# block 1

block_1/met2.png
Bar = 50 µm.
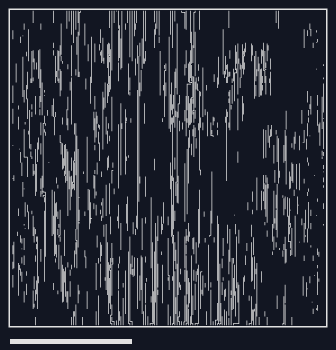

File: config.mk
export PLATFORM = sky130hd
export DESIGN_NAME = parity_job_ctl
export DESIGN_NICKNAME = d
export VERILOG_FILES = /design/src/rtl/parity_job_ctl.sv
export SDC_FILE = /design/constraint.sdc
export NUM_CORES = 1
export LEC_CHECK = 0
export CAP_MARGIN = 20
export CELL_PAD_IN_SITES_DETAIL_PLACEMENT = 1
export CELL_PAD_IN_SITES_GLOBAL_PLACEMENT = 1
export CORE_MARGIN = 2
export CORE_UTILIZATION = 26
export DETAILED_ROUTE_END_ITERATION = 10
export GPL_TIMING_DRIVEN = 0
export PLACE_DENSITY_LB_ADDON = 0.15
export SYNTH_ARGS = -nofsm -noshare
export SYNTH_HDL_FRONTEND = slang
export SYNTH_SLANG_ARGS = --single-unit
export TNS_END_PERCENT = 50
File: constraint.sdc
create_clock -name clock -period 2.7 [get_ports clock]
set_clock_uncertainty 0.2 [all_clocks]
set_input_delay 0.54 -clock clock [delete_from_list [all_inputs] [get_ports clock]]
set_output_delay 0.54 -clock clock [all_outputs]
set_load 0.01 [all_outputs]
File: src/rtl/parity_job_ctl.sv
// parity_job_ctl: PSL job command controller with odd-parity checking, driving a downstream parity core
module parity_job_ctl #(
    parameter int RESET_CYCLES = 4,
    parameter bit PARITY_EN = 1
) (
    input  logic        clock,
    input  logic        reset,
    input  logic        job_valid,
    input  logic [7:0]  job_command,
    input  logic        job_command_parity,
    input  logic [63:0] job_address,
    input  logic        job_address_parity,
    input  logic        core_done,
    input  logic        core_error,
    output logic        running,
    output logic        done,
    output logic [63:0] error,
    output logic        yield,
    output logic        core_reset,
    output logic        start_pulse,
    output logic [63:0] wed_address
);
    typedef enum logic [1:0] {IDLE, RESETTING, RUN, DONE} state_t;
    state_t      state_q, state_d;
    logic [7:0]  cnt_q, cnt_d;
    logic [2:0]  err_q, err_d;
    logic        start_q, start_d;
    logic [63:0] wed_q, wed_d;
    logic        cmd_ok, addr_ok;
    assign cmd_ok  = !PARITY_EN || (^{job_command, job_command_parity});
    assign addr_ok = !PARITY_EN || (^{job_address, job_address_parity});
    // next state: later assignments win, so job commands override core_done and countdown
    always_comb begin
        state_d = state_q;
        cnt_d   = cnt_q;
        err_d   = err_q;
        start_d = 1'b0;
        wed_d   = wed_q;
        if (state_q == DONE) state_d = IDLE;
        if (state_q == RESETTING) begin
            if (cnt_q == 8'd0) begin
                state_d = DONE;
                err_d   = 3'd0;
            end else cnt_d = cnt_q - 8'd1;
        end
        if (state_q == RUN && core_done) begin
            state_d = DONE;
            err_d   = core_error ? 3'd4 : 3'd0;
        end
        if (job_valid) begin
            if (!cmd_ok) begin
                state_d = DONE;
                err_d   = 3'd1;
            end else if (job_command == 8'h80) begin
                state_d = RESETTING;
                cnt_d   = 8'(RESET_CYCLES - 1);
            end else if (job_command == 8'h90 && state_q == IDLE) begin
                state_d = addr_ok ? RUN : DONE;
                err_d   = addr_ok ? err_q : 3'd2;
                start_d = addr_ok;
                wed_d   = addr_ok ? job_address : wed_q;
            end
        end
    end
    // state registers with synchronous reset
    always_ff @(posedge clock) begin
        if (reset) begin
            state_q <= IDLE;
            cnt_q   <= 8'd0;
            err_q   <= 3'd0;
            start_q <= 1'b0;
            wed_q   <= 64'd0;
        end else begin
            state_q <= state_d;
            cnt_q   <= cnt_d;
            err_q   <= err_d;
            start_q <= start_d;
            wed_q   <= wed_d;
        end
    end
    assign running     = state_q == RUN;
    assign done        = state_q == DONE;
    assign core_reset  = state_q == RESETTING;
    assign error       = done ? {61'd0, err_q} : 64'd0;
    assign yield       = 1'b0;
    assign start_pulse = start_q;
    assign wed_address = wed_q;
endmodule

# block 2

$ cat config.mk
export PLATFORM = sky130hd
export DESIGN_NAME = if_id_skid_reg
export DESIGN_NICKNAME = d
export VERILOG_FILES = /design/src/rtl/if_id_skid_reg.sv
export SDC_FILE = /design/constraint.sdc
export NUM_CORES = 1
export LEC_CHECK = 0
export CAP_MARGIN = 0
export CORE_MARGIN = 4
export CORE_UTILIZATION = 49
export DETAILED_ROUTE_END_ITERATION = 10
export GPL_ROUTABILITY_DRIVEN = 0
export GPL_TIMING_DRIVEN = 1
export PLACE_DENSITY = 0.8
export SLEW_MARGIN = 20
export SYNTH_ARGS = -nofsm -noshare
export SYNTH_HDL_FRONTEND = slang
export SYNTH_SLANG_ARGS = --single-unit
export TNS_END_PERCENT = 30
$ cat constraint.sdc
create_clock -name clk -period 2.05 [get_ports clk]
set_input_delay 0.41 -clock clk [delete_from_list [all_inputs] [get_ports clk]]
set_output_delay 0.41 -clock clk [all_outputs]
set_load 0.01 [all_outputs]
$ cat src/rtl/if_id_skid_reg.sv
// IF/ID pipeline register with a one-entry skid buffer, so in_ready can be registered
// without losing throughput. Also decodes the instruction fields and counts stalls and flushes.
module if_id_skid_reg #(
  parameter int unsigned  PC_W      = 32,
  parameter int unsigned  INSTR_W   = 32,
  parameter logic [31:0]  NOP_INSTR = 32'h0000_0013,
  parameter int unsigned  CNT_W     = 16
) (
  input  logic               clk,
  input  logic               rst_n,
  input  logic               in_valid,
  output logic               in_ready,
  input  logic [PC_W-1:0]    in_pc,
  input  logic [PC_W-1:0]    in_pc_plus_4,
  input  logic [INSTR_W-1:0] in_instr,
  input  logic               flush,
  output logic               out_valid,
  input  logic               out_ready,
  output logic [PC_W-1:0]    out_pc,
  output logic [PC_W-1:0]    out_pc_plus_4,
  output logic [INSTR_W-1:0] out_instr,
  output logic [6:0]         opcode,
  output logic [4:0]         rd,
  output logic [2:0]         func_3,
  output logic [4:0]         rs1,
  output logic [4:0]         rs2,
  output logic               func_7_bit_6,
  output logic [CNT_W-1:0]   stall_cnt,
  output logic [CNT_W-1:0]   flush_cnt
);

  localparam logic [INSTR_W-1:0] NOP_W = INSTR_W'(NOP_INSTR);

  logic               main_v_q, main_v_n;
  logic               skid_v_q, skid_v_n;
  logic               in_ready_q, in_ready_n;
  logic [PC_W-1:0]    main_pc_q, main_pc_n, main_pc4_q, main_pc4_n;
  logic [INSTR_W-1:0] main_instr_q, main_instr_n;
  logic [PC_W-1:0]    skid_pc_q, skid_pc_n, skid_pc4_q, skid_pc4_n;
  logic [INSTR_W-1:0] skid_instr_q, skid_instr_n;
  logic [CNT_W-1:0]   stall_cnt_q, stall_cnt_n, flush_cnt_q, flush_cnt_n;

  logic accept, release_main, stall_evt;

  always_ff @(posedge clk or negedge rst_n) begin
    if (!rst_n) begin
      main_v_q     <= 1'b0;
      skid_v_q     <= 1'b0;
      in_ready_q   <= 1'b1;
      main_pc_q    <= '0;
      main_pc4_q   <= '0;
      main_instr_q <= NOP_W;
      skid_pc_q    <= '0;
      skid_pc4_q   <= '0;
      skid_instr_q <= NOP_W;
      stall_cnt_q  <= '0;
      flush_cnt_q  <= '0;
    end else begin
      main_v_q     <= main_v_n;
      skid_v_q     <= skid_v_n;
      in_ready_q   <= in_ready_n;
      main_pc_q    <= main_pc_n;
      main_pc4_q   <= main_pc4_n;
      main_instr_q <= main_instr_n;
      skid_pc_q    <= skid_pc_n;
      skid_pc4_q   <= skid_pc4_n;
      skid_instr_q <= skid_instr_n;
      stall_cnt_q  <= stall_cnt_n;
      flush_cnt_q  <= flush_cnt_n;
    end
  end

  // Entry movement: release drains main (refilled from skid), then an accepted input
  // lands in whichever slot is free afterwards, keeping skid younger than main.
  always_comb begin
    main_v_n     = main_v_q;
    skid_v_n     = skid_v_q;
    main_pc_n    = main_pc_q;
    main_pc4_n   = main_pc4_q;
    main_instr_n = main_instr_q;
    skid_pc_n    = skid_pc_q;
    skid_pc4_n   = skid_pc4_q;
    skid_instr_n = skid_instr_q;
    stall_cnt_n  = stall_cnt_q;
    flush_cnt_n  = flush_cnt_q;

    accept       = in_valid && in_ready_q;
    release_main = main_v_q && out_ready;
    stall_evt    = main_v_q && !out_ready && !flush;

    if (flush) begin
      main_v_n = 1'b0;
      skid_v_n = 1'b0;
    end else begin
      if (release_main) begin
        main_v_n = 1'b0;
        if (skid_v_q) begin
          main_v_n     = 1'b1;
          skid_v_n     = 1'b0;
          main_pc_n    = skid_pc_q;
          main_pc4_n   = skid_pc4_q;
          main_instr_n = skid_instr_q;
        end
      end
      if (accept) begin
        if (!main_v_n) begin
          main_v_n     = 1'b1;
          main_pc_n    = in_pc;
          main_pc4_n   = in_pc_plus_4;
          main_instr_n = in_instr;
        end else begin
          skid_v_n     = 1'b1;
          skid_pc_n    = in_pc;
          skid_pc4_n   = in_pc_plus_4;
          skid_instr_n = in_instr;
        end
      end
    end
    in_ready_n = !skid_v_n;

    if (stall_evt && (stall_cnt_q != '1))
      stall_cnt_n = stall_cnt_q + CNT_W'(1);
    if (flush && (flush_cnt_q != '1))
      flush_cnt_n = flush_cnt_q + CNT_W'(1);
  end

  assign in_ready      = in_ready_q;
  assign out_valid     = main_v_q;
  assign out_pc        = main_pc_q;
  assign out_pc_plus_4 = main_pc4_q;
  assign out_instr     = main_v_q ? main_instr_q : NOP_W;
  assign stall_cnt     = stall_cnt_q;
  assign flush_cnt     = flush_cnt_q;

  assign opcode        = out_instr[6:0];
  assign rd            = out_instr[11:7];
  assign func_3        = out_instr[14:12];
  assign rs1           = out_instr[19:15];
  assign rs2           = out_instr[24:20];
  assign func_7_bit_6  = out_instr[30];

endmodule


## Gallery

Routed clock nets over the placement.
panel A
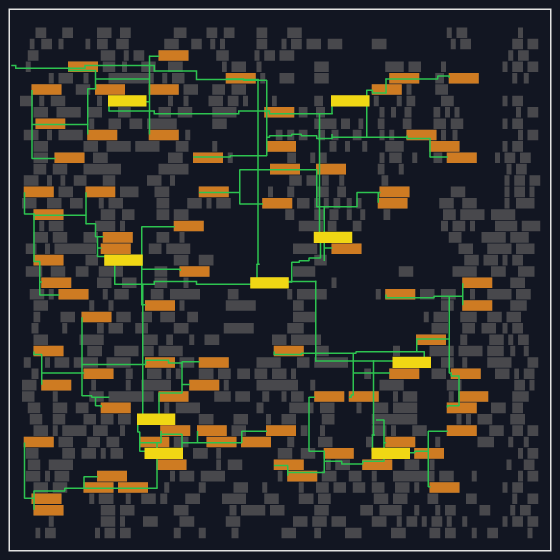
panel B
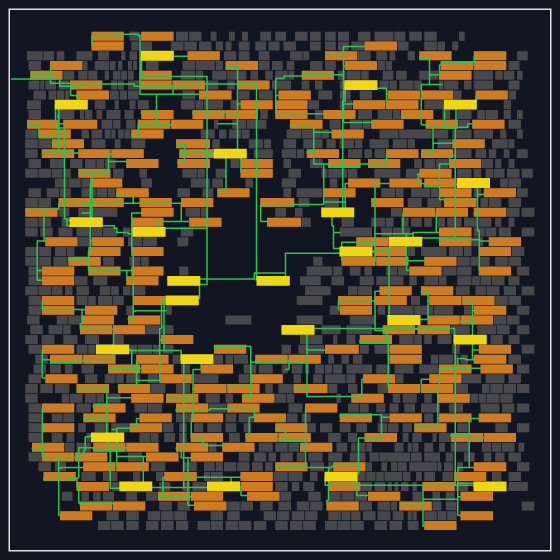
block 2 -> panel B
block 1 -> panel A
Of these, most sequential cells: panel B

block_1/cell_classes.png
Bar = 50 µm. Fill, decap, tap and diode cells in gray.
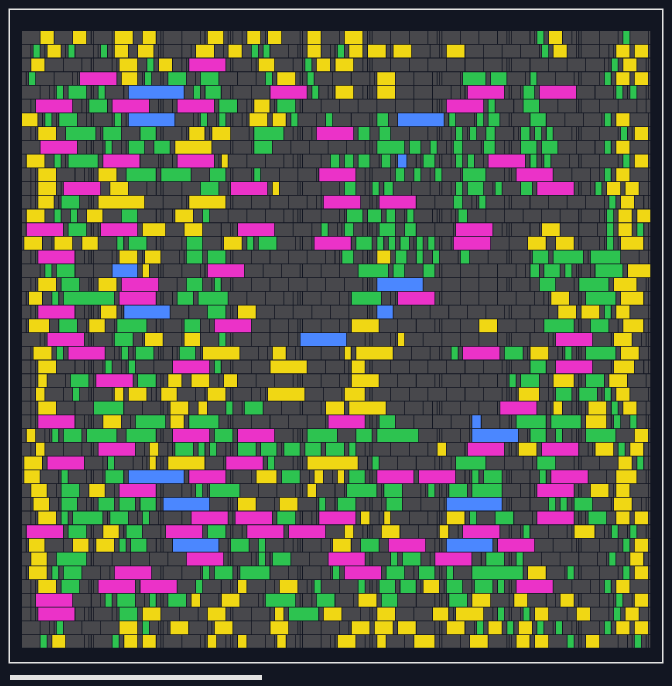
other buffers and delay cells: shown in yellow, cells 237. flip-flops: shown in magenta, cells 78. clock drivers and dummy loads: shown in blue, cells 16. all other logic: shown in green, cells 335.

## Picture notes: block_1/met2.png
The wires run mostly vertical. The longest straight run is 59.5 µm.
met2 capacity usage during global routing: 26.41%
total wirelength of the detailed-routed design: 12440 µm
Vias: 3519

==> metrics.cfg, block 1 <==
[setup_path]
cp.buffers_inverters=4
critPathRequiredTime_ns=2.72

[global_routing]
grt_start_max_net_pins=14
total_grt_overflow=0

[cts]
clkLatencyLatePin_ns=0.35
cts.htree.levels=3
clockBufferDepth=2
tritoncts_clock_tree=yes

[hold_path]
whs_path_depth=3
hold-path-endpoint=wed_address[29]$_SDFFE_PP0P_

[layout]
filler_cell_count=1759
comb_share_pct=35.99
area_delta_synth_final_pct=67.06

[power_and_ir_drop]
overall_power_mw=4.047
power.share.clock_pct=35.2
leakagePower_nw=2.850

[timing]
setup_violations=44
timing.final.crit_period_ns=2.800
setup_ws_ns=-0.09979
max_freq_mhz=357.2

[run_status]
status=finished, violations left
violations=setup timing

[logic_synthesis]
topCombFamilyByArea=XOR/XNOR gates
yosys_most_used_dff=dfxtp_1
synth_async_sr_flop_share_pct=0

[floorplanning]
die_width_um=129.2
fp_util_pct=26.71

[route]
wire_per_inst_um=14.16

block_2/final_placement.png
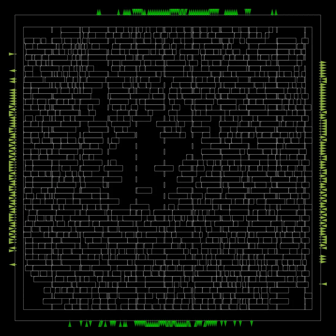
non-filler instance count after layout: 1298
Floorplan Core Area: 19650 µm²
# rows: 51

==> metrics.cfg, block 2 <==
[cts]
clkLatencyLatePin_ns=0.51
postCtsSetupBuffers=0

[setup_path]
worst_reg2reg_path_endpoint=stall_cnt[9]$_DFFE_PN0P_

[global_routing]
met1_usage_pct=30.71
gr-usage-met2_pct=38.09
grt_first_pass_wirelength_um=41810

[timing]
setup_violations=7
max_freq_mhz=473.4
setup_ws_ns=-0.06247

[logic_synthesis]
muxShareOfSynthArea_pct=11.27
count_of_library_flops_with_an_enable_pin=0
synth_top_cell_by_count=dfrtp_1
xor_area_share_pct=2.479
synth.area.top_cells=dfrtp_1, mux2_2, o22ai_1

[hold_path]
hold_path.class=in -> async

[run_status]
violations=setup timing
status=finished, violations left

[power_and_ir_drop]
vdd.ir_drop.worst_uv=781.3

[route]
detail_route.vias_per_cell=5.648
via_count=7331
met3_wirelength_from_detailed_routing_um=1655

[layout]
n_all_buffers=327
inverters_excl_clock=2
final_core_utilization_pct=69.80
logic_gate_count=435
seqAreaFraction_pct=41.49
final_layout_top_logic_cell=dfrtp_1

[placement]
io_buffers=256


# block 3

$ cat config.mk
export PLATFORM = sky130hd
export DESIGN_NAME = uart_rx_param_flat
export DESIGN_NICKNAME = d
export VERILOG_FILES = /design/src/rtl/uart_pkg.sv /design/src/rtl/uart_rx_param_if.sv /design/src/rtl/uart_rx_fifo.sv /design/src/rtl/uart_rx_param.sv /design/src/flat_wrapper.sv
export SDC_FILE = /design/constraint.sdc
export NUM_CORES = 1
export LEC_CHECK = 0
export CAP_MARGIN = 20
export CORE_ASPECT_RATIO = 1.2
export CORE_MARGIN = 2
export CORE_UTILIZATION = 55
export DETAILED_ROUTE_END_ITERATION = 7
export PLACE_DENSITY = 0.74
export SKIP_CTS_REPAIR_TIMING = 1
export SLEW_MARGIN = 10
export SYNTH_ARGS = -nofsm -noshare
export SYNTH_HDL_FRONTEND = slang
export SYNTH_SLANG_ARGS = --single-unit
$ cat constraint.sdc
create_clock -name pclk -period 3.3 [get_ports pclk]
set_input_delay 0.33 -clock pclk [delete_from_list [all_inputs] [get_ports pclk]]
set_output_delay 0.33 -clock pclk [all_outputs]
set_load 0.01 [all_outputs]
$ cat src/rtl/uart_pkg.sv
// rtl/uart_pkg.sv - shared types and encodings for the UART receiver
package uart_pkg;

   typedef enum logic [2:0] {IDLE, START, DATA, PARITY, STOP} rx_state_e;

   typedef struct packed {
      logic       bi;
      logic       fe;
      logic       pe;
      logic [7:0] data;
   } rx_entry_t;

   localparam int ENTRY_W = $bits(rx_entry_t);

   localparam logic [1:0] DLEN_5 = 2'b00;
   localparam logic [1:0] DLEN_6 = 2'b01;
   localparam logic [1:0] DLEN_7 = 2'b10;
   localparam logic [1:0] DLEN_8 = 2'b11;

   localparam logic [1:0] RXT_FULL    = 2'b00;
   localparam logic [1:0] RXT_HALF    = 2'b01;
   localparam logic [1:0] RXT_QUARTER = 2'b10;
   localparam logic [1:0] RXT_TWO     = 2'b11;

   // Index of the last data bit for a given word-length encoding
   function automatic logic [2:0] last_bit_idx(input logic [1:0] dlen);
      case (dlen)
         DLEN_5:  return 3'd4;
         DLEN_6:  return 3'd5;
         DLEN_7:  return 3'd6;
         DLEN_8:  return 3'd7;
         default: return 3'd7;
      endcase
   endfunction

endpackage

$ cat src/rtl/uart_rx_param_if.sv
// rtl/uart_rx_param_if.sv - control and status bundle between register block and UART receiver
interface uart_rx_param_if #(parameter int AW = 4);
   logic          ctrl_en;
   logic [1:0]    ctrl_dlen;
   logic          ctrl_pen;
   logic          ctrl_ep;
   logic          ctrl_sp;
   logic          ctrl_shift_rx;
   logic          ctrl_data_rd;
   logic [1:0]    ctrl_rxt;
   logic          rx_ne;
   logic          rx_busy;
   logic          rx_rxf;
   logic          rx_ov;
   logic          rx_pe;
   logic          rx_fe;
   logic          rx_bi;
   logic [7:0]    rx_data;
   logic [AW:0]   rx_level;
   logic          rx_to;

   modport master (
      output ctrl_en, ctrl_dlen, ctrl_pen, ctrl_ep, ctrl_sp, ctrl_shift_rx, ctrl_data_rd, ctrl_rxt,
      input  rx_ne, rx_busy, rx_rxf, rx_ov, rx_pe, rx_fe, rx_bi, rx_data, rx_level, rx_to
   );

   modport slave (
      input  ctrl_en, ctrl_dlen, ctrl_pen, ctrl_ep, ctrl_sp, ctrl_shift_rx, ctrl_data_rd, ctrl_rxt,
      output rx_ne, rx_busy, rx_rxf, rx_ov, rx_pe, rx_fe, rx_bi, rx_data, rx_level, rx_to
   );
endinterface

$ cat src/rtl/uart_rx_fifo.sv
// rtl/uart_rx_fifo.sv - synchronous receive FIFO with flush and occupancy level
module uart_rx_fifo #(
   parameter  int FIFO_DEPTH = 16,
   parameter  int W          = 11,
   localparam int AW         = $clog2(FIFO_DEPTH)
) (
   input  logic          pclk,
   input  logic          preset_n,
   input  logic          flush,
   input  logic          push,
   input  logic [W-1:0]  wdata,
   input  logic          pop,
   output logic [W-1:0]  rdata,
   output logic [AW:0]   level,
   output logic          full,
   output logic          empty
);

   logic [AW:0]  wptr, rptr;
   logic [W-1:0] mem [FIFO_DEPTH];
   logic         do_push, do_pop;

   // A push into a full FIFO is dropped even if a pop happens in the same cycle
   assign do_push = push && !full && !flush;
   assign do_pop  = pop && !empty && !flush;

   always_ff @(posedge pclk or negedge preset_n) begin
      if (!preset_n) begin
         wptr <= '0;
         rptr <= '0;
      end else if (flush) begin
         wptr <= rptr;
      end else begin
         if (do_push) wptr <= wptr + 1'b1;
         if (do_pop)  rptr <= rptr + 1'b1;
      end
   end

   always_ff @(posedge pclk) begin
      if (do_push) mem[wptr[AW-1:0]] <= wdata;
   end

   assign rdata = mem[rptr[AW-1:0]];
   assign level = wptr - rptr;
   assign empty = (wptr == rptr);
   assign full  = (wptr[AW] != rptr[AW]) && (wptr[AW-1:0] == rptr[AW-1:0]);

endmodule

$ cat src/rtl/uart_rx_param.sv
// rtl/uart_rx_param.sv - UART receiver: majority-vote sampling, parity/framing/break flags, RX FIFO
// Receive timeout present only when UART_RX_TIMEOUT_EN is defined.
module uart_rx_param
   import uart_pkg::*;
#(
   parameter int FIFO_DEPTH = 16,
   parameter int OVS        = 16
) (
   input  logic           pclk,
   input  logic           preset_n,
   input  logic           uart_rx,
   uart_rx_param_if.slave bus
);

   localparam int AW = $clog2(FIFO_DEPTH);
   localparam int CW = $clog2(OVS);
   localparam logic [CW-1:0] CNT_S0   = CW'(OVS / 2 - 2);
   localparam logic [CW-1:0] CNT_S1   = CW'(OVS / 2 - 1);
   localparam logic [CW-1:0] CNT_VOTE = CW'(OVS / 2);
   localparam logic [CW-1:0] CNT_LAST = CW'(OVS - 1);

   logic              sync1, uart_sync;
   rx_state_e         state_q, state_d;
   logic [CW-1:0]     cnt;
   logic [2:0]        bit_cnt;
   logic [7:0]        shreg;
   logic              s0, s1, par_q, push_q, ov_q;
   rx_entry_t         entry_q, next_entry, head;
   logic              vote, tick_run, vote_tick, end_tick, start_det, frame_done;
   logic [ENTRY_W-1:0] rdata;
   logic [AW:0]       level;
   logic              full, empty;

   always_ff @(posedge pclk or negedge preset_n) begin
      if (!preset_n) begin
         sync1     <= 1'b1;
         uart_sync <= 1'b1;
      end else begin
         sync1     <= uart_rx;
         uart_sync <= sync1;
      end
   end

   assign tick_run  = bus.ctrl_shift_rx && (state_q != IDLE);
   assign vote      = (s0 & s1) | (s0 & uart_sync) | (s1 & uart_sync);
   assign vote_tick = tick_run && (cnt == CNT_VOTE);
   assign end_tick  = tick_run && (cnt == CNT_LAST);

   always_ff @(posedge pclk or negedge preset_n) begin
      if (!preset_n) state_q <= IDLE;
      else           state_q <= state_d;
   end

   always_comb begin
      state_d    = state_q;
      start_det  = 1'b0;
      frame_done = 1'b0;
      case (state_q)
         IDLE:   if (!uart_sync) begin
                    state_d   = START;
                    start_det = 1'b1;
                 end
         START:  if (vote_tick && vote) state_d = IDLE;
                 else if (end_tick)     state_d = DATA;
         DATA:   if (end_tick && bit_cnt == last_bit_idx(bus.ctrl_dlen))
                    state_d = bus.ctrl_pen ? PARITY : STOP;
         PARITY: if (end_tick) state_d = STOP;
         // Returning to IDLE mid-stop lets the next start edge be caught early
         STOP:   if (vote_tick) begin
                    state_d    = IDLE;
                    frame_done = 1'b1;
                 end
         default: state_d = IDLE;
      endcase
      if (!bus.ctrl_en) begin
         state_d    = IDLE;
         start_det  = 1'b0;
         frame_done = 1'b0;
      end
   end

   always_comb begin
      next_entry.data = shreg;
      next_entry.fe   = ~vote;
      if (!bus.ctrl_pen)    next_entry.pe = 1'b0;
      else if (bus.ctrl_sp) next_entry.pe = (par_q != ~bus.ctrl_ep);
      else                  next_entry.pe = ((^{shreg, par_q}) != ~bus.ctrl_ep);
      next_entry.bi = (shreg == 8'd0) && (!bus.ctrl_pen || !par_q) && !vote;
   end

   always_ff @(posedge pclk or negedge preset_n) begin
      if (!preset_n) begin
         cnt     <= '0;
         bit_cnt <= '0;
         shreg   <= '0;
         s0      <= 1'b1;
         s1      <= 1'b1;
         par_q   <= 1'b0;
         push_q  <= 1'b0;
         entry_q <= '0;
      end else if (!bus.ctrl_en) begin
         cnt     <= '0;
         bit_cnt <= '0;
         push_q  <= 1'b0;
      end else begin
         push_q <= frame_done;
         if (frame_done) entry_q <= next_entry;
         if (start_det) begin
            cnt     <= '0;
            bit_cnt <= '0;
            shreg   <= '0;
         end else if (tick_run) begin
            cnt <= end_tick ? '0 : cnt + 1'b1;
            if (cnt == CNT_S0) s0 <= uart_sync;
            if (cnt == CNT_S1) s1 <= uart_sync;
            if (vote_tick && state_q == DATA)   shreg[bit_cnt] <= vote;
            if (vote_tick && state_q == PARITY) par_q <= vote;
            if (end_tick && state_q == DATA)    bit_cnt <= bit_cnt + 1'b1;
         end
      end
   end

   // Overrun set takes priority over the clear from a read in the same cycle
   always_ff @(posedge pclk or negedge preset_n) begin
      if (!preset_n)                ov_q <= 1'b0;
      else if (push_q && full)      ov_q <= 1'b1;
      else if (bus.ctrl_data_rd)    ov_q <= 1'b0;
   end

   uart_rx_fifo #(.FIFO_DEPTH(FIFO_DEPTH), .W(ENTRY_W)) u_fifo (
      .pclk     (pclk),
      .preset_n (preset_n),
      .flush    (!bus.ctrl_en),
      .push     (push_q),
      .wdata    (entry_q),
      .pop      (bus.ctrl_data_rd),
      .rdata    (rdata),
      .level    (level),
      .full     (full),
      .empty    (empty)
   );

   assign head = rx_entry_t'(rdata);

   always_comb begin
      bus.rx_rxf = 1'b0;
      case (bus.ctrl_rxt)
         RXT_FULL:    bus.rx_rxf = full;
         RXT_HALF:    bus.rx_rxf = (level >= (AW+1)'(FIFO_DEPTH / 2));
         RXT_QUARTER: bus.rx_rxf = (level >= (AW+1)'(FIFO_DEPTH / 4));
         RXT_TWO:     bus.rx_rxf = (level >= (AW+1)'(2));
         default:     bus.rx_rxf = 1'b0;
      endcase
   end

   assign bus.rx_ne    = !empty;
   assign bus.rx_busy  = (state_q != IDLE);
   assign bus.rx_ov    = ov_q;
   assign bus.rx_level = level;
   assign bus.rx_data  = empty ? 8'd0 : head.data;
   assign bus.rx_pe    = !empty && head.pe;
   assign bus.rx_fe    = !empty && head.fe;
   assign bus.rx_bi    = !empty && head.bi;

`ifdef UART_RX_TIMEOUT_EN
   localparam int TO_LIMIT = 4 * 11 * OVS;
   localparam int TW       = $clog2(TO_LIMIT + 1);
   logic [TW-1:0] to_cnt;
   logic          to_q, pop_ok;

   assign pop_ok = bus.ctrl_data_rd && !empty;

   always_ff @(posedge pclk or negedge preset_n) begin
      if (!preset_n) begin
         to_cnt <= '0;
         to_q   <= 1'b0;
      end else begin
         if (!bus.ctrl_en || start_det || pop_ok || empty)
            to_cnt <= '0;
         else if (bus.ctrl_shift_rx && to_cnt != TW'(TO_LIMIT))
            to_cnt <= to_cnt + 1'b1;
         if (!bus.ctrl_en || start_det || pop_ok)
            to_q <= 1'b0;
         else if (to_cnt == TW'(TO_LIMIT) && !empty)
            to_q <= 1'b1;
      end
   end

   assign bus.rx_to = to_q;
`else
   assign bus.rx_to = 1'b0;
`endif

endmodule
$ cat src/flat_wrapper.sv
// flat-port wrapper written by rule: the top's interface ports become plain ports
module uart_rx_param_flat import uart_pkg::*;
#(
   parameter int FIFO_DEPTH = 16,
   parameter int OVS        = 16
)
  (pclk, preset_n, uart_rx, bus_ctrl_en, bus_ctrl_dlen, bus_ctrl_pen, bus_ctrl_ep, bus_ctrl_sp, bus_ctrl_shift_rx, bus_ctrl_data_rd, bus_ctrl_rxt, bus_rx_ne, bus_rx_busy, bus_rx_rxf, bus_rx_ov, bus_rx_pe, bus_rx_fe, bus_rx_bi, bus_rx_data, bus_rx_level, bus_rx_to);
  uart_rx_param_if bus_i ();
  input  logic pclk;
  input  logic preset_n;
  input  logic uart_rx;
  input wire logic [$bits(bus_i.ctrl_en)-1:0] bus_ctrl_en;
  input wire logic [$bits(bus_i.ctrl_dlen)-1:0] bus_ctrl_dlen;
  input wire logic [$bits(bus_i.ctrl_pen)-1:0] bus_ctrl_pen;
  input wire logic [$bits(bus_i.ctrl_ep)-1:0] bus_ctrl_ep;
  input wire logic [$bits(bus_i.ctrl_sp)-1:0] bus_ctrl_sp;
  input wire logic [$bits(bus_i.ctrl_shift_rx)-1:0] bus_ctrl_shift_rx;
  input wire logic [$bits(bus_i.ctrl_data_rd)-1:0] bus_ctrl_data_rd;
  input wire logic [$bits(bus_i.ctrl_rxt)-1:0] bus_ctrl_rxt;
  output wire logic [$bits(bus_i.rx_ne)-1:0] bus_rx_ne;
  output wire logic [$bits(bus_i.rx_busy)-1:0] bus_rx_busy;
  output wire logic [$bits(bus_i.rx_rxf)-1:0] bus_rx_rxf;
  output wire logic [$bits(bus_i.rx_ov)-1:0] bus_rx_ov;
  output wire logic [$bits(bus_i.rx_pe)-1:0] bus_rx_pe;
  output wire logic [$bits(bus_i.rx_fe)-1:0] bus_rx_fe;
  output wire logic [$bits(bus_i.rx_bi)-1:0] bus_rx_bi;
  output wire logic [$bits(bus_i.rx_data)-1:0] bus_rx_data;
  output wire logic [$bits(bus_i.rx_level)-1:0] bus_rx_level;
  output wire logic [$bits(bus_i.rx_to)-1:0] bus_rx_to;
  assign bus_i.ctrl_en = bus_ctrl_en;
  assign bus_i.ctrl_dlen = bus_ctrl_dlen;
  assign bus_i.ctrl_pen = bus_ctrl_pen;
  assign bus_i.ctrl_ep = bus_ctrl_ep;
  assign bus_i.ctrl_sp = bus_ctrl_sp;
  assign bus_i.ctrl_shift_rx = bus_ctrl_shift_rx;
  assign bus_i.ctrl_data_rd = bus_ctrl_data_rd;
  assign bus_i.ctrl_rxt = bus_ctrl_rxt;
  assign bus_rx_ne = bus_i.rx_ne;
  assign bus_rx_busy = bus_i.rx_busy;
  assign bus_rx_rxf = bus_i.rx_rxf;
  assign bus_rx_ov = bus_i.rx_ov;
  assign bus_rx_pe = bus_i.rx_pe;
  assign bus_rx_fe = bus_i.rx_fe;
  assign bus_rx_bi = bus_i.rx_bi;
  assign bus_rx_data = bus_i.rx_data;
  assign bus_rx_level = bus_i.rx_level;
  assign bus_rx_to = bus_i.rx_to;
  uart_rx_param #(.FIFO_DEPTH(FIFO_DEPTH), .OVS(OVS)) u_core (.pclk(pclk), .preset_n(preset_n), .uart_rx(uart_rx), .bus(bus_i));
endmodule
# block 4

File: src/rtl/ws2812_ctrl_if.sv
// Host-side handshake bundle for the WS2812 frame controller.
// Ports: ws2812_start, cfg_data (host->ctrl); cfg_start, busy, frame_done (ctrl->host).
interface ws2812_ctrl_if;
   logic        ws2812_start;
   logic [23:0] cfg_data;
   logic        cfg_start;
   logic        busy;
   logic        frame_done;

   modport master (
      output ws2812_start, cfg_data,
      input  cfg_start, busy, frame_done
   );

   modport slave (
      input  ws2812_start, cfg_data,
      output cfg_start, busy, frame_done
   );
endinterface

File: src/rtl/ws2812_ctrl.sv
// WS2812 LED chain driver: streams PIXELS 24-bit words, then a low latch gap.
// Ports: sys_clk, sys_rst_n (async low), bus (slave handshake), dout (serial line).
module ws2812_ctrl #(
   parameter int PIXELS       = 64,
   parameter int BIT_PERIOD   = 63,
   parameter int T0H          = 20,
   parameter int T1H          = 40,
   parameter int RESET_CYCLES = 15000
) (
   input  logic         sys_clk,
   input  logic         sys_rst_n,
   ws2812_ctrl_if.slave bus,
   output logic         dout
);

   localparam int CMAX = (BIT_PERIOD > RESET_CYCLES) ? BIT_PERIOD : RESET_CYCLES;
   localparam int CW   = $clog2(CMAX + 1);
   localparam int PW   = (PIXELS > 1) ? $clog2(PIXELS) : 1;

   typedef logic [CW-1:0] cnt_t;
   typedef logic [PW-1:0] pix_t;

   localparam cnt_t BP_LAST  = cnt_t'(BIT_PERIOD - 1);
   localparam cnt_t RC_LAST  = cnt_t'(RESET_CYCLES - 1);
   localparam cnt_t T0       = cnt_t'(T0H);
   localparam cnt_t T1       = cnt_t'(T1H);
   localparam pix_t PIX_LAST = pix_t'(PIXELS - 1);

   typedef enum logic [1:0] {IDLE, LOAD, SEND, LATCH} state_t;

   state_t      state, state_n;
   cnt_t        cyc, cyc_n;
   logic [4:0]  bit_cnt, bit_n;
   pix_t        pix, pix_n;
   logic [23:0] sh, sh_n;
   logic        pend, pend_n;
   logic        dout_n;
   cnt_t        hi;

   always_ff @(posedge sys_clk or negedge sys_rst_n) begin
      if (!sys_rst_n) begin
         state   <= IDLE;
         cyc     <= '0;
         bit_cnt <= '0;
         pix     <= '0;
         sh      <= '0;
         pend    <= 1'b0;
         dout    <= 1'b0;
      end else begin
         state   <= state_n;
         cyc     <= cyc_n;
         bit_cnt <= bit_n;
         pix     <= pix_n;
         sh      <= sh_n;
         pend    <= pend_n;
         dout    <= dout_n;
      end
   end

   // cyc counts cycles within a bit in SEND and the gap length in LATCH.
   always_comb begin
      state_n = state;
      cyc_n   = cyc;
      bit_n   = bit_cnt;
      pix_n   = pix;
      sh_n    = sh;
      pend_n  = pend;
      if (bus.ws2812_start && state != IDLE)
         pend_n = 1'b1;
      unique case (state)
         IDLE: begin
            if (bus.ws2812_start || pend) begin
               state_n = LOAD;
               pend_n  = 1'b0;
            end
         end
         LOAD: begin
            sh_n    = bus.cfg_data;
            bit_n   = '0;
            cyc_n   = '0;
            state_n = SEND;
         end
         SEND: begin
            if (cyc == BP_LAST) begin
               cyc_n = '0;
               sh_n  = {sh[22:0], 1'b0};
               if (bit_cnt == 5'd23) begin
                  bit_n = '0;
                  if (pix == PIX_LAST) begin
                     pix_n   = '0;
                     state_n = LATCH;
                  end else begin
                     pix_n   = pix + 1'b1;
                     state_n = LOAD;
                  end
               end else begin
                  bit_n = bit_cnt + 1'b1;
               end
            end else begin
               cyc_n = cyc + 1'b1;
            end
         end
         LATCH: begin
            if (cyc == RC_LAST) begin
               cyc_n   = '0;
               state_n = IDLE;
            end else begin
               cyc_n = cyc + 1'b1;
            end
         end
         default: state_n = IDLE;
      endcase
      // dout is registered, so it is computed from next-cycle state.
      hi     = sh_n[23] ? T1 : T0;
      dout_n = (state_n == SEND) && (cyc_n < hi);
   end

   assign bus.cfg_start  = (state == LOAD);
   assign bus.busy       = (state != IDLE);
   assign bus.frame_done = (state == LATCH) && (cyc == RC_LAST);

endmodule

File: src/flat_wrapper.sv
// flat-port wrapper written by rule: the top's interface ports become plain ports
module ws2812_ctrl_flat 
#(
   parameter int PIXELS       = 64,
   parameter int BIT_PERIOD   = 63,
   parameter int T0H          = 20,
   parameter int T1H          = 40,
   parameter int RESET_CYCLES = 15000
)
  (sys_clk, sys_rst_n, dout, bus_ws2812_start, bus_cfg_data, bus_cfg_start, bus_busy, bus_frame_done);
  ws2812_ctrl_if bus_i ();
  input  logic sys_clk;
  input  logic sys_rst_n;
  output logic dout;
  input wire logic [$bits(bus_i.ws2812_start)-1:0] bus_ws2812_start;
  input wire logic [$bits(bus_i.cfg_data)-1:0] bus_cfg_data;
  output wire logic [$bits(bus_i.cfg_start)-1:0] bus_cfg_start;
  output wire logic [$bits(bus_i.busy)-1:0] bus_busy;
  output wire logic [$bits(bus_i.frame_done)-1:0] bus_frame_done;
  assign bus_i.ws2812_start = bus_ws2812_start;
  assign bus_i.cfg_data = bus_cfg_data;
  assign bus_cfg_start = bus_i.cfg_start;
  assign bus_busy = bus_i.busy;
  assign bus_frame_done = bus_i.frame_done;
  ws2812_ctrl #(.PIXELS(PIXELS), .BIT_PERIOD(BIT_PERIOD), .T0H(T0H), .T1H(T1H), .RESET_CYCLES(RESET_CYCLES)) u_core (.sys_clk(sys_clk), .sys_rst_n(sys_rst_n), .bus(bus_i), .dout(dout));
endmodule
File: config.mk
export PLATFORM = sky130hd
export DESIGN_NAME = ws2812_ctrl_flat
export DESIGN_NICKNAME = d
export VERILOG_FILES = /design/src/rtl/ws2812_ctrl_if.sv /design/src/rtl/ws2812_ctrl.sv /design/src/flat_wrapper.sv
export SDC_FILE = /design/constraint.sdc
export NUM_CORES = 1
export LEC_CHECK = 0
export ABC_AREA = 0
export CAP_MARGIN = 20
export CORE_MARGIN = 2
export CORE_UTILIZATION = 60
export DETAILED_ROUTE_END_ITERATION = 10
export GPL_ROUTABILITY_DRIVEN = 0
export GPL_TIMING_DRIVEN = 0
export HOLD_SLACK_MARGIN = 0.12
export PLACE_DENSITY = 0.84
export SYNTH_ARGS = -nofsm -noshare
export SYNTH_HDL_FRONTEND = slang
export SYNTH_SLANG_ARGS = --single-unit
File: constraint.sdc
create_clock -name sys_clk -period 9.6 [get_ports sys_clk]
set_input_delay 1.44 -clock sys_clk [delete_from_list [all_inputs] [get_ports sys_clk]]
set_output_delay 1.44 -clock sys_clk [all_outputs]
set_load 0.05 [all_outputs]
# block 5

File: src/rtl/box_decimator.sv
// box_decimator
//
// Keeps the last sample of every DECIM_FACTOR-sample group from the box_filter
// output stream and buffers the kept samples in a DEPTH-entry first-word-fall-through
// FIFO. The consumer reads the FIFO through a valid/ready handshake. A kept sample
// that arrives while the FIFO is full and nothing is popped is dropped. The drop
// sets a sticky overflow flag and is counted in a saturating counter.
//
// Ports
//   clk        in   1                clock, all state on posedge
//   rst_n      in   1                asynchronous active-low reset
//   in_valid   in   1                in carries a new filtered sample
//   in         in   DATA_W           filtered sample
//   out_data   out  DATA_W           FIFO head sample (holds last value when empty)
//   out_valid  out  1                FIFO non-empty
//   out_ready  in   1                consumer accepts the head this cycle
//   count      out  $clog2(DEPTH)+1  FIFO occupancy, 0..DEPTH
//   overflow   out  1                sticky: a kept sample was dropped
//   drop_cnt   out  16               dropped-sample count, saturating

module box_decimator #(
    parameter int unsigned DECIM_FACTOR = 4,
    parameter int unsigned DEPTH        = 8,
    parameter int unsigned DATA_W       = 32
) (
    input  logic                     clk,
    input  logic                     rst_n,
    input  logic                     in_valid,
    input  logic [DATA_W-1:0]        in,
    output logic [DATA_W-1:0]        out_data,
    output logic                     out_valid,
    input  logic                     out_ready,
    output logic [$clog2(DEPTH):0]   count,
    output logic                     overflow,
    output logic [15:0]              drop_cnt
);

    // A factor of 1 still gets a 1-bit phase register that simply stays at 0.
    localparam int unsigned PW = (DECIM_FACTOR > 1) ? $clog2(DECIM_FACTOR) : 1;
    localparam int unsigned AW = $clog2(DEPTH);
    localparam int unsigned CW = AW + 1;

    localparam logic [PW-1:0] PHASE_LAST = PW'(DECIM_FACTOR - 1);
    localparam logic [CW-1:0] COUNT_FULL = CW'(DEPTH);

    // State
    logic [PW-1:0]     phase_q, phase_d;
    logic [AW-1:0]     wr_ptr_q, wr_ptr_d;
    logic [AW-1:0]     rd_ptr_q, rd_ptr_d;
    logic [CW-1:0]     count_q, count_d;
    logic [DATA_W-1:0] mem_q [DEPTH];
    logic [DATA_W-1:0] mem_d [DEPTH];
    logic [DATA_W-1:0] out_data_q, out_data_d;
    logic              overflow_q, overflow_d;
    logic [15:0]       drop_cnt_q, drop_cnt_d;

    // Per-cycle decode
    logic kept;
    logic full;
    logic pop;
    logic push_ok;
    logic drop;

    always_comb begin
        kept    = in_valid && (phase_q == PHASE_LAST);
        full    = (count_q == COUNT_FULL);
        pop     = (count_q != '0) && out_ready;
        // A pop in the same cycle frees the slot, so a full FIFO still accepts.
        push_ok = kept && (!full || pop);
        drop    = kept && full && !pop;
    end

    // Decimation phase: counts valid samples within a group.
    always_comb begin
        phase_d = phase_q;
        if (in_valid) begin
            if (kept) begin
                phase_d = '0;
            end else begin
                phase_d = phase_q + PW'(1);
            end
        end
    end

    // FIFO storage, pointers and occupancy.
    always_comb begin
        mem_d    = mem_q;
        wr_ptr_d = wr_ptr_q;
        rd_ptr_d = rd_ptr_q;

        if (push_ok) begin
            mem_d[wr_ptr_q] = in;
            wr_ptr_d        = wr_ptr_q + AW'(1);
        end
        if (pop) begin
            rd_ptr_d = rd_ptr_q + AW'(1);
        end

        unique case ({push_ok, pop})
            2'b10:   count_d = count_q + CW'(1);
            2'b01:   count_d = count_q - CW'(1);
            default: count_d = count_q;
        endcase
    end

    // Registered head. It tracks the entry at the next read pointer, including a
    // sample written this cycle, and keeps the last head once the FIFO drains.
    always_comb begin
        out_data_d = out_data_q;
        if (count_d != '0) begin
            out_data_d = mem_d[rd_ptr_d];
        end
    end

    // Overflow reporting.
    always_comb begin
        overflow_d = overflow_q | drop;
        drop_cnt_d = drop_cnt_q;
        if (drop && (drop_cnt_q != 16'hFFFF)) begin
            drop_cnt_d = drop_cnt_q + 16'd1;
        end
    end

    always_ff @(posedge clk or negedge rst_n) begin
        if (!rst_n) begin
            phase_q    <= '0;
            wr_ptr_q   <= '0;
            rd_ptr_q   <= '0;
            count_q    <= '0;
            out_data_q <= '0;
            overflow_q <= 1'b0;
            drop_cnt_q <= '0;
            for (int unsigned i = 0; i < DEPTH; i++) begin
                mem_q[i] <= '0;
            end
        end else begin
            phase_q    <= phase_d;
            wr_ptr_q   <= wr_ptr_d;
            rd_ptr_q   <= rd_ptr_d;
            count_q    <= count_d;
            out_data_q <= out_data_d;
            overflow_q <= overflow_d;
            drop_cnt_q <= drop_cnt_d;
            for (int unsigned i = 0; i < DEPTH; i++) begin
                mem_q[i] <= mem_d[i];
            end
        end
    end

    assign out_data  = out_data_q;
    assign out_valid = (count_q != '0);
    assign count     = count_q;
    assign overflow  = overflow_q;
    assign drop_cnt  = drop_cnt_q;

endmodule

File: config.mk
export PLATFORM = sky130hd
export DESIGN_NAME = box_decimator
export DESIGN_NICKNAME = d
export VERILOG_FILES = /design/src/rtl/box_decimator.sv
export SDC_FILE = /design/constraint.sdc
export NUM_CORES = 1
export LEC_CHECK = 0
export CAP_MARGIN = 20
export CORE_MARGIN = 2
export CORE_UTILIZATION = 55
export CTS_BUF_LIST = sky130_fd_sc_hd__clkbuf_2 sky130_fd_sc_hd__clkbuf_4 sky130_fd_sc_hd__clkbuf_8
export CTS_CLUSTER_SIZE = 24
export DETAILED_ROUTE_END_ITERATION = 16
export GPL_TIMING_DRIVEN = 0
export MAX_ROUTING_LAYER = met4
export PLACE_DENSITY = 0.75
export SLEW_MARGIN = 20
export SYNTH_ARGS = -nofsm -noshare
export SYNTH_HDL_FRONTEND = slang
export SYNTH_SLANG_ARGS = --single-unit
File: constraint.sdc
create_clock -name clk -period 8.6 [get_ports clk]
set_clock_uncertainty 0.05 [all_clocks]
set_input_delay 1.72 -clock clk [delete_from_list [all_inputs] [get_ports clk]]
set_output_delay 1.72 -clock clk [all_outputs]
set_load 0.005 [all_outputs]
# block 6

==> src/rtl/screen_reader_if.sv <==
// Bundles the screen reader's frame control, memory bus and pixel stream.
// master = the screen reader, slave = the memory/display side.
interface screen_reader_if;
    logic        start;
    logic        busy;
    logic        frame_done;
    logic        mem_stall;
    logic        mem_read;
    logic        mem_write;
    logic [15:0] mem_addr;
    logic [7:0]  mem_write_byte;
    logic [7:0]  mem_read_byte;
    logic        pix_valid;
    logic        pix_ready;
    logic        pix_data;
    logic [5:0]  pix_x;
    logic [4:0]  pix_y;

    modport master (
        input  start, mem_stall, mem_read_byte, pix_ready,
        output busy, frame_done, mem_read, mem_write, mem_addr, mem_write_byte,
               pix_valid, pix_data, pix_x, pix_y
    );

    modport slave (
        output start, mem_stall, mem_read_byte, pix_ready,
        input  busy, frame_done, mem_read, mem_write, mem_addr, mem_write_byte,
               pix_valid, pix_data, pix_x, pix_y
    );
endinterface

==> src/rtl/screen_reader.sv <==
// Scans a 64x32 1bpp framebuffer out of shared memory as a valid/ready pixel
// stream, one byte (8 pixels, MSB leftmost) at a time.
module screen_reader #(
    parameter logic [15:0] FB_ADDR  = 16'h0F00,
    parameter int          FB_BYTES = 256
) (
    input  logic           clk,
    input  logic           rst_n,
    screen_reader_if.master bus
);
    typedef enum logic [2:0] {IDLE, READ, LATCH, SHIFT, DONE} state_t;

    localparam logic [7:0] IDX_LAST = 8'(FB_BYTES - 1);

    state_t     state_q;
    logic [7:0] idx_q;
    logic [7:0] sh_q;
    logic [2:0] bit_q;
    logic       xfer;

    assign xfer = (state_q == SHIFT) && bus.pix_ready;

    always_ff @(posedge clk or negedge rst_n) begin
        if (!rst_n) begin
            state_q <= IDLE;
            idx_q   <= 8'd0;
            sh_q    <= 8'd0;
            bit_q   <= 3'd0;
        end else begin
            case (state_q)
                IDLE: begin
                    if (bus.start) begin
                        idx_q   <= 8'd0;
                        state_q <= READ;
                    end
                end
                // The gpu owns memory while mem_stall is high; wait here.
                READ: begin
                    if (!bus.mem_stall) state_q <= LATCH;
                end
                LATCH: begin
                    sh_q    <= bus.mem_read_byte;
                    bit_q   <= 3'd0;
                    state_q <= SHIFT;
                end
                SHIFT: begin
                    if (xfer) begin
                        sh_q  <= {sh_q[6:0], 1'b0};
                        bit_q <= bit_q + 3'd1;
                        if (bit_q == 3'd7) begin
                            if (idx_q == IDX_LAST) begin
                                state_q <= DONE;
                            end else begin
                                idx_q   <= idx_q + 8'd1;
                                state_q <= READ;
                            end
                        end
                    end
                end
                DONE:    state_q <= IDLE;
                default: state_q <= IDLE;
            endcase
        end
    end

    // Outputs are decoded from registered state only, except the read strobe,
    // which must drop in the same cycle the gpu raises mem_stall.
    assign bus.busy           = (state_q != IDLE);
    assign bus.frame_done     = (state_q == DONE);
    assign bus.mem_read       = (state_q == READ) && !bus.mem_stall;
    assign bus.mem_write      = 1'b0;
    assign bus.mem_write_byte = 8'h00;
    assign bus.mem_addr       = (state_q == IDLE) ? FB_ADDR : FB_ADDR + {8'h00, idx_q};
    assign bus.pix_valid      = (state_q == SHIFT);
    assign bus.pix_data       = (state_q == SHIFT) && sh_q[7];
    assign bus.pix_x          = {idx_q[2:0], bit_q};
    assign bus.pix_y          = idx_q[7:3];
endmodule

==> src/flat_wrapper.sv <==
// flat-port wrapper written by rule: the top's interface ports become plain ports
module screen_reader_flat 
#(
    parameter logic [15:0] FB_ADDR  = 16'h0F00,
    parameter int          FB_BYTES = 256
)
  (clk, rst_n, bus_start, bus_mem_stall, bus_mem_read_byte, bus_pix_ready, bus_busy, bus_frame_done, bus_mem_read, bus_mem_write, bus_mem_addr, bus_mem_write_byte, bus_pix_valid, bus_pix_data, bus_pix_x, bus_pix_y);
  screen_reader_if bus_i ();
  input  logic clk;
  input  logic rst_n;
  input wire logic [$bits(bus_i.start)-1:0] bus_start;
  input wire logic [$bits(bus_i.mem_stall)-1:0] bus_mem_stall;
  input wire logic [$bits(bus_i.mem_read_byte)-1:0] bus_mem_read_byte;
  input wire logic [$bits(bus_i.pix_ready)-1:0] bus_pix_ready;
  output wire logic [$bits(bus_i.busy)-1:0] bus_busy;
  output wire logic [$bits(bus_i.frame_done)-1:0] bus_frame_done;
  output wire logic [$bits(bus_i.mem_read)-1:0] bus_mem_read;
  output wire logic [$bits(bus_i.mem_write)-1:0] bus_mem_write;
  output wire logic [$bits(bus_i.mem_addr)-1:0] bus_mem_addr;
  output wire logic [$bits(bus_i.mem_write_byte)-1:0] bus_mem_write_byte;
  output wire logic [$bits(bus_i.pix_valid)-1:0] bus_pix_valid;
  output wire logic [$bits(bus_i.pix_data)-1:0] bus_pix_data;
  output wire logic [$bits(bus_i.pix_x)-1:0] bus_pix_x;
  output wire logic [$bits(bus_i.pix_y)-1:0] bus_pix_y;
  assign bus_i.start = bus_start;
  assign bus_i.mem_stall = bus_mem_stall;
  assign bus_i.mem_read_byte = bus_mem_read_byte;
  assign bus_i.pix_ready = bus_pix_ready;
  assign bus_busy = bus_i.busy;
  assign bus_frame_done = bus_i.frame_done;
  assign bus_mem_read = bus_i.mem_read;
  assign bus_mem_write = bus_i.mem_write;
  assign bus_mem_addr = bus_i.mem_addr;
  assign bus_mem_write_byte = bus_i.mem_write_byte;
  assign bus_pix_valid = bus_i.pix_valid;
  assign bus_pix_data = bus_i.pix_data;
  assign bus_pix_x = bus_i.pix_x;
  assign bus_pix_y = bus_i.pix_y;
  screen_reader #(.FB_ADDR(FB_ADDR), .FB_BYTES(FB_BYTES)) u_core (.clk(clk), .rst_n(rst_n), .bus(bus_i));
endmodule
==> config.mk <==
export PLATFORM = sky130hd
export DESIGN_NAME = screen_reader_flat
export DESIGN_NICKNAME = d
export VERILOG_FILES = /design/src/rtl/screen_reader_if.sv /design/src/rtl/screen_reader.sv /design/src/flat_wrapper.sv
export SDC_FILE = /design/constraint.sdc
export NUM_CORES = 1
export LEC_CHECK = 0
export ABC_AREA = 0
export CAP_MARGIN = 20
export CORE_MARGIN = 4
export CORE_UTILIZATION = 35
export CTS_CLUSTER_SIZE = 20
export DETAILED_ROUTE_END_ITERATION = 10
export PLACE_DENSITY = 0.7
export SLEW_MARGIN = 20
export SYNTH_ARGS = -nofsm -noshare
export SYNTH_HDL_FRONTEND = slang
export SYNTH_SLANG_ARGS = --single-unit
==> constraint.sdc <==
create_clock -name clk -period 1.69 [get_ports clk]
set_input_delay 0.169 -clock clk [delete_from_list [all_inputs] [get_ports clk]]
set_output_delay 0.169 -clock clk [all_outputs]
set_load 0.05 [all_outputs]
block_5/clock_map.png
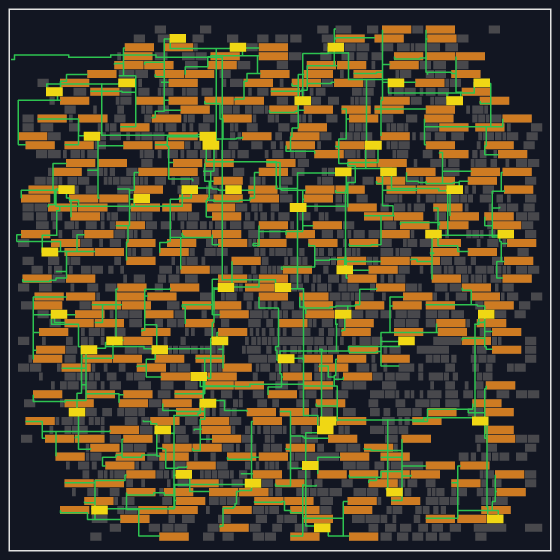
clock wires: shown in green, length 3910 µm. flip-flops: shown in orange, count 317. cells driving clock nets: shown in yellow, count 50.
There are 51 routed clock nets. Position of the flops: widely spread.
part of the power in the clock network: 21.7%
Latency at later pin: 0.58 ns
power in the clock group: 1.33 mW

==> metrics.cfg, block 5 <==
[route]
detail_route.vias_per_cell=5.571
drc=0

[cts]
postCtsHoldBufs=0
tritoncts_clock_tree=yes

[power_and_ir_drop]
power.share.combinational_pct=40.1
power.switching_fraction_pct=34.93

[logic_synthesis]
synth.cells.most_frequent=dfrtp_1, mux2i_1, inv_1, mux2_2, nand2_1
postSynthSeqShare_pct=55.58
xor_area_share_pct=1.517

[layout]
antenna_cells_inserted=1
comb_area_um2=5353
layout_top_cells_excl_fill_tap=dfrtp_1, mux2i_1, inv_1

[run_status]
status=finished clean

[setup_path]
critPathArrivalTime_ns=5.98
worst_reg2reg_path_endpoint=out_data[18]$_DFFE_PN0P_

[placement]
placedInstanceArea_um2=15650

[global_routing]
grt_antenna_before_repair=1

[job]
cap_violations=0

[floorplanning]
rows=58

block_4/clock_map.png
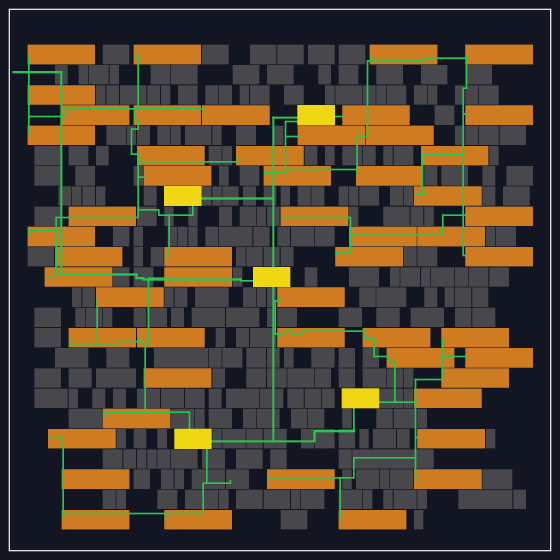
cells driving clock nets: shown in yellow, count 5. flip-flops: shown in orange, count 53. clock wires: shown in green, length 603 µm.
There are 6 routed clock nets. Position of the flops: widely spread.
part of the power in the clock network: 39.0%
power in the clock group: 0.153 mW
maximum clock skew at final layout: 0.01132 ns
Latency at later pin: 0.32 ns

==> metrics.cfg, block 4 <==
[run_status]
status=finished clean

[route]
topRoutingLayerUsed=met4
via_count=2379
dr.pass1.iters=5

[power_and_ir_drop]
overall_power_mw=0.3913

[cts]
cts_resized=0

[setup_path]
path_cells=nor4bb_1 -> nand4b_1 -> nor4_1 -> clkdlybuf4s50_1
critPathArrivalTime_ns=2.35
worst_path_dominant_cell_family=buffers and inverters

[timing]
worst_slew_pin_slew_ns=0.5525

[logic_synthesis]
yosys.area_share.adder_pct=4.872
syn_inst=297
yosys_most_used_dff=dfrtp_1
synth.cellmix.simpleShare_pct=19.35

[placement]
placedInstanceArea_um2=3206

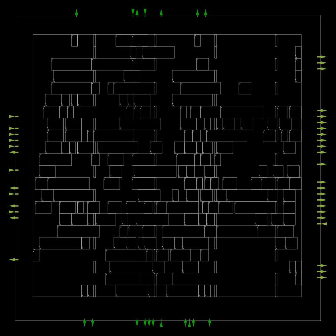
block_6/final_placement.png
Floorplan Core Area: 3661 µm²
number of fill cells: 344
# rows: 22
sequential cells: 22
non-filler instance count after layout: 229

block_6/clock_map.png
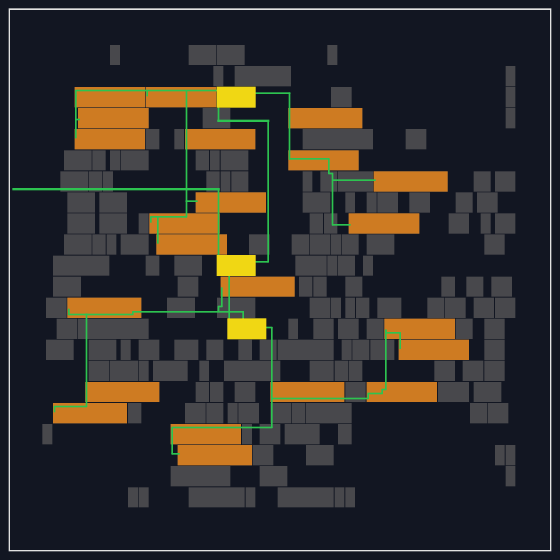
flip-flops: shown in orange, count 22. clock wires: shown in green, length 277 µm. cells driving clock nets: shown in yellow, count 3.
There are 4 routed clock nets.

==> metrics.cfg, block 6 <==
[run_status]
status=finished clean

[route]
met3_wirelength_from_detailed_routing_um=237
topRoutingLayerUsed=met4
drc=0
dr.pass1.iters=4

[cts]
postCtsHoldBufs=0
tritoncts_clock_tree=yes
postCtsSetupBuffers=0

[timing]
max_freq_mhz=616.6
setup-tns-final_ns=0

[setup_path]
cp.depth=5
critPathArrivalTime_ns=1.45
worst_path_dominant_cell_family=buffers and inverters

[layout]
layout_top_cells_excl_fill_tap=buf_4, conb_1, nand2_1
post-route-cell-area_um2=1843
layout-drive-gt1-share_pct=34.25
antenna_cells_inserted=0

[logic_synthesis]
synth_flop_count=22
synth_async_sr_flop_share_pct=100.0
synth.area.top_cells=dfrtp_1, buf_4, mux2i_1
synth.cells.most_frequent=dfrtp_1, buf_4, nand2_1, mux2i_1
synth.top_cell.area_share_pct=41.28

[floorplanning]
die_area_um2=4862
fp_util_pct=36.43

[power_and_ir_drop]
comb_power_mw=1.50
powerClk_mw=0.376
p_seq_mw=0.860

[hold_path]
hold_path.class=in -> async

[global_routing]
total_grt_overflow=0

block_3/pdn.png
Pins as bars on the die edge. Tap cells in gray.
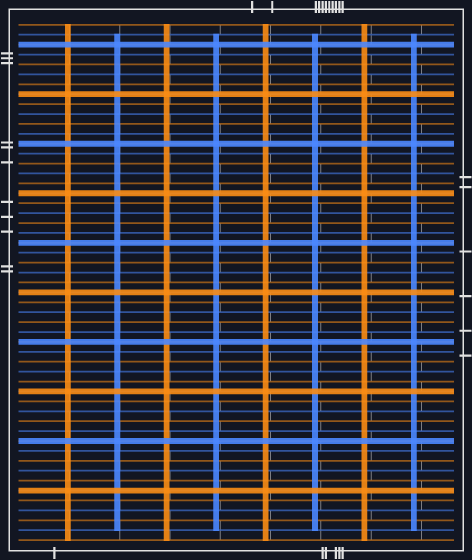
VDD: shown in blue. VSS: shown in orange.
The core has 52 rows. 10 straps on met5. 8 straps on met4. 34 signal pins sit on the boundary.
Floorplan Core Area: 16920 µm²
floorplan die height: 148.2 µm

==> metrics.cfg, block 3 <==
[layout]
dominant_cells=sequential cells
n_all_buffers=71
seqAreaFraction_pct=58.34
comb_area_um2=2861
num-nets-final=654
final_layout_top_logic_cell=edfxtp_1
antenna_cells_inserted=0
final-instance-count-excl-fill=857

[setup_path]
critical_path.endpoint=bus_rx_data[2]
cp.depth=6
r2r_cells=6
r2r-start=u_core.u_fifo.wptr[3]$_DFFE_PN0P_

[logic_synthesis]
yosys.area_share.adder_pct=2.021
yosys-stat-area_um2=9534

[timing]
skew_ns=0.007369

[hold_path]
worst_hold_startpoint=uart_rx

[run_status]
status=finished clean

[cts]
numClockSinks=222
clockBufferDepth=3
numCtsBuffers=22

[placement]
placedInstanceArea_um2=10200

[power_and_ir_drop]
cellPowerDensity_nw_per_um2=669.4

[floorplanning]
die_area_um2=18410


## Gallery

Placed cells, one color a class.
Plate I
Bar = 50 µm. Fill, decap, tap and diode cells in gray.
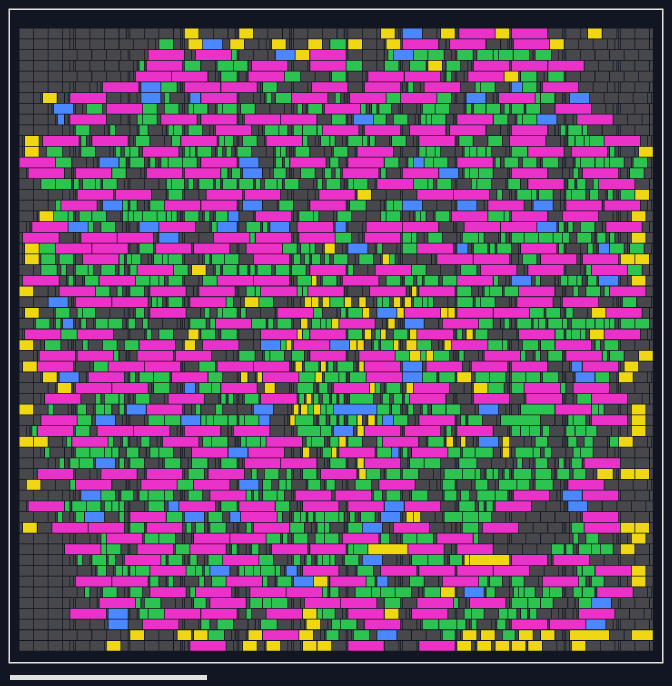
Plate II
Bar = 20 µm. Fill, decap, tap and diode cells in gray.
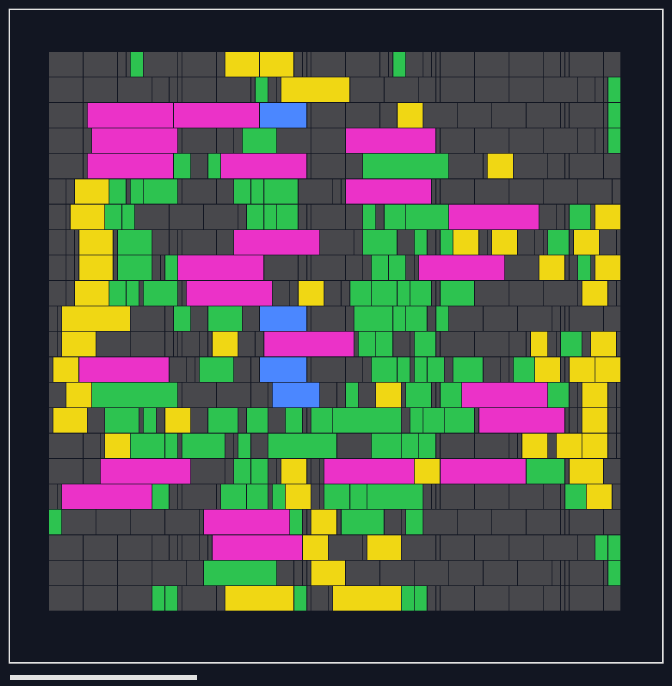
Plate III
Bar = 20 µm. Fill, decap, tap and diode cells in gray.
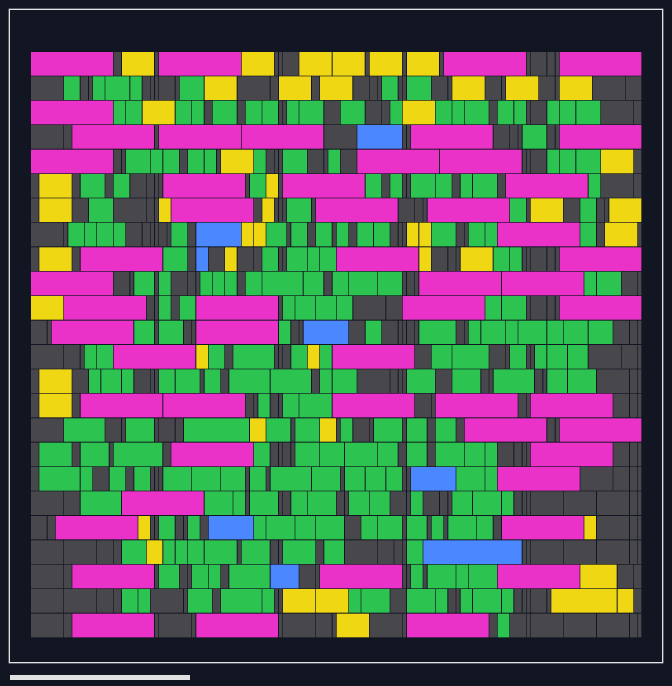
Plate IV
Bar = 20 µm. Fill, decap, tap and diode cells in gray.
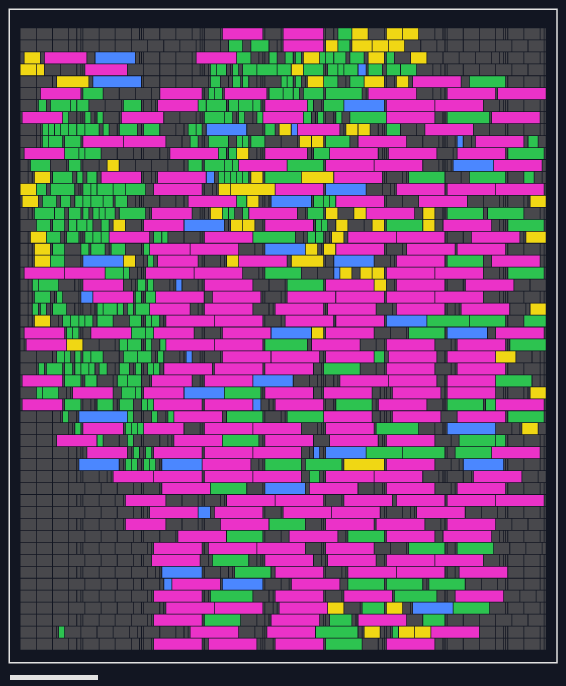
Plate I: block 5
Plate IV: block 3
Plate II: block 6
Plate III: block 4
The one with the largest die is Plate I.

Key to Plate IV:
clock drivers and dummy loads: shown in blue, cells 38. all other logic: shown in green, cells 310. flip-flops: shown in magenta, cells 222. other buffers and delay cells: shown in yellow, cells 71.


# block 7

block_7/clock_map.png
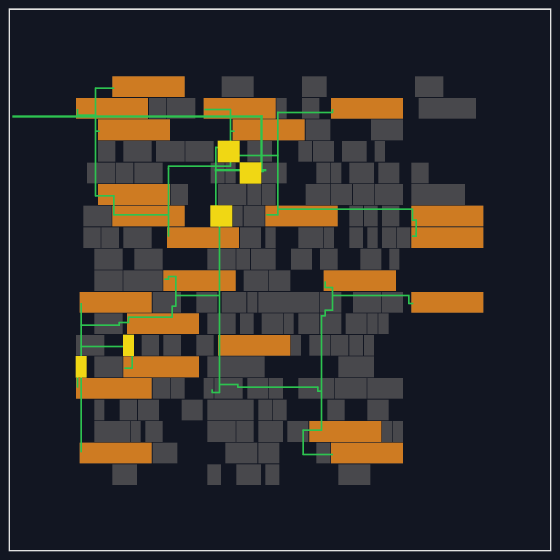

[config.mk]
export PLATFORM = sky130hd
export DESIGN_NAME = coolgirl_scanline_irq
export DESIGN_NICKNAME = d
export VERILOG_FILES = /design/src/rtl/coolgirl_scanline_irq_pkg.sv /design/src/rtl/coolgirl_a12_filter.sv /design/src/rtl/coolgirl_scanline_irq.sv
export SDC_FILE = /design/constraint.sdc
export NUM_CORES = 1
export LEC_CHECK = 0
export ABC_CLOCK_PERIOD_IN_PS = 2600
export CORE_MARGIN = 8
export CORE_UTILIZATION = 49
export DETAILED_ROUTE_END_ITERATION = 8
export MAX_ROUTING_LAYER = met4
export PLACE_DENSITY = 0.76
export SYNTH_ARGS = -nofsm -noshare
export SYNTH_HDL_FRONTEND = slang
export SYNTH_SLANG_ARGS = --single-unit
[constraint.sdc]
create_clock -name m2 -period 2.6 [get_ports m2]
set_input_delay 0.52 -clock m2 [delete_from_list [all_inputs] [get_ports m2]]
set_output_delay 0.52 -clock m2 [all_outputs]
set_load 0.01 [all_outputs]
[src/rtl/coolgirl_scanline_irq_pkg.sv]
// Shared definitions for the COOLGIRL MMC3-style scanline IRQ block.
package coolgirl_scanline_irq_pkg;

  localparam int CNT_W               = 8;
  localparam int A12_LOW_MIN_DEFAULT = 3;

  // Encoding is {A13, A0} within the $C000-$FFFF window.
  typedef enum logic [1:0] {
    IRQ_LATCH   = 2'b00,
    IRQ_RELOAD  = 2'b01,
    IRQ_DISABLE = 2'b10,
    IRQ_ENABLE  = 2'b11
  } irq_reg_e;

  function automatic irq_reg_e decode_reg(input logic a13, input logic a0);
    return irq_reg_e'({a13, a0});
  endfunction

endpackage

[src/rtl/coolgirl_a12_filter.sv]
// PPU A12 synchronizer plus low-run filter; pulses clk_scan on a qualified rising edge.
module coolgirl_a12_filter
  import coolgirl_scanline_irq_pkg::*;
#(
  parameter int A12_LOW_MIN = A12_LOW_MIN_DEFAULT
) (
  input  logic m2,
  input  logic rst_n,
  input  logic enable,
  input  logic ppu_a12,
  output logic clk_scan
);

  localparam int LW = (A12_LOW_MIN > 0) ? $clog2(A12_LOW_MIN + 1) : 1;
  localparam logic [LW-1:0] LOW_MAX = LW'(A12_LOW_MIN);

  logic          sync1_q, sync2_q;
  logic [LW-1:0] low_cnt_q, low_cnt_d;

  always_comb begin
    low_cnt_d = low_cnt_q;
    if (sync2_q)                 low_cnt_d = '0;
    else if (low_cnt_q != LOW_MAX) low_cnt_d = low_cnt_q + 1'b1;
  end

  // NOTE: non-blocking assignments here so every flop samples pre-edge values.
  always_ff @(negedge m2 or negedge rst_n) begin
    if (!rst_n) begin
      sync1_q   <= 1'b1;
      sync2_q   <= 1'b1;
      low_cnt_q <= '0;
    end else if (!enable) begin
      sync1_q   <= 1'b1;
      sync2_q   <= 1'b1;
      low_cnt_q <= '0;
    end else begin
      sync1_q   <= ppu_a12;
      sync2_q   <= sync1_q;
      low_cnt_q <= low_cnt_d;
    end
  end

  // The low-run count is cleared one cycle after A12 goes high, so this is a single-cycle pulse.
  assign clk_scan = enable & sync2_q & (low_cnt_q == LOW_MAX);

endmodule

[src/rtl/coolgirl_scanline_irq.sv]
// MMC3-style scanline counter and IRQ registers, clocked on the falling edge of CPU M2.
module coolgirl_scanline_irq
  import coolgirl_scanline_irq_pkg::*;
#(
  parameter int A12_LOW_MIN = A12_LOW_MIN_DEFAULT,
  parameter bit IRQ_REV_A   = 1'b0
) (
  input  logic        m2,
  input  logic        rst_n,
  input  logic        enable,
  input  logic        romsel,
  input  logic        cpu_rw_in,
  input  logic [14:0] cpu_addr_in,
  input  logic [7:0]  cpu_data_in,
  input  logic        ppu_a12,
  output logic        irq
);

  logic [CNT_W-1:0] latch_q, latch_d, counter_q, counter_d, scan_next;
  logic             reload_q, reload_d, irq_en_q, irq_en_d, irq_pending_q, irq_pending_d;
  logic             clk_scan, wr_en, reload_path, set_ok, scan_take;
  irq_reg_e         wr_sel;
  logic             unused_addr;

  assign unused_addr = ^cpu_addr_in[12:1];

  coolgirl_a12_filter #(.A12_LOW_MIN(A12_LOW_MIN)) u_filter (
    .m2       (m2),
    .rst_n    (rst_n),
    .enable   (enable),
    .ppu_a12  (ppu_a12),
    .clk_scan (clk_scan)
  );

  always_comb begin
    wr_en       = !romsel && !cpu_rw_in && cpu_addr_in[14];
    wr_sel      = decode_reg(cpu_addr_in[13], cpu_addr_in[0]);
    reload_path = (counter_q == '0) || reload_q;
    scan_next   = reload_path ? latch_q : counter_q - CNT_W'(1);
    // Rev-A parts only raise IRQ from a reload when it follows real counting or a nonzero reload.
    set_ok      = !IRQ_REV_A || !reload_path || (counter_q != '0) || (reload_q && (latch_q != '0));
    scan_take   = clk_scan && !(wr_en && (wr_sel == IRQ_RELOAD));

    // NOTE: every _d defaults to its _q first so no path through this block infers a latch.
    latch_d       = latch_q;
    counter_d     = counter_q;
    reload_d      = reload_q;
    irq_en_d      = irq_en_q;
    irq_pending_d = irq_pending_q;

    if (scan_take) begin
      counter_d = scan_next;
      if (reload_path) reload_d = 1'b0;
      if ((scan_next == '0) && irq_en_q && set_ok) irq_pending_d = 1'b1;
    end

    // CPU writes are applied after the scan update so they take priority.
    if (wr_en) begin
      unique case (wr_sel)
        IRQ_LATCH:   latch_d = cpu_data_in;
        IRQ_RELOAD:  begin
          counter_d = '0;
          reload_d  = 1'b1;
        end
        IRQ_DISABLE: begin
          irq_en_d      = 1'b0;
          irq_pending_d = 1'b0;
        end
        IRQ_ENABLE:  irq_en_d = 1'b1;
      endcase
    end

    if (!enable) begin
      latch_d       = '0;
      counter_d     = '0;
      reload_d      = 1'b0;
      irq_en_d      = 1'b0;
      irq_pending_d = 1'b0;
    end
  end

  always_ff @(negedge m2 or negedge rst_n) begin
    if (!rst_n) begin
      latch_q       <= '0;
      counter_q     <= '0;
      reload_q      <= 1'b0;
      irq_en_q      <= 1'b0;
      irq_pending_q <= 1'b0;
    end else begin
      latch_q       <= latch_d;
      counter_q     <= counter_d;
      reload_q      <= reload_d;
      irq_en_q      <= irq_en_d;
      irq_pending_q <= irq_pending_d;
    end
  end

  assign irq = ~irq_pending_q;

endmodule

# block 8

--- src/rtl/adc_capture_core.sv ---
`default_nettype none
// ============================================================================
// Module   : adc_capture_core
// Purpose  : ADC receive capture engine. Generates the ADC sample clock from
//            SPLB_Clk, captures the parallel ADC word on every falling edge
//            of that clock, and buffers the samples in a small FIFO. The
//            register logic drains the FIFO with a single-cycle read
//            handshake. Reports busy/done/overflow/level status and a
//            one-cycle completion interrupt.
// Macro    : ADC_CAPTURE_TWOS_COMP_EN
//              defined   - offset-binary sample converted to two's
//                          complement and sign-extended into Rd_Data[30:0]
//              undefined - sample zero-extended into Rd_Data[30:0]
// Ports    : SPLB_Clk, SPLB_Rst_n       clock, async active-low reset
//            S_Data / S_Clkout / S_PWRDN ADC data in, sample clock, power-down
//            Ctrl_Start / Ctrl_Stop      capture start / abort pulses
//            Ctrl_Div                    sample-clock half period minus 1
//            Ctrl_Count                  samples to capture (0 = continuous)
//            Rd_Req / Rd_Ack / Rd_Data   FIFO pop handshake, bit 31 = valid
//            Stat_Busy / Stat_Done / Stat_Overflow / Stat_Level, IRQ
// Revision : 1.0 - initial release
// ============================================================================
module adc_capture_core #(
  parameter int ADC_WIDTH  = 10,
  parameter int FIFO_DEPTH = 16,
  parameter int DIV_WIDTH  = 8
) (
  input  logic                            SPLB_Clk,
  input  logic                            SPLB_Rst_n,
  input  logic [ADC_WIDTH-1:0]            S_Data,
  output logic                            S_Clkout,
  output logic                            S_PWRDN,
  input  logic                            Ctrl_Start,
  input  logic                            Ctrl_Stop,
  input  logic [DIV_WIDTH-1:0]            Ctrl_Div,
  input  logic [15:0]                     Ctrl_Count,
  input  logic                            Rd_Req,
  output logic                            Rd_Ack,
  output logic [31:0]                     Rd_Data,
  output logic                            Stat_Busy,
  output logic                            Stat_Done,
  output logic                            Stat_Overflow,
  output logic [$clog2(FIFO_DEPTH):0]     Stat_Level,
  output logic                            IRQ
);

  localparam int ADDR_W = $clog2(FIFO_DEPTH);
  localparam logic [ADDR_W:0] LEVEL_FULL = (ADDR_W+1)'(FIFO_DEPTH);

  localparam logic [1:0] ST_IDLE = 2'd0;
  localparam logic [1:0] ST_RUN  = 2'd1;
  localparam logic [1:0] ST_DONE = 2'd2;

  logic [1:0]           state;
  logic [DIV_WIDTH-1:0] div_q;
  logic [DIV_WIDTH-1:0] div_cnt;
  logic [15:0]          count_q;
  logic [15:0]          sample_cnt;

  logic [ADC_WIDTH-1:0] mem [FIFO_DEPTH];
  logic [ADDR_W:0]      wr_ptr;
  logic [ADDR_W:0]      rd_ptr;

  logic                 start_go;
  logic                 strobe;
  logic                 done_hit;
  logic                 empty;
  logic                 full;
  logic                 pop;
  logic                 push;
  logic                 overflow_evt;
  logic [ADC_WIDTH-1:0] head;
  logic [30:0]          head_ext;

  // Extra pointer bit distinguishes full from empty; the difference is the
  // occupancy and stays correct across pointer wrap-around.
  assign Stat_Level = wr_ptr - rd_ptr;
  assign empty      = (Stat_Level == '0);
  assign full       = (Stat_Level == LEVEL_FULL);

  assign Stat_Busy  = (state == ST_RUN);
  assign S_PWRDN    = (state != ST_RUN);

  // Stop overrides both a start and a sample falling on the same edge.
  assign start_go = Ctrl_Start && !Ctrl_Stop && (state != ST_RUN);
  assign strobe   = (state == ST_RUN) && !Ctrl_Stop &&
                    (div_cnt == div_q) && S_Clkout;
  assign done_hit = strobe && (count_q != 16'd0) &&
                    ((sample_cnt + 16'd1) == count_q);

  // Pop is evaluated before push: a full FIFO being read still accepts the
  // new sample, and an empty FIFO being written still reads back empty.
  assign pop          = Rd_Req && !empty;
  assign push         = strobe && (!full || pop);
  assign overflow_evt = strobe && full && !pop;

  assign head = mem[rd_ptr[ADDR_W-1:0]];

`ifdef ADC_CAPTURE_TWOS_COMP_EN
  logic [ADC_WIDTH-1:0] head_tc;
  // Offset binary to two's complement is a flip of the MSB.
  assign head_tc  = head ^ {1'b1, {(ADC_WIDTH-1){1'b0}}};
  assign head_ext = {{(31-ADC_WIDTH){head_tc[ADC_WIDTH-1]}}, head_tc};
`else
  assign head_ext = {{(31-ADC_WIDTH){1'b0}}, head};
`endif

  // --------------------------------------------------------------------------
  // Capture control: state, divider, sample counter, sticky status, IRQ
  // --------------------------------------------------------------------------
  always_ff @(posedge SPLB_Clk or negedge SPLB_Rst_n) begin
    if (!SPLB_Rst_n) begin
      state         <= ST_IDLE;
      div_q         <= '0;
      div_cnt       <= '0;
      count_q       <= '0;
      sample_cnt    <= '0;
      S_Clkout      <= 1'b0;
      Stat_Done     <= 1'b0;
      Stat_Overflow <= 1'b0;
      IRQ           <= 1'b0;
    end else begin
      IRQ <= 1'b0;
      if (Ctrl_Stop) begin
        state    <= ST_IDLE;
        S_Clkout <= 1'b0;
      end else if (start_go) begin
        state         <= ST_RUN;
        div_q         <= Ctrl_Div;
        count_q       <= Ctrl_Count;
        div_cnt       <= '0;
        sample_cnt    <= '0;
        S_Clkout      <= 1'b0;
        Stat_Done     <= 1'b0;
        Stat_Overflow <= 1'b0;
      end else if (state == ST_RUN) begin
        if (div_cnt == div_q) begin
          div_cnt  <= '0;
          S_Clkout <= ~S_Clkout;
        end else begin
          div_cnt <= div_cnt + 1'b1;
        end
        if (strobe) begin
          sample_cnt <= sample_cnt + 16'd1;
        end
        if (overflow_evt) begin
          Stat_Overflow <= 1'b1;
        end
        if (done_hit) begin
          state     <= ST_DONE;
          S_Clkout  <= 1'b0;
          Stat_Done <= 1'b1;
          IRQ       <= 1'b1;
        end
      end
    end
  end

  // --------------------------------------------------------------------------
  // FIFO pointers and read response
  // --------------------------------------------------------------------------
  always_ff @(posedge SPLB_Clk or negedge SPLB_Rst_n) begin
    if (!SPLB_Rst_n) begin
      wr_ptr  <= '0;
      rd_ptr  <= '0;
      Rd_Ack  <= 1'b0;
      Rd_Data <= '0;
    end else begin
      Rd_Ack <= Rd_Req;
      if (pop) begin
        Rd_Data <= {1'b1, head_ext};
      end else begin
        Rd_Data <= '0;
      end
      if (start_go) begin
        wr_ptr <= '0;
        rd_ptr <= '0;
      end else begin
        if (pop) begin
          rd_ptr <= rd_ptr + 1'b1;
        end
        if (push) begin
          wr_ptr <= wr_ptr + 1'b1;
        end
      end
    end
  end

  // Storage needs no reset: clearing the pointers empties the FIFO.
  always_ff @(posedge SPLB_Clk) begin
    if (push) begin
      mem[wr_ptr[ADDR_W-1:0]] <= S_Data;
    end
  end

endmodule
`default_nettype wire
--- config.mk ---
export PLATFORM = sky130hd
export DESIGN_NAME = adc_capture_core
export DESIGN_NICKNAME = d
export VERILOG_FILES = /design/src/rtl/adc_capture_core.sv
export SDC_FILE = /design/constraint.sdc
export NUM_CORES = 1
export LEC_CHECK = 0
export ABC_CLOCK_PERIOD_IN_PS = 6300
export CAP_MARGIN = 30
export CORE_MARGIN = 1.5
export CORE_UTILIZATION = 40
export CTS_CLUSTER_DIAMETER = 40
export DETAILED_ROUTE_END_ITERATION = 8
export PLACE_DENSITY = 0.63
export SLEW_MARGIN = 0
export SYNTH_ARGS = -nofsm -noshare
export SYNTH_HDL_FRONTEND = slang
export SYNTH_SLANG_ARGS = --single-unit
--- constraint.sdc ---
create_clock -name SPLB_Clk -period 6.3 [get_ports SPLB_Clk]
set_clock_uncertainty 0.2 [all_clocks]
set_input_delay 1.26 -clock SPLB_Clk [delete_from_list [all_inputs] [get_ports SPLB_Clk]]
set_output_delay 1.26 -clock SPLB_Clk [all_outputs]
set_load 0.03 [all_outputs]
# block 9

==> config.mk <==
export PLATFORM = sky130hd
export DESIGN_NAME = match_seq_ctrl
export DESIGN_NICKNAME = d
export VERILOG_FILES = /design/src/rtl/match_seq_ctrl.sv
export SDC_FILE = /design/constraint.sdc
export NUM_CORES = 1
export LEC_CHECK = 0
export CAP_MARGIN = 30
export CORE_ASPECT_RATIO = 0.8
export CORE_MARGIN = 3
export CORE_UTILIZATION = 45
export DETAILED_ROUTE_END_ITERATION = 10
export HOLD_SLACK_MARGIN = 0.02
export PLACE_DENSITY = 0.67
export SYNTH_ARGS = -nofsm -noshare
export SYNTH_HDL_FRONTEND = slang
export SYNTH_SLANG_ARGS = --single-unit
export TNS_END_PERCENT = 50
==> constraint.sdc <==
create_clock -name CLK -period 3.2 [get_ports CLK]
set_input_delay 0.64 -clock CLK [delete_from_list [all_inputs] [get_ports CLK]]
set_output_delay 0.64 -clock CLK [all_outputs]
set_load 0.02 [all_outputs]
==> src/rtl/match_seq_ctrl.sv <==
// Sequencer that feeds test_timer compare values from a programmable table and restarts the timer per entry.
// Optional sticky completion interrupt (IRQ/IRQ_CLR) is built when MATCH_SEQ_IRQ_EN is defined.
module match_seq_ctrl #(
  parameter int MW    = 5,
  parameter int DEPTH = 4,
  parameter int AW    = 2,
  parameter int CNT_W = 8
) (
  input  logic             CLK,
  input  logic             RST,
  input  logic             CFG_WE,
  input  logic [AW-1:0]    CFG_ADDR,
  input  logic [MW-1:0]    CFG_DATA,
  input  logic [CNT_W-1:0] LOOP_CNT,
  input  logic             START,
  input  logic             STOP,
  input  logic             MATCH_OUT,
  output logic [MW-1:0]    MATCH_IN,
  output logic             TIMER_RST,
  output logic [AW-1:0]    SEQ_IDX,
  output logic             WAVE,
  output logic             BUSY,
  output logic             DONE
`ifdef MATCH_SEQ_IRQ_EN
  ,
  input  logic             IRQ_CLR,
  output logic             IRQ
`endif
);

  typedef enum logic [1:0] {IDLE, LOAD, RUN} state_t;

  state_t             state_q, state_d;
  logic [MW-1:0]      tbl_q [DEPTH];
  logic [MW-1:0]      match_in_q, match_in_d;
  logic               timer_rst_q, timer_rst_d;
  logic [AW-1:0]      seq_idx_q, seq_idx_d;
  logic               wave_q, wave_d;
  logic               busy_q, busy_d;
  logic               done_q, done_d;
  logic [CNT_W-1:0]   pass_q, pass_d;
  logic [CNT_W-1:0]   loop_q, loop_d;
  logic [CNT_W-1:0]   pass_inc;
  logic               wrap;
`ifdef MATCH_SEQ_IRQ_EN
  logic               irq_q, irq_d;
`endif

  // Table is plain storage: no reset, writable in any state.
  always_ff @(posedge CLK) begin
    if (CFG_WE) tbl_q[CFG_ADDR] <= CFG_DATA;
  end

  always_comb begin
    state_d    = state_q;
    match_in_d = match_in_q;
    seq_idx_d  = seq_idx_q;
    wave_d     = wave_q;
    pass_d     = pass_q;
    loop_d     = loop_q;
    done_d     = 1'b0;
    pass_inc   = (&pass_q) ? pass_q : pass_q + CNT_W'(1);
    wrap       = &seq_idx_q;
    case (state_q)
      IDLE: begin
        if (START) begin
          state_d   = LOAD;
          seq_idx_d = '0;
          pass_d    = '0;
          loop_d    = LOOP_CNT;
          wave_d    = 1'b0;
        end
      end
      LOAD: begin
        if (STOP) begin
          state_d = IDLE;
        end else begin
          match_in_d = tbl_q[seq_idx_q];
          state_d    = RUN;
        end
      end
      RUN: begin
        // STOP outranks a coincident match: nothing advances.
        if (STOP) begin
          state_d = IDLE;
        end else if (MATCH_OUT) begin
          wave_d    = ~wave_q;
          seq_idx_d = seq_idx_q + AW'(1);
          if (wrap) pass_d = pass_inc;
          if (wrap && (loop_q != '0) && (pass_inc == loop_q)) begin
            done_d  = 1'b1;
            state_d = IDLE;
          end else begin
            state_d = LOAD;
          end
        end
      end
      default: state_d = IDLE;
    endcase
    timer_rst_d = (state_d != RUN);
    busy_d      = (state_d != IDLE);
  end

`ifdef MATCH_SEQ_IRQ_EN
  // Set (one cycle after DONE) beats a coincident clear.
  always_comb begin
    irq_d = irq_q;
    if (done_q)       irq_d = 1'b1;
    else if (IRQ_CLR) irq_d = 1'b0;
  end
`endif

  always_ff @(posedge CLK or negedge RST) begin
    if (!RST) begin
      state_q     <= IDLE;
      match_in_q  <= '0;
      timer_rst_q <= 1'b1;
      seq_idx_q   <= '0;
      wave_q      <= 1'b0;
      busy_q      <= 1'b0;
      done_q      <= 1'b0;
      pass_q      <= '0;
      loop_q      <= '0;
`ifdef MATCH_SEQ_IRQ_EN
      irq_q       <= 1'b0;
`endif
    end else begin
      state_q     <= state_d;
      match_in_q  <= match_in_d;
      timer_rst_q <= timer_rst_d;
      seq_idx_q   <= seq_idx_d;
      wave_q      <= wave_d;
      busy_q      <= busy_d;
      done_q      <= done_d;
      pass_q      <= pass_d;
      loop_q      <= loop_d;
`ifdef MATCH_SEQ_IRQ_EN
      irq_q       <= irq_d;
`endif
    end
  end

  assign MATCH_IN  = match_in_q;
  assign TIMER_RST = timer_rst_q;
  assign SEQ_IDX   = seq_idx_q;
  assign WAVE      = wave_q;
  assign BUSY      = busy_q;
  assign DONE      = done_q;
`ifdef MATCH_SEQ_IRQ_EN
  assign IRQ       = irq_q;
`endif

endmodule

# block 10

<file path="config.mk">
export PLATFORM = sky130hd
export DESIGN_NAME = hedios_uart_rx
export DESIGN_NICKNAME = d
export VERILOG_FILES = /design/src/rtl/hedios_uart_pkg.sv /design/src/rtl/hedios_sync2.sv /design/src/rtl/hedios_uart_rx.sv
export SDC_FILE = /design/constraint.sdc
export NUM_CORES = 1
export LEC_CHECK = 0
export CAP_MARGIN = 20
export CORE_UTILIZATION = 50
export CTS_BUF_LIST = sky130_fd_sc_hd__clkbuf_8
export CTS_CLUSTER_DIAMETER = 200
export DETAILED_ROUTE_END_ITERATION = 16
export PLACE_DENSITY = 0.75
export REMOVE_ABC_BUFFERS = 1
export SLEW_MARGIN = 5
export SYNTH_ARGS = -nofsm -noshare
export SYNTH_HDL_FRONTEND = slang
export SYNTH_SLANG_ARGS = --single-unit
</file>
<file path="constraint.sdc">
create_clock -name clk -period 5 [get_ports clk]
set_input_delay 1 -clock clk [delete_from_list [all_inputs] [get_ports clk]]
set_output_delay 1 -clock clk [all_outputs]
set_load 0.1 [all_outputs]
</file>
<file path="src/rtl/hedios_uart_pkg.sv">
// Shared definitions for the Hedios UART receive and transmit paths.
package hedios_uart_pkg;

  // Payload bits per 8N1 character.
  localparam int unsigned UART_DATA_BITS = 8;

  // Receiver line-state sequence; the transmitter reuses the same names.
  typedef enum logic [2:0] {
    IDLE,
    START,
    DATA,
    STOP,
    WAIT_IDLE
  } rx_state_t;

  // Clocks per bit, CLK_RATE/BAUD_RATE rounded to nearest.
  function automatic int unsigned cpb(input int unsigned clk_rate,
                                      input int unsigned baud_rate);
    return (clk_rate + baud_rate / 2) / baud_rate;
  endfunction

endpackage

</file>
<file path="src/rtl/hedios_sync2.sv">
// Two-flop synchroniser for a single asynchronous bit, with a selectable reset level.
module hedios_sync2 #(
  parameter logic ResetVal = 1'b1
) (
  input  logic clk_i,
  input  logic rst_ni,
  input  logic d_i,
  output logic q_o
);

  logic meta_q;
  logic sync_q;

  // Both stages reset to the idle level so the consumer sees no spurious edge.
  always_ff @(posedge clk_i) begin
    if (!rst_ni) begin
      meta_q <= ResetVal;
      sync_q <= ResetVal;
    end else begin
      meta_q <= d_i;
      sync_q <= meta_q;
    end
  end

  assign q_o = sync_q;

endmodule

</file>
<file path="src/rtl/hedios_uart_rx.sv">
// 8N1 UART receiver: mid-bit sampling from a down-counting baud timer, byte handed
// to the consumer over valid/ready, framing errors and overruns as one-cycle pulses.
module hedios_uart_rx
  import hedios_uart_pkg::*;
#(
  parameter int unsigned CLK_RATE  = 100_000_000,
  parameter int unsigned BAUD_RATE = 1_000_000
) (
  input  logic       clk,
  input  logic       rst_n,
  input  logic       rx_line,
  output logic [7:0] data,
  output logic       data_valid,
  input  logic       data_ready,
  output logic       frame_err,
  output logic       overrun,
  output logic       busy
);

  localparam int unsigned CPB  = cpb(CLK_RATE, BAUD_RATE);
  localparam int unsigned HALF = CPB / 2;
  localparam int unsigned CntW = $clog2(CPB);
  localparam int unsigned IdxW = $clog2(UART_DATA_BITS);

  localparam logic [CntW-1:0] HalfLoad = CntW'(HALF - 1);
  localparam logic [CntW-1:0] BitLoad  = CntW'(CPB - 1);
  localparam logic [IdxW-1:0] LastIdx  = IdxW'(UART_DATA_BITS - 1);

  // Below four clocks per bit the half-bit offset and reload values degenerate.
  if (CPB < 4) begin : g_cpb_too_small
    $error("hedios_uart_rx: CLK_RATE/BAUD_RATE yields fewer than 4 clocks per bit");
  end

  logic                      rxs;
  rx_state_t                 state_q;
  logic [CntW-1:0]           cnt_q;
  logic [IdxW-1:0]           idx_q;
  logic [UART_DATA_BITS-1:0] shift_q;
  logic                      frame_err_q;
  logic [UART_DATA_BITS-1:0] data_q;
  logic                      valid_q;
  logic                      overrun_q;

  logic                      cnt_zero;
  logic [CntW-1:0]           cnt_dec;
  logic                      byte_done;

  hedios_sync2 #(
    .ResetVal (1'b1)
  ) u_rx_sync (
    .clk_i  (clk),
    .rst_ni (rst_n),
    .d_i    (rx_line),
    .q_o    (rxs)
  );

  assign cnt_zero = (cnt_q == '0);
  assign cnt_dec  = cnt_q - CntW'(1);

  // A byte is complete when the stop bit samples high.
  assign byte_done = (state_q == STOP) && cnt_zero && rxs;

  // Receive sequencer: start detection, mid-bit sampling, stop check, break absorption.
  always_ff @(posedge clk) begin
    if (!rst_n) begin
      state_q     <= IDLE;
      cnt_q       <= '0;
      idx_q       <= '0;
      shift_q     <= '0;
      frame_err_q <= 1'b0;
    end else begin
      frame_err_q <= 1'b0;
      case (state_q)
        IDLE: begin
          if (!rxs) begin
            cnt_q   <= HalfLoad;
            state_q <= START;
          end
        end

        START: begin
          if (cnt_zero) begin
            if (!rxs) begin
              cnt_q   <= BitLoad;
              idx_q   <= '0;
              state_q <= DATA;
            end else begin
              // Glitch shorter than half a bit: drop it silently.
              state_q <= IDLE;
            end
          end else begin
            cnt_q <= cnt_dec;
          end
        end

        DATA: begin
          if (cnt_zero) begin
            shift_q <= {rxs, shift_q[UART_DATA_BITS-1:1]};
            cnt_q   <= BitLoad;
            if (idx_q == LastIdx) begin
              state_q <= STOP;
            end else begin
              idx_q <= idx_q + IdxW'(1);
            end
          end else begin
            cnt_q <= cnt_dec;
          end
        end

        STOP: begin
          if (cnt_zero) begin
            if (rxs) begin
              state_q <= IDLE;
            end else begin
              frame_err_q <= 1'b1;
              state_q     <= WAIT_IDLE;
            end
          end else begin
            cnt_q <= cnt_dec;
          end
        end

        WAIT_IDLE: begin
          // Hold off until the line returns high so a break is not read as data.
          if (rxs) begin
            state_q <= IDLE;
          end
        end

        default: begin
          state_q <= IDLE;
        end
      endcase
    end
  end

  // Output holding register with valid/ready handshake; a full register with no
  // acceptance in the completion cycle keeps the old byte and flags an overrun.
  always_ff @(posedge clk) begin
    if (!rst_n) begin
      data_q    <= '0;
      valid_q   <= 1'b0;
      overrun_q <= 1'b0;
    end else begin
      overrun_q <= 1'b0;
      if (byte_done) begin
        if (!valid_q || data_ready) begin
          data_q  <= shift_q;
          valid_q <= 1'b1;
        end else begin
          overrun_q <= 1'b1;
        end
      end else if (valid_q && data_ready) begin
        valid_q <= 1'b0;
      end
    end
  end

  assign data       = data_q;
  assign data_valid = valid_q;
  assign frame_err  = frame_err_q;
  assign overrun    = overrun_q;
  assign busy       = (state_q != IDLE);

endmodule

</file>
block_8/final_placement.png
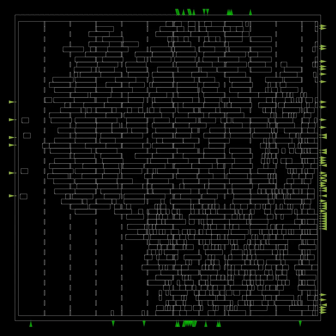
non-filler instance count after layout: 1154
TAP cells: 330
Seq area share: 53.33%

block_8/met2.png
Bar = 50 µm.
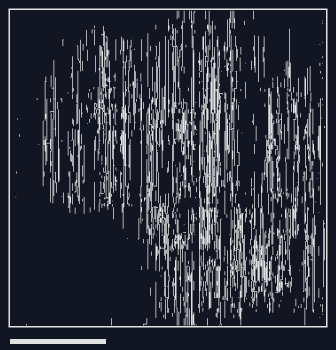
The layer carries 10400 µm of wire. The layer holds 44% of the routed length. 711 nets have wire on it.
Vias: 6195
met2 capacity usage during global routing: 26.35%
total wirelength of the detailed-routed design: 23650 µm

==> metrics.cfg, block 8 <==
[setup_path]
path_cells=inv_1 -> ha_1 -> inv_1 -> fa_1 -> a21o_1 -> a21oi_1 -> xor2_1 -> inv_1 -> clkdlybuf4s50_1
cp_max_fo=5
critical_path.startpoint_type=flop
critPathRequiredTime_ns=4.84

[cts]
postCtsSetupBuffers=0
clockBufferDepth=3
numCtsBuffers=39
root_buffer_cell=clkbuf_16

[placement]
detail_placement_hpwl_um=15550

[route]
wl_met2_um=10400
ant_nets=0
dr.pass1.iters=7
detail_route.vias_per_cell=5.368

[layout]
final_layout_top_logic_cell=edfxtp_1
n_all_buffers=68
num-nets-final=844

[floorplanning]
placeableCoreArea_um2=25330

[logic_synthesis]
syn_inst=717
yosys-stat-area_um2=10360
yosys_most_used_dff=edfxtp_1
netlist_area_pre_place_um2=10360

[global_routing]
grt_most_used_layer=met1
met1_usage_pct=26.70

[power_and_ir_drop]
power.share.combinational_pct=19.1

[run_status]
status=finished clean

[hold_path]
hold_path.class=reg -> reg

[timing]
setup_violations=0
hold_violations=0

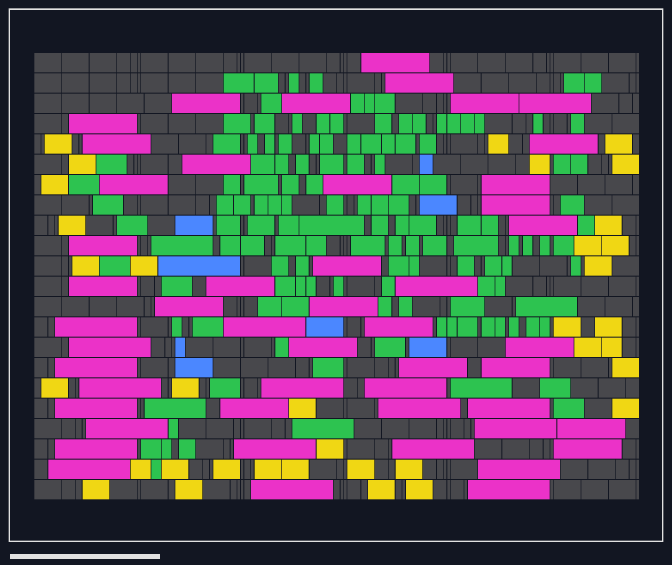
block_9/cell_classes.png
Bar = 20 µm. Fill, decap, tap and diode cells in gray.
clock drivers and dummy loads: shown in blue, cells 8. other buffers and delay cells: shown in yellow, cells 35. flip-flops: shown in magenta, cells 49. all other logic: shown in green, cells 134.
Seq area share: 46.68%
Final Instance Area: 2844 µm²
Floorplan Core Area: 4845 µm²
final core utilization: 58.70%

==> metrics.cfg, block 9 <==
[global_routing]
grtUsageMet3_pct=5.704

[route]
wire_per_inst_um=18.06

[run_status]
status=finished clean

[logic_synthesis]
xor_area_share_pct=1.845
netlist_area_pre_place_um2=2374

[cts]
clkLatencyLatePin_ns=0.30
root_buffer_cell=clkbuf_8

[layout]
nFlopsAndLatches=49
comb_area_um2=985.9
area_delta_synth_final_pct=19.82

[power_and_ir_drop]
power.share.clock_pct=27.0
power.largest_group=sequential cells

[setup_path]
setup.worst_path.end_class=flop
critPathArrivalTime_ns=2.60
worst_path_dominant_cell_family=simple AND/OR/NAND/NOR gates
r2r_cells=7
worst_reg2reg_path_endpoint=state_q[0]$_DFF_PN0_

[floorplanning]
fp_util_pct=48.99

[timing]
drv_slew=0
timing.final.crit_period_ns=2.416

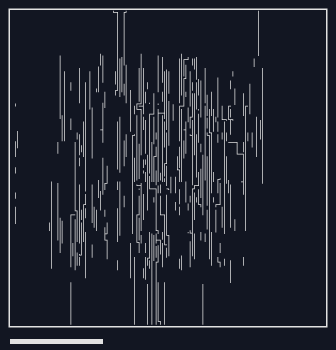
block_7/met2.png
Bar = 20 µm.
The wires run mostly vertical. The longest straight run is 26.9 µm. The layer carries 1560 µm of wire. 152 nets have wire on it. The layer holds 50% of the routed length.
met2 capacity usage during global routing: 24.97%
Vias: 1122
total wirelength of the detailed-routed design: 3094 µm

block_7/cell_classes.png
Bar = 20 µm. Fill, decap, tap and diode cells in gray.
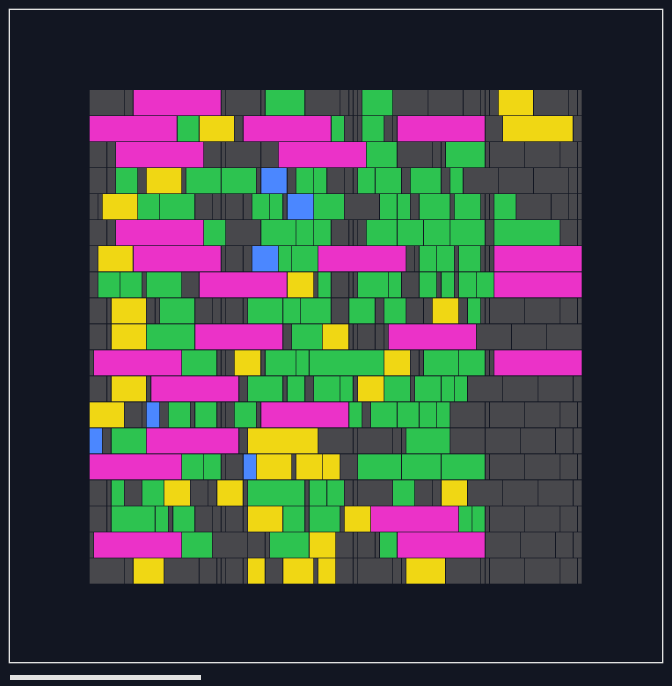
all other logic: shown in green, cells 104. clock drivers and dummy loads: shown in blue, cells 6. flip-flops: shown in magenta, cells 23. other buffers and delay cells: shown in yellow, cells 31.
Seq area share: 34.17%
Floorplan Core Area: 2663 µm²

About block_7/clock_map.png:
cells driving clock nets: shown in yellow, count 5. flip-flops: shown in orange, count 23. clock wires: shown in green, length 298 µm.
There are 6 routed clock nets.
power in the clock group: 0.182 mW
Latency at later pin: 0.37 ns

==> metrics.cfg, block 7 <==
[run_status]
status=finished, violations left
violations=setup timing

[timing]
setup_ws_ns=-0.09026
skew_ns=0.07019
setup_violations=1

[cts]
cts_resized=17

[power_and_ir_drop]
p_seq_mw=0.368
power_report.internal_total_mw=0.4664

[setup_path]
cp.buffers_inverters=2
r2r_cells=7
critPathRequiredTime_ns=2.08
path_cells=inv_2 -> buf_6
setup.worst_path.start=irq_pending_q$_DFF_NN0_

[global_routing]
grt_first_pass_wirelength_um=5244
grtUsageMet3_pct=2.455

[layout]
inverters_excl_clock=5

[logic_synthesis]
muxShareOfSynthArea_pct=8.349
yosysWarnings=0
yosys_most_used_dff=dfrtn_1

[hold_path]
worst_hold_startpoint=irq_en_q$_DFFE_NN0P_

[placement]
dp_cells=189

block_10/met2.png
Bar = 20 µm.
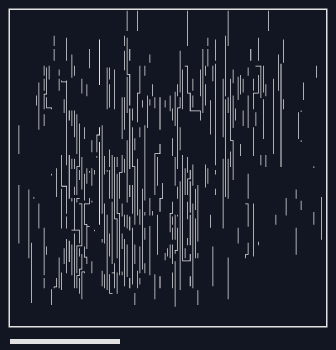
The longest straight run is 19.7 µm. The layer holds 45% of the routed length. The wires run mostly vertical. 166 nets have wire on it.
met2 capacity usage during global routing: 31.06%
total wirelength of the detailed-routed design: 3030 µm
Vias: 1329

==> metrics.cfg, block 10 <==
[timing]
timing.final.crit_period_ns=3.167
drv_slew=0
setup_ws_ns=1.833

[hold_path]
hold_path.class=reg -> reg
worst_hold_startpoint=u_rx_sync.meta_q$_SDFF_PN1_

[route]
drc=3
wl_met2_um=1373
topRoutingLayerUsed=met4

[logic_synthesis]
postSynthSeqShare_pct=43.94
count_of_library_flops_with_an_enable_pin=0
yosysWarnings=0
synth.area.top_cells=dfxtp_1, mux2i_1, a21oi_1
synth_top_cell_by_count=dfxtp_1
unique_cell_type_count_in_the_yosys_netlist=42

[floorplanning]
die_width_um=57.66
rows=19

[setup_path]
timing.critical_path.slowest_stage_cell=clkdlybuf4s50_1

[run_status]
status=finished, violations left
violations=DRC

[job]
cap_violations=0

[layout]
antenna_cells_inserted=0

[power_and_ir_drop]
cellPowerDensity_nw_per_um2=315.7
power.switching_fraction_pct=27.27

[global_routing]
grtUsageMet3_pct=9.598


==> gallery <==
Routed clock nets over the placement.
shot_01.png
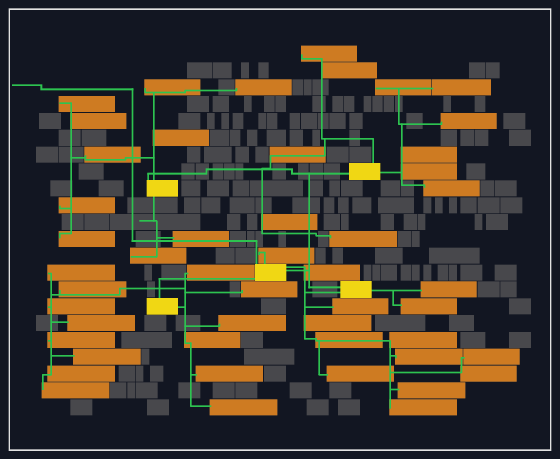
shot_02.png
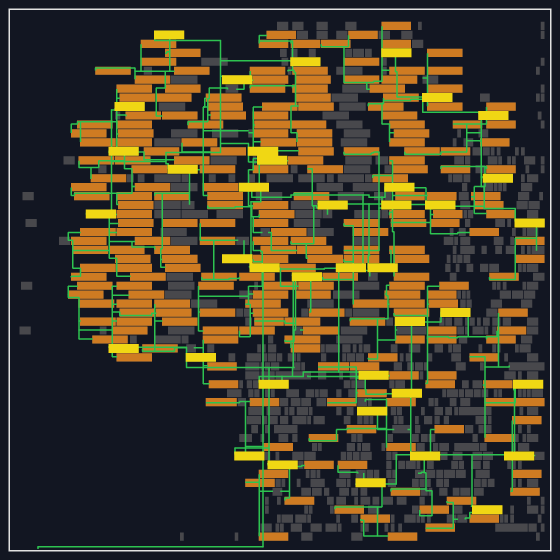
shot_03.png
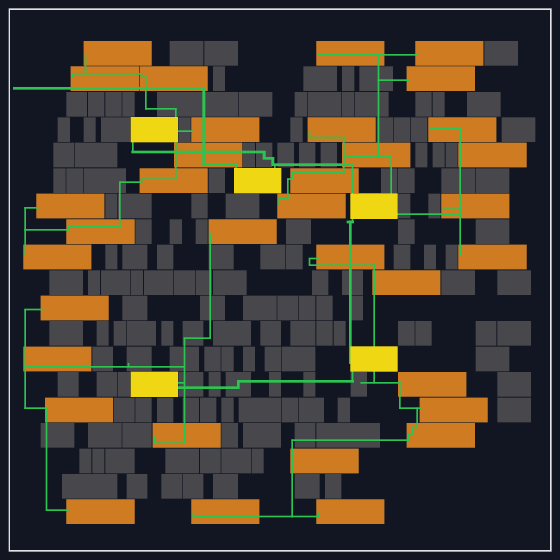
- most sequential cells: shot_02.png
- shot_02.png = block 8
- shot_03.png = block 10
- shot_01.png = block 9


# block 11

block_11/cell_classes.png
Bar = 20 µm. Fill, decap, tap and diode cells in gray.
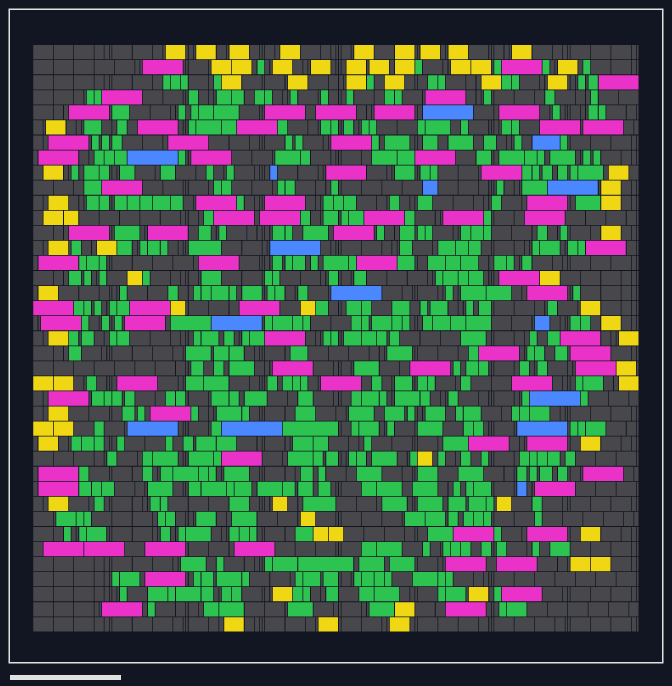

==> config.mk <==
export PLATFORM = sky130hd
export DESIGN_NAME = argmax_stream
export DESIGN_NICKNAME = d
export VERILOG_FILES = /design/src/rtl/argmax_stream.sv
export SDC_FILE = /design/constraint.sdc
export NUM_CORES = 1
export LEC_CHECK = 0
export CELL_PAD_IN_SITES_DETAIL_PLACEMENT = 0
export CELL_PAD_IN_SITES_GLOBAL_PLACEMENT = 1
export CORE_MARGIN = 4
export CORE_UTILIZATION = 40
export DETAILED_ROUTE_END_ITERATION = 10
export MAX_ROUTING_LAYER = met4
export PLACE_DENSITY_LB_ADDON = 0.1
export SLEW_MARGIN = 30
export SYNTH_ARGS = -nofsm -noshare
export SYNTH_HDL_FRONTEND = slang
export SYNTH_SLANG_ARGS = --single-unit
==> constraint.sdc <==
create_clock -name clk -period 6.36 [get_ports clk]
set_clock_uncertainty 0.1 [all_clocks]
set_input_delay 1.272 -clock clk [delete_from_list [all_inputs] [get_ports clk]]
set_output_delay 1.272 -clock clk [all_outputs]
set_load 0.05 [all_outputs]
==> src/rtl/argmax_stream.sv <==
// rtl/argmax_stream.sv - streaming arg-max with runner-up margin and low-confidence flag
module argmax_stream #(
  parameter int NUM_CLASSES = 10,
  parameter int DATA_W      = 12,
  localparam int IDX_W      = (NUM_CLASSES > 1) ? $clog2(NUM_CLASSES) : 1
) (
  input  logic              clk,
  input  logic              rst_n,
  input  logic              valid_in,
  input  logic [DATA_W-1:0] data_in,
  input  logic              flush,
  input  logic [DATA_W:0]   margin_thresh,
  output logic              busy,
  output logic              valid_out,
  output logic [IDX_W-1:0]  class_idx,
  output logic [DATA_W-1:0] max_score,
  output logic [DATA_W:0]   margin,
  output logic              low_conf
);

  localparam logic [IDX_W-1:0]         LAST_IDX = IDX_W'(NUM_CLASSES - 1);
  localparam logic signed [DATA_W-1:0] MIN_VAL  = {1'b1, {(DATA_W-1){1'b0}}};

  logic [IDX_W-1:0]         cnt;
  logic signed [DATA_W-1:0] run_max;
  logic signed [DATA_W-1:0] run_2nd;
  logic [IDX_W-1:0]         run_idx;
  logic [DATA_W:0]          thr_q;

  logic signed [DATA_W-1:0] score;
  logic                     first;
  logic                     last;
  logic                     accept;
  logic signed [DATA_W-1:0] nxt_max;
  logic signed [DATA_W-1:0] nxt_2nd;
  logic [IDX_W-1:0]         nxt_idx;
  logic [DATA_W:0]          nxt_margin;

  // Fold the incoming score into the running top-1/top-2; ties keep the earlier index.
  always_comb begin
    score   = $signed(data_in);
    first   = (cnt == '0);
    last    = (cnt == LAST_IDX);
    accept  = valid_in && !flush;
    nxt_max = run_max;
    nxt_2nd = run_2nd;
    nxt_idx = run_idx;
    if (first) begin
      nxt_max = score;
      nxt_idx = '0;
      nxt_2nd = MIN_VAL;
    end else if (score > run_max) begin
      nxt_2nd = run_max;
      nxt_max = score;
      nxt_idx = cnt;
    end else if (score > run_2nd) begin
      nxt_2nd = score;
    end
    // One extra bit keeps max - runner-up non-negative and overflow-free.
    nxt_margin = {nxt_max[DATA_W-1], nxt_max} - {nxt_2nd[DATA_W-1], nxt_2nd};
  end

  // Frame position and running state; flush abandons the partial frame.
  always_ff @(posedge clk) begin
    if (!rst_n) begin
      cnt     <= '0;
      busy    <= 1'b0;
      run_max <= '0;
      run_2nd <= '0;
      run_idx <= '0;
    end else if (flush) begin
      cnt  <= '0;
      busy <= 1'b0;
    end else if (valid_in) begin
      run_max <= nxt_max;
      run_2nd <= nxt_2nd;
      run_idx <= nxt_idx;
      if (last) begin
        cnt  <= '0;
        busy <= 1'b0;
      end else begin
        cnt  <= cnt + 1'b1;
        busy <= 1'b1;
      end
    end
  end

  // Result registers load only on an accepted last score and otherwise hold.
  always_ff @(posedge clk) begin
    if (!rst_n) begin
      valid_out <= 1'b0;
      class_idx <= '0;
      max_score <= '0;
      margin    <= '0;
      thr_q     <= '0;
    end else begin
      valid_out <= 1'b0;
      if (accept && last) begin
        valid_out <= 1'b1;
        class_idx <= nxt_idx;
        max_score <= nxt_max;
        margin    <= nxt_margin;
        thr_q     <= margin_thresh;
      end
    end
  end

  // Threshold is captured alongside the margin, so the flag holds with the result.
  assign low_conf = (margin < thr_q);

endmodule

# block 12

File: config.mk
export PLATFORM = sky130hd
export DESIGN_NAME = ram_1r1w_sync_be
export DESIGN_NICKNAME = d
export VERILOG_FILES = /design/src/rtl/ram_1r1w_sync_be.sv
export SDC_FILE = /design/constraint.sdc
export NUM_CORES = 1
export LEC_CHECK = 0
export CAP_MARGIN = 20
export CORE_ASPECT_RATIO = 0.75
export CORE_MARGIN = 2
export CORE_UTILIZATION = 40
export DETAILED_ROUTE_END_ITERATION = 12
export GPL_ROUTABILITY_DRIVEN = 0
export HOLD_SLACK_MARGIN = 0.03
export SLEW_MARGIN = 15
export SYNTH_ARGS = -nofsm -noshare
export SYNTH_HDL_FRONTEND = slang
export SYNTH_SLANG_ARGS = --single-unit
File: constraint.sdc
create_clock -name clk_i -period 3.71 [get_ports clk_i]
set_input_delay 0.742 -clock clk_i [delete_from_list [all_inputs] [get_ports clk_i]]
set_output_delay 0.742 -clock clk_i [all_outputs]
set_load 0.01 [all_outputs]
File: src/rtl/ram_1r1w_sync_be.sv
// ram_1r1w_sync_be: 1R1W byte-enable RAM with registered valid/ready read port and post-reset clear sweep
module ram_1r1w_sync_be #(
  parameter int width_p = 32,
  parameter int depth_p = 16,
  parameter bit bypass_p = 1'b1,
  parameter logic [width_p-1:0] init_value_p = '0
) (
  input  logic                       clk_i,
  input  logic                       reset_n_i,
  output logic                       init_done_o,
  input  logic                       wr_valid_i,
  output logic                       wr_ready_o,
  input  logic [$clog2(depth_p)-1:0] wr_addr_i,
  input  logic [width_p-1:0]         wr_data_i,
  input  logic [width_p/8-1:0]       wr_be_i,
  input  logic                       rd_valid_i,
  output logic                       rd_ready_o,
  input  logic [$clog2(depth_p)-1:0] rd_addr_i,
  output logic                       rd_valid_o,
  input  logic                       rd_ready_i,
  output logic [width_p-1:0]         rd_data_o
);
  localparam int addr_w = $clog2(depth_p);
  localparam int bytes = width_p / 8;
  typedef enum logic {CLEAR, READY} state_e;
  state_e state;
  logic [addr_w-1:0] clr_cnt;
  logic [width_p-1:0] mem [depth_p];
  logic wr_acc, rd_acc, wr_in, rd_in, hit;
  logic [width_p-1:0] old_data, rd_next;
  assign init_done_o = state == READY;
  assign wr_ready_o = init_done_o;
  assign rd_ready_o = init_done_o & (!rd_valid_o | rd_ready_i);
  assign wr_acc = wr_valid_i & wr_ready_o;
  assign rd_acc = rd_valid_i & rd_ready_o;
  // Range checks only exist when the depth leaves unused address codes
  if (depth_p == (1 << addr_w)) begin : g_pow2
    assign wr_in = 1'b1;
    assign rd_in = 1'b1;
  end else begin : g_npow2
    assign wr_in = wr_addr_i < addr_w'(depth_p);
    assign rd_in = rd_addr_i < addr_w'(depth_p);
  end
  assign hit = bypass_p && wr_acc && wr_in && wr_addr_i == rd_addr_i;
  always_comb begin
    old_data = rd_in ? mem[rd_addr_i] : '0;
    rd_next = old_data;
    for (int k = 0; k < bytes; k++)
      rd_next[8*k +: 8] = hit && wr_be_i[k] ? wr_data_i[8*k +: 8] : old_data[8*k +: 8];
  end
  always_ff @(posedge clk_i or negedge reset_n_i) begin
    if (!reset_n_i) begin
      state <= CLEAR;
      clr_cnt <= '0;
      rd_valid_o <= 1'b0;
      rd_data_o <= '0;
    end else begin
      if (state == CLEAR) begin
        clr_cnt <= clr_cnt + 1'b1;
        if (clr_cnt == addr_w'(depth_p - 1)) state <= READY;
      end
      if (rd_acc) begin
        rd_valid_o <= 1'b1;
        rd_data_o <= rd_next;
      end else if (rd_ready_i) begin
        rd_valid_o <= 1'b0;
      end
    end
  end
  always_ff @(posedge clk_i) begin
    if (state == CLEAR && reset_n_i) mem[clr_cnt] <= init_value_p;
    else if (wr_acc && wr_in)
      for (int k = 0; k < bytes; k++)
        if (wr_be_i[k]) mem[wr_addr_i][8*k +: 8] <= wr_data_i[8*k +: 8];
  end
endmodule

block_11/clock_map.png
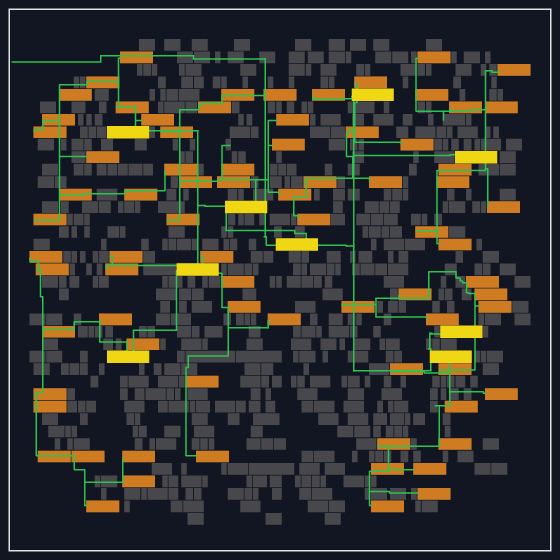
cells driving clock nets: shown in yellow, count 9. clock wires: shown in green, length 1120 µm. flip-flops: shown in orange, count 76.
There are 10 routed clock nets.
Latency at later pin: 0.34 ns
part of the power in the clock network: 41.7%
power in the clock group: 0.513 mW

Notes on block_11/cell_classes.png above:
all other logic: shown in green, cells 487. flip-flops: shown in magenta, cells 76. clock drivers and dummy loads: shown in blue, cells 15. other buffers and delay cells: shown in yellow, cells 70.
Floorplan Core Area: 11610 µm²
# rows: 39
Final Instance Area: 5803 µm²
Seq area share: 26.22%

==> metrics.cfg, block 11 <==
[run_status]
status=finished clean

[global_routing]
gr-usage-met2_pct=31.40
grt_most_used_layer=met2

[power_and_ir_drop]
overall_power_mw=1.229

[placement]
placedInstanceArea_um2=5507
dp_cells=776
place.gp.congestion=0.8747

[layout]
clkCellAreaFrac_pct=5.045
layout_top_cells_excl_fill_tap=nand2_1, dfxtp_1, clkdlybuf4s50_1
top_regs=margin: 13 flops, thr_q: 13 flops
antenna_cells_inserted=0
filler_cell_count=1140
layout.buffer.nonclock.area_share_pct=11.64
comb_share_pct=51.36

[setup_path]
cp.depth=15
critical_path.startpoint_type=input port
r2r_cells=15

[cts]
postCtsHoldBufs=0
root_buffer_cell=clkbuf_16

[logic_synthesis]
synth_async_sr_flop_share_pct=0
yosys-stat-area_um2=4821
yosys.area_share.adder_pct=12.87
synth.cellmix.simpleShare_pct=17.47
synth_top_cell_by_count=nand2_1

[timing]
fin_hold_ws_ns=0.3533

[route]
drc=0
detail_route.vias_per_cell=5.656
first_iter_violations=213

block_12/cell_classes.png
Bar = 100 µm. Fill, decap, tap and diode cells in gray.
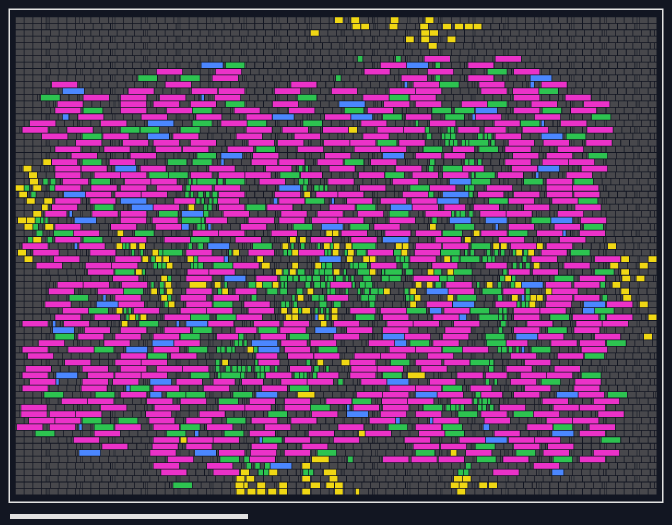
flip-flops: shown in magenta, cells 550. all other logic: shown in green, cells 457. other buffers and delay cells: shown in yellow, cells 184. clock drivers and dummy loads: shown in blue, cells 97.
Seq area share: 63.06%
Floorplan Core Area: 54350 µm²
Final Instance Area: 25890 µm²

block_12/met2.png
Bar = 100 µm.
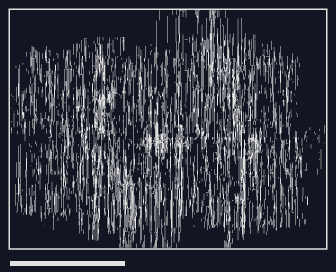
The longest straight run is 65.3 µm. The layer holds 45% of the routed length.

==> metrics.cfg, block 12 <==
[power_and_ir_drop]
p_seq_mw=6.95
net_switching_mw=2.850
comb_power_mw=0.960
power.switching_fraction_pct=21.44
power.sequential.fraction_pct=52.3
power.share.combinational_pct=7.2

[cts]
numClockSinks=550
cts_resized=0
clkLatencyLatePin_ns=0.58

[global_routing]
track_usage_pct=18.50
grtUsageMet3_pct=3.794
grt_antenna_before_repair=1

[layout]
final-instance-count-excl-fill=2011
nFlopsAndLatches=550
dominant_cells=sequential cells
seqCellArea_um2=16330

[floorplanning]
die_y_um=206.9
die_area_um2=56790

[logic_synthesis]
postSynthSeqShare_pct=74.37
muxShareOfSynthArea_pct=16.62
count_of_library_flops_with_an_enable_pin=512
synth_async_sr_flop_share_pct=6.909

[setup_path]
setup.worst_path.end_class=flop
cp_max_fo=23
path_cells=clkdlybuf4s50_1 -> and2_4 -> nor2b_4 -> mux2i_1 -> a2111oi_4 -> buf_4 -> a31oi_1 -> a21oi_1

[timing]
timing.final.crit_share_pct=76.71

[placement]
placedInstanceArea_um2=24160

[route]
detail_route.vias_per_cell=5.627

[run_status]
status=finished clean



==> screenshots <==
Placed standard cells.
picture 1
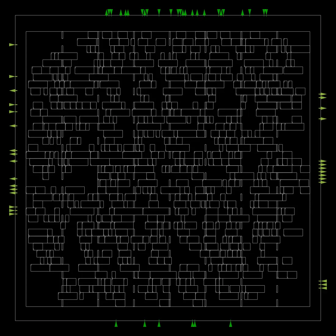
picture 2
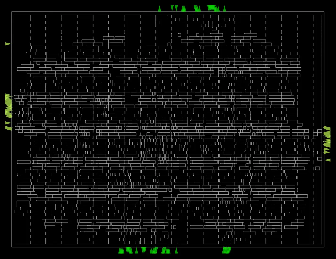
picture 3
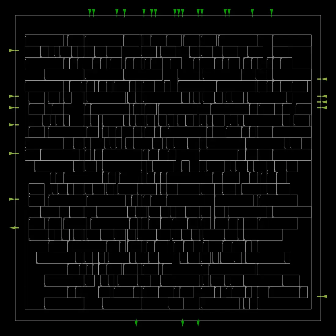
picture 4
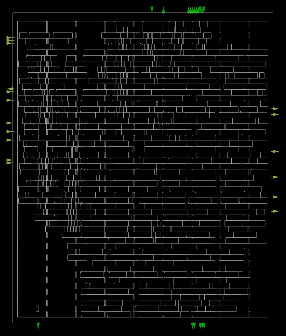
picture 5
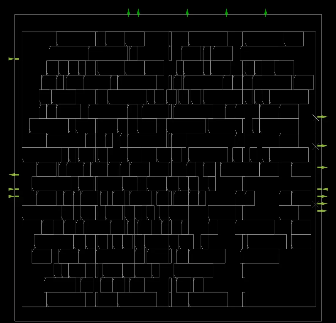
picture 6
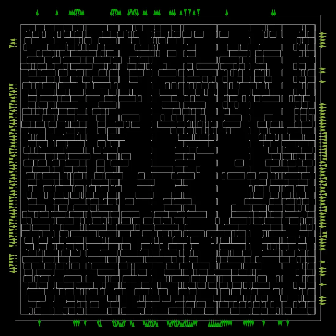
block 10 -> picture 5
block 1 -> picture 6
block 4 -> picture 3
block 11 -> picture 1
block 3 -> picture 4
block 12 -> picture 2
- fewest sequential cells: picture 5
- fewest cells: picture 5


==> layout pictures side by side <==
Placed cells, one color a class.
image #1
Bar = 50 µm. Fill, decap, tap and diode cells in gray.
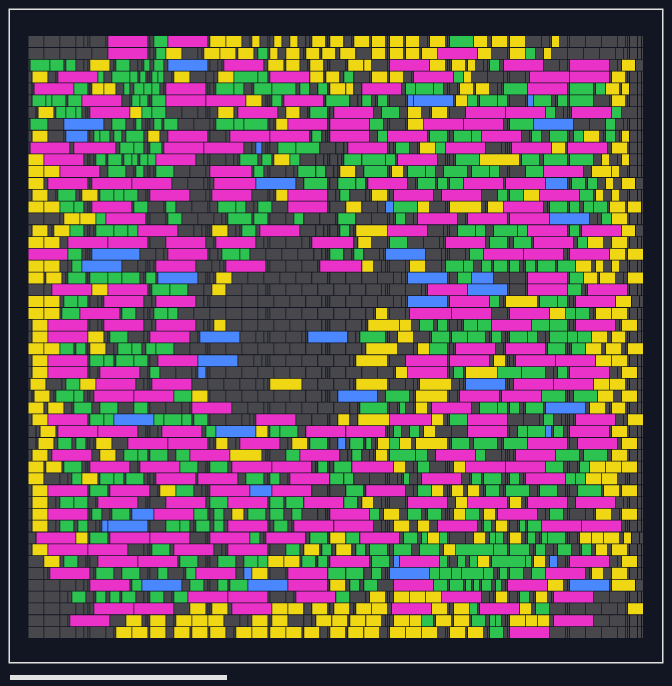
image #2
Bar = 20 µm. Fill, decap, tap and diode cells in gray.
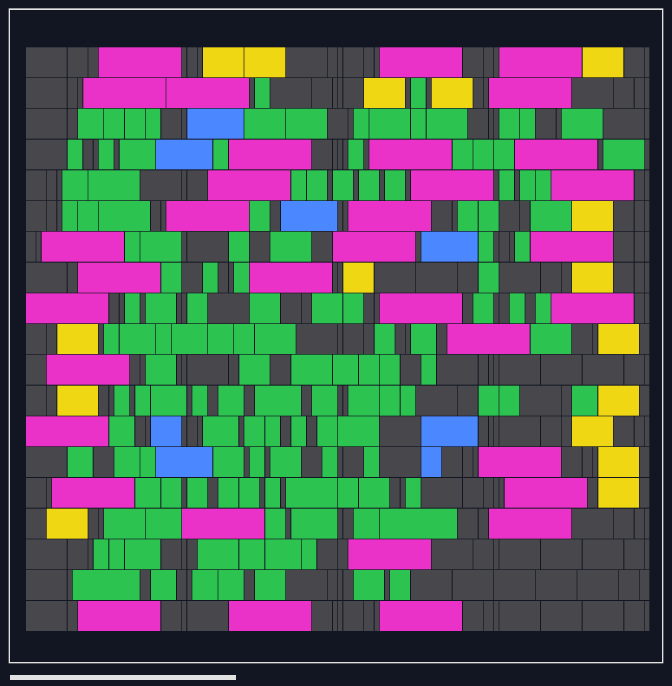
image #3
Bar = 50 µm. Fill, decap, tap and diode cells in gray.
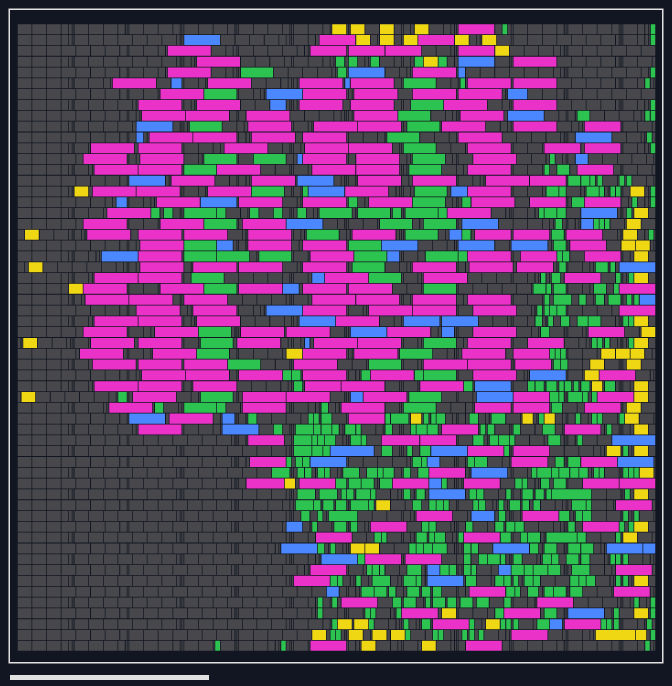
Block 8 is image #3.
Block 2 is image #1.
Block 10 is image #2.
The one with the fewest cells is image #2.
The one with the largest die is image #3.

Key to image #2:
flip-flops: shown in magenta, cells 34. clock drivers and dummy loads: shown in blue, cells 8. other buffers and delay cells: shown in yellow, cells 16. all other logic: shown in green, cells 135.

Power is estimated from default activity; no workload was simulated.
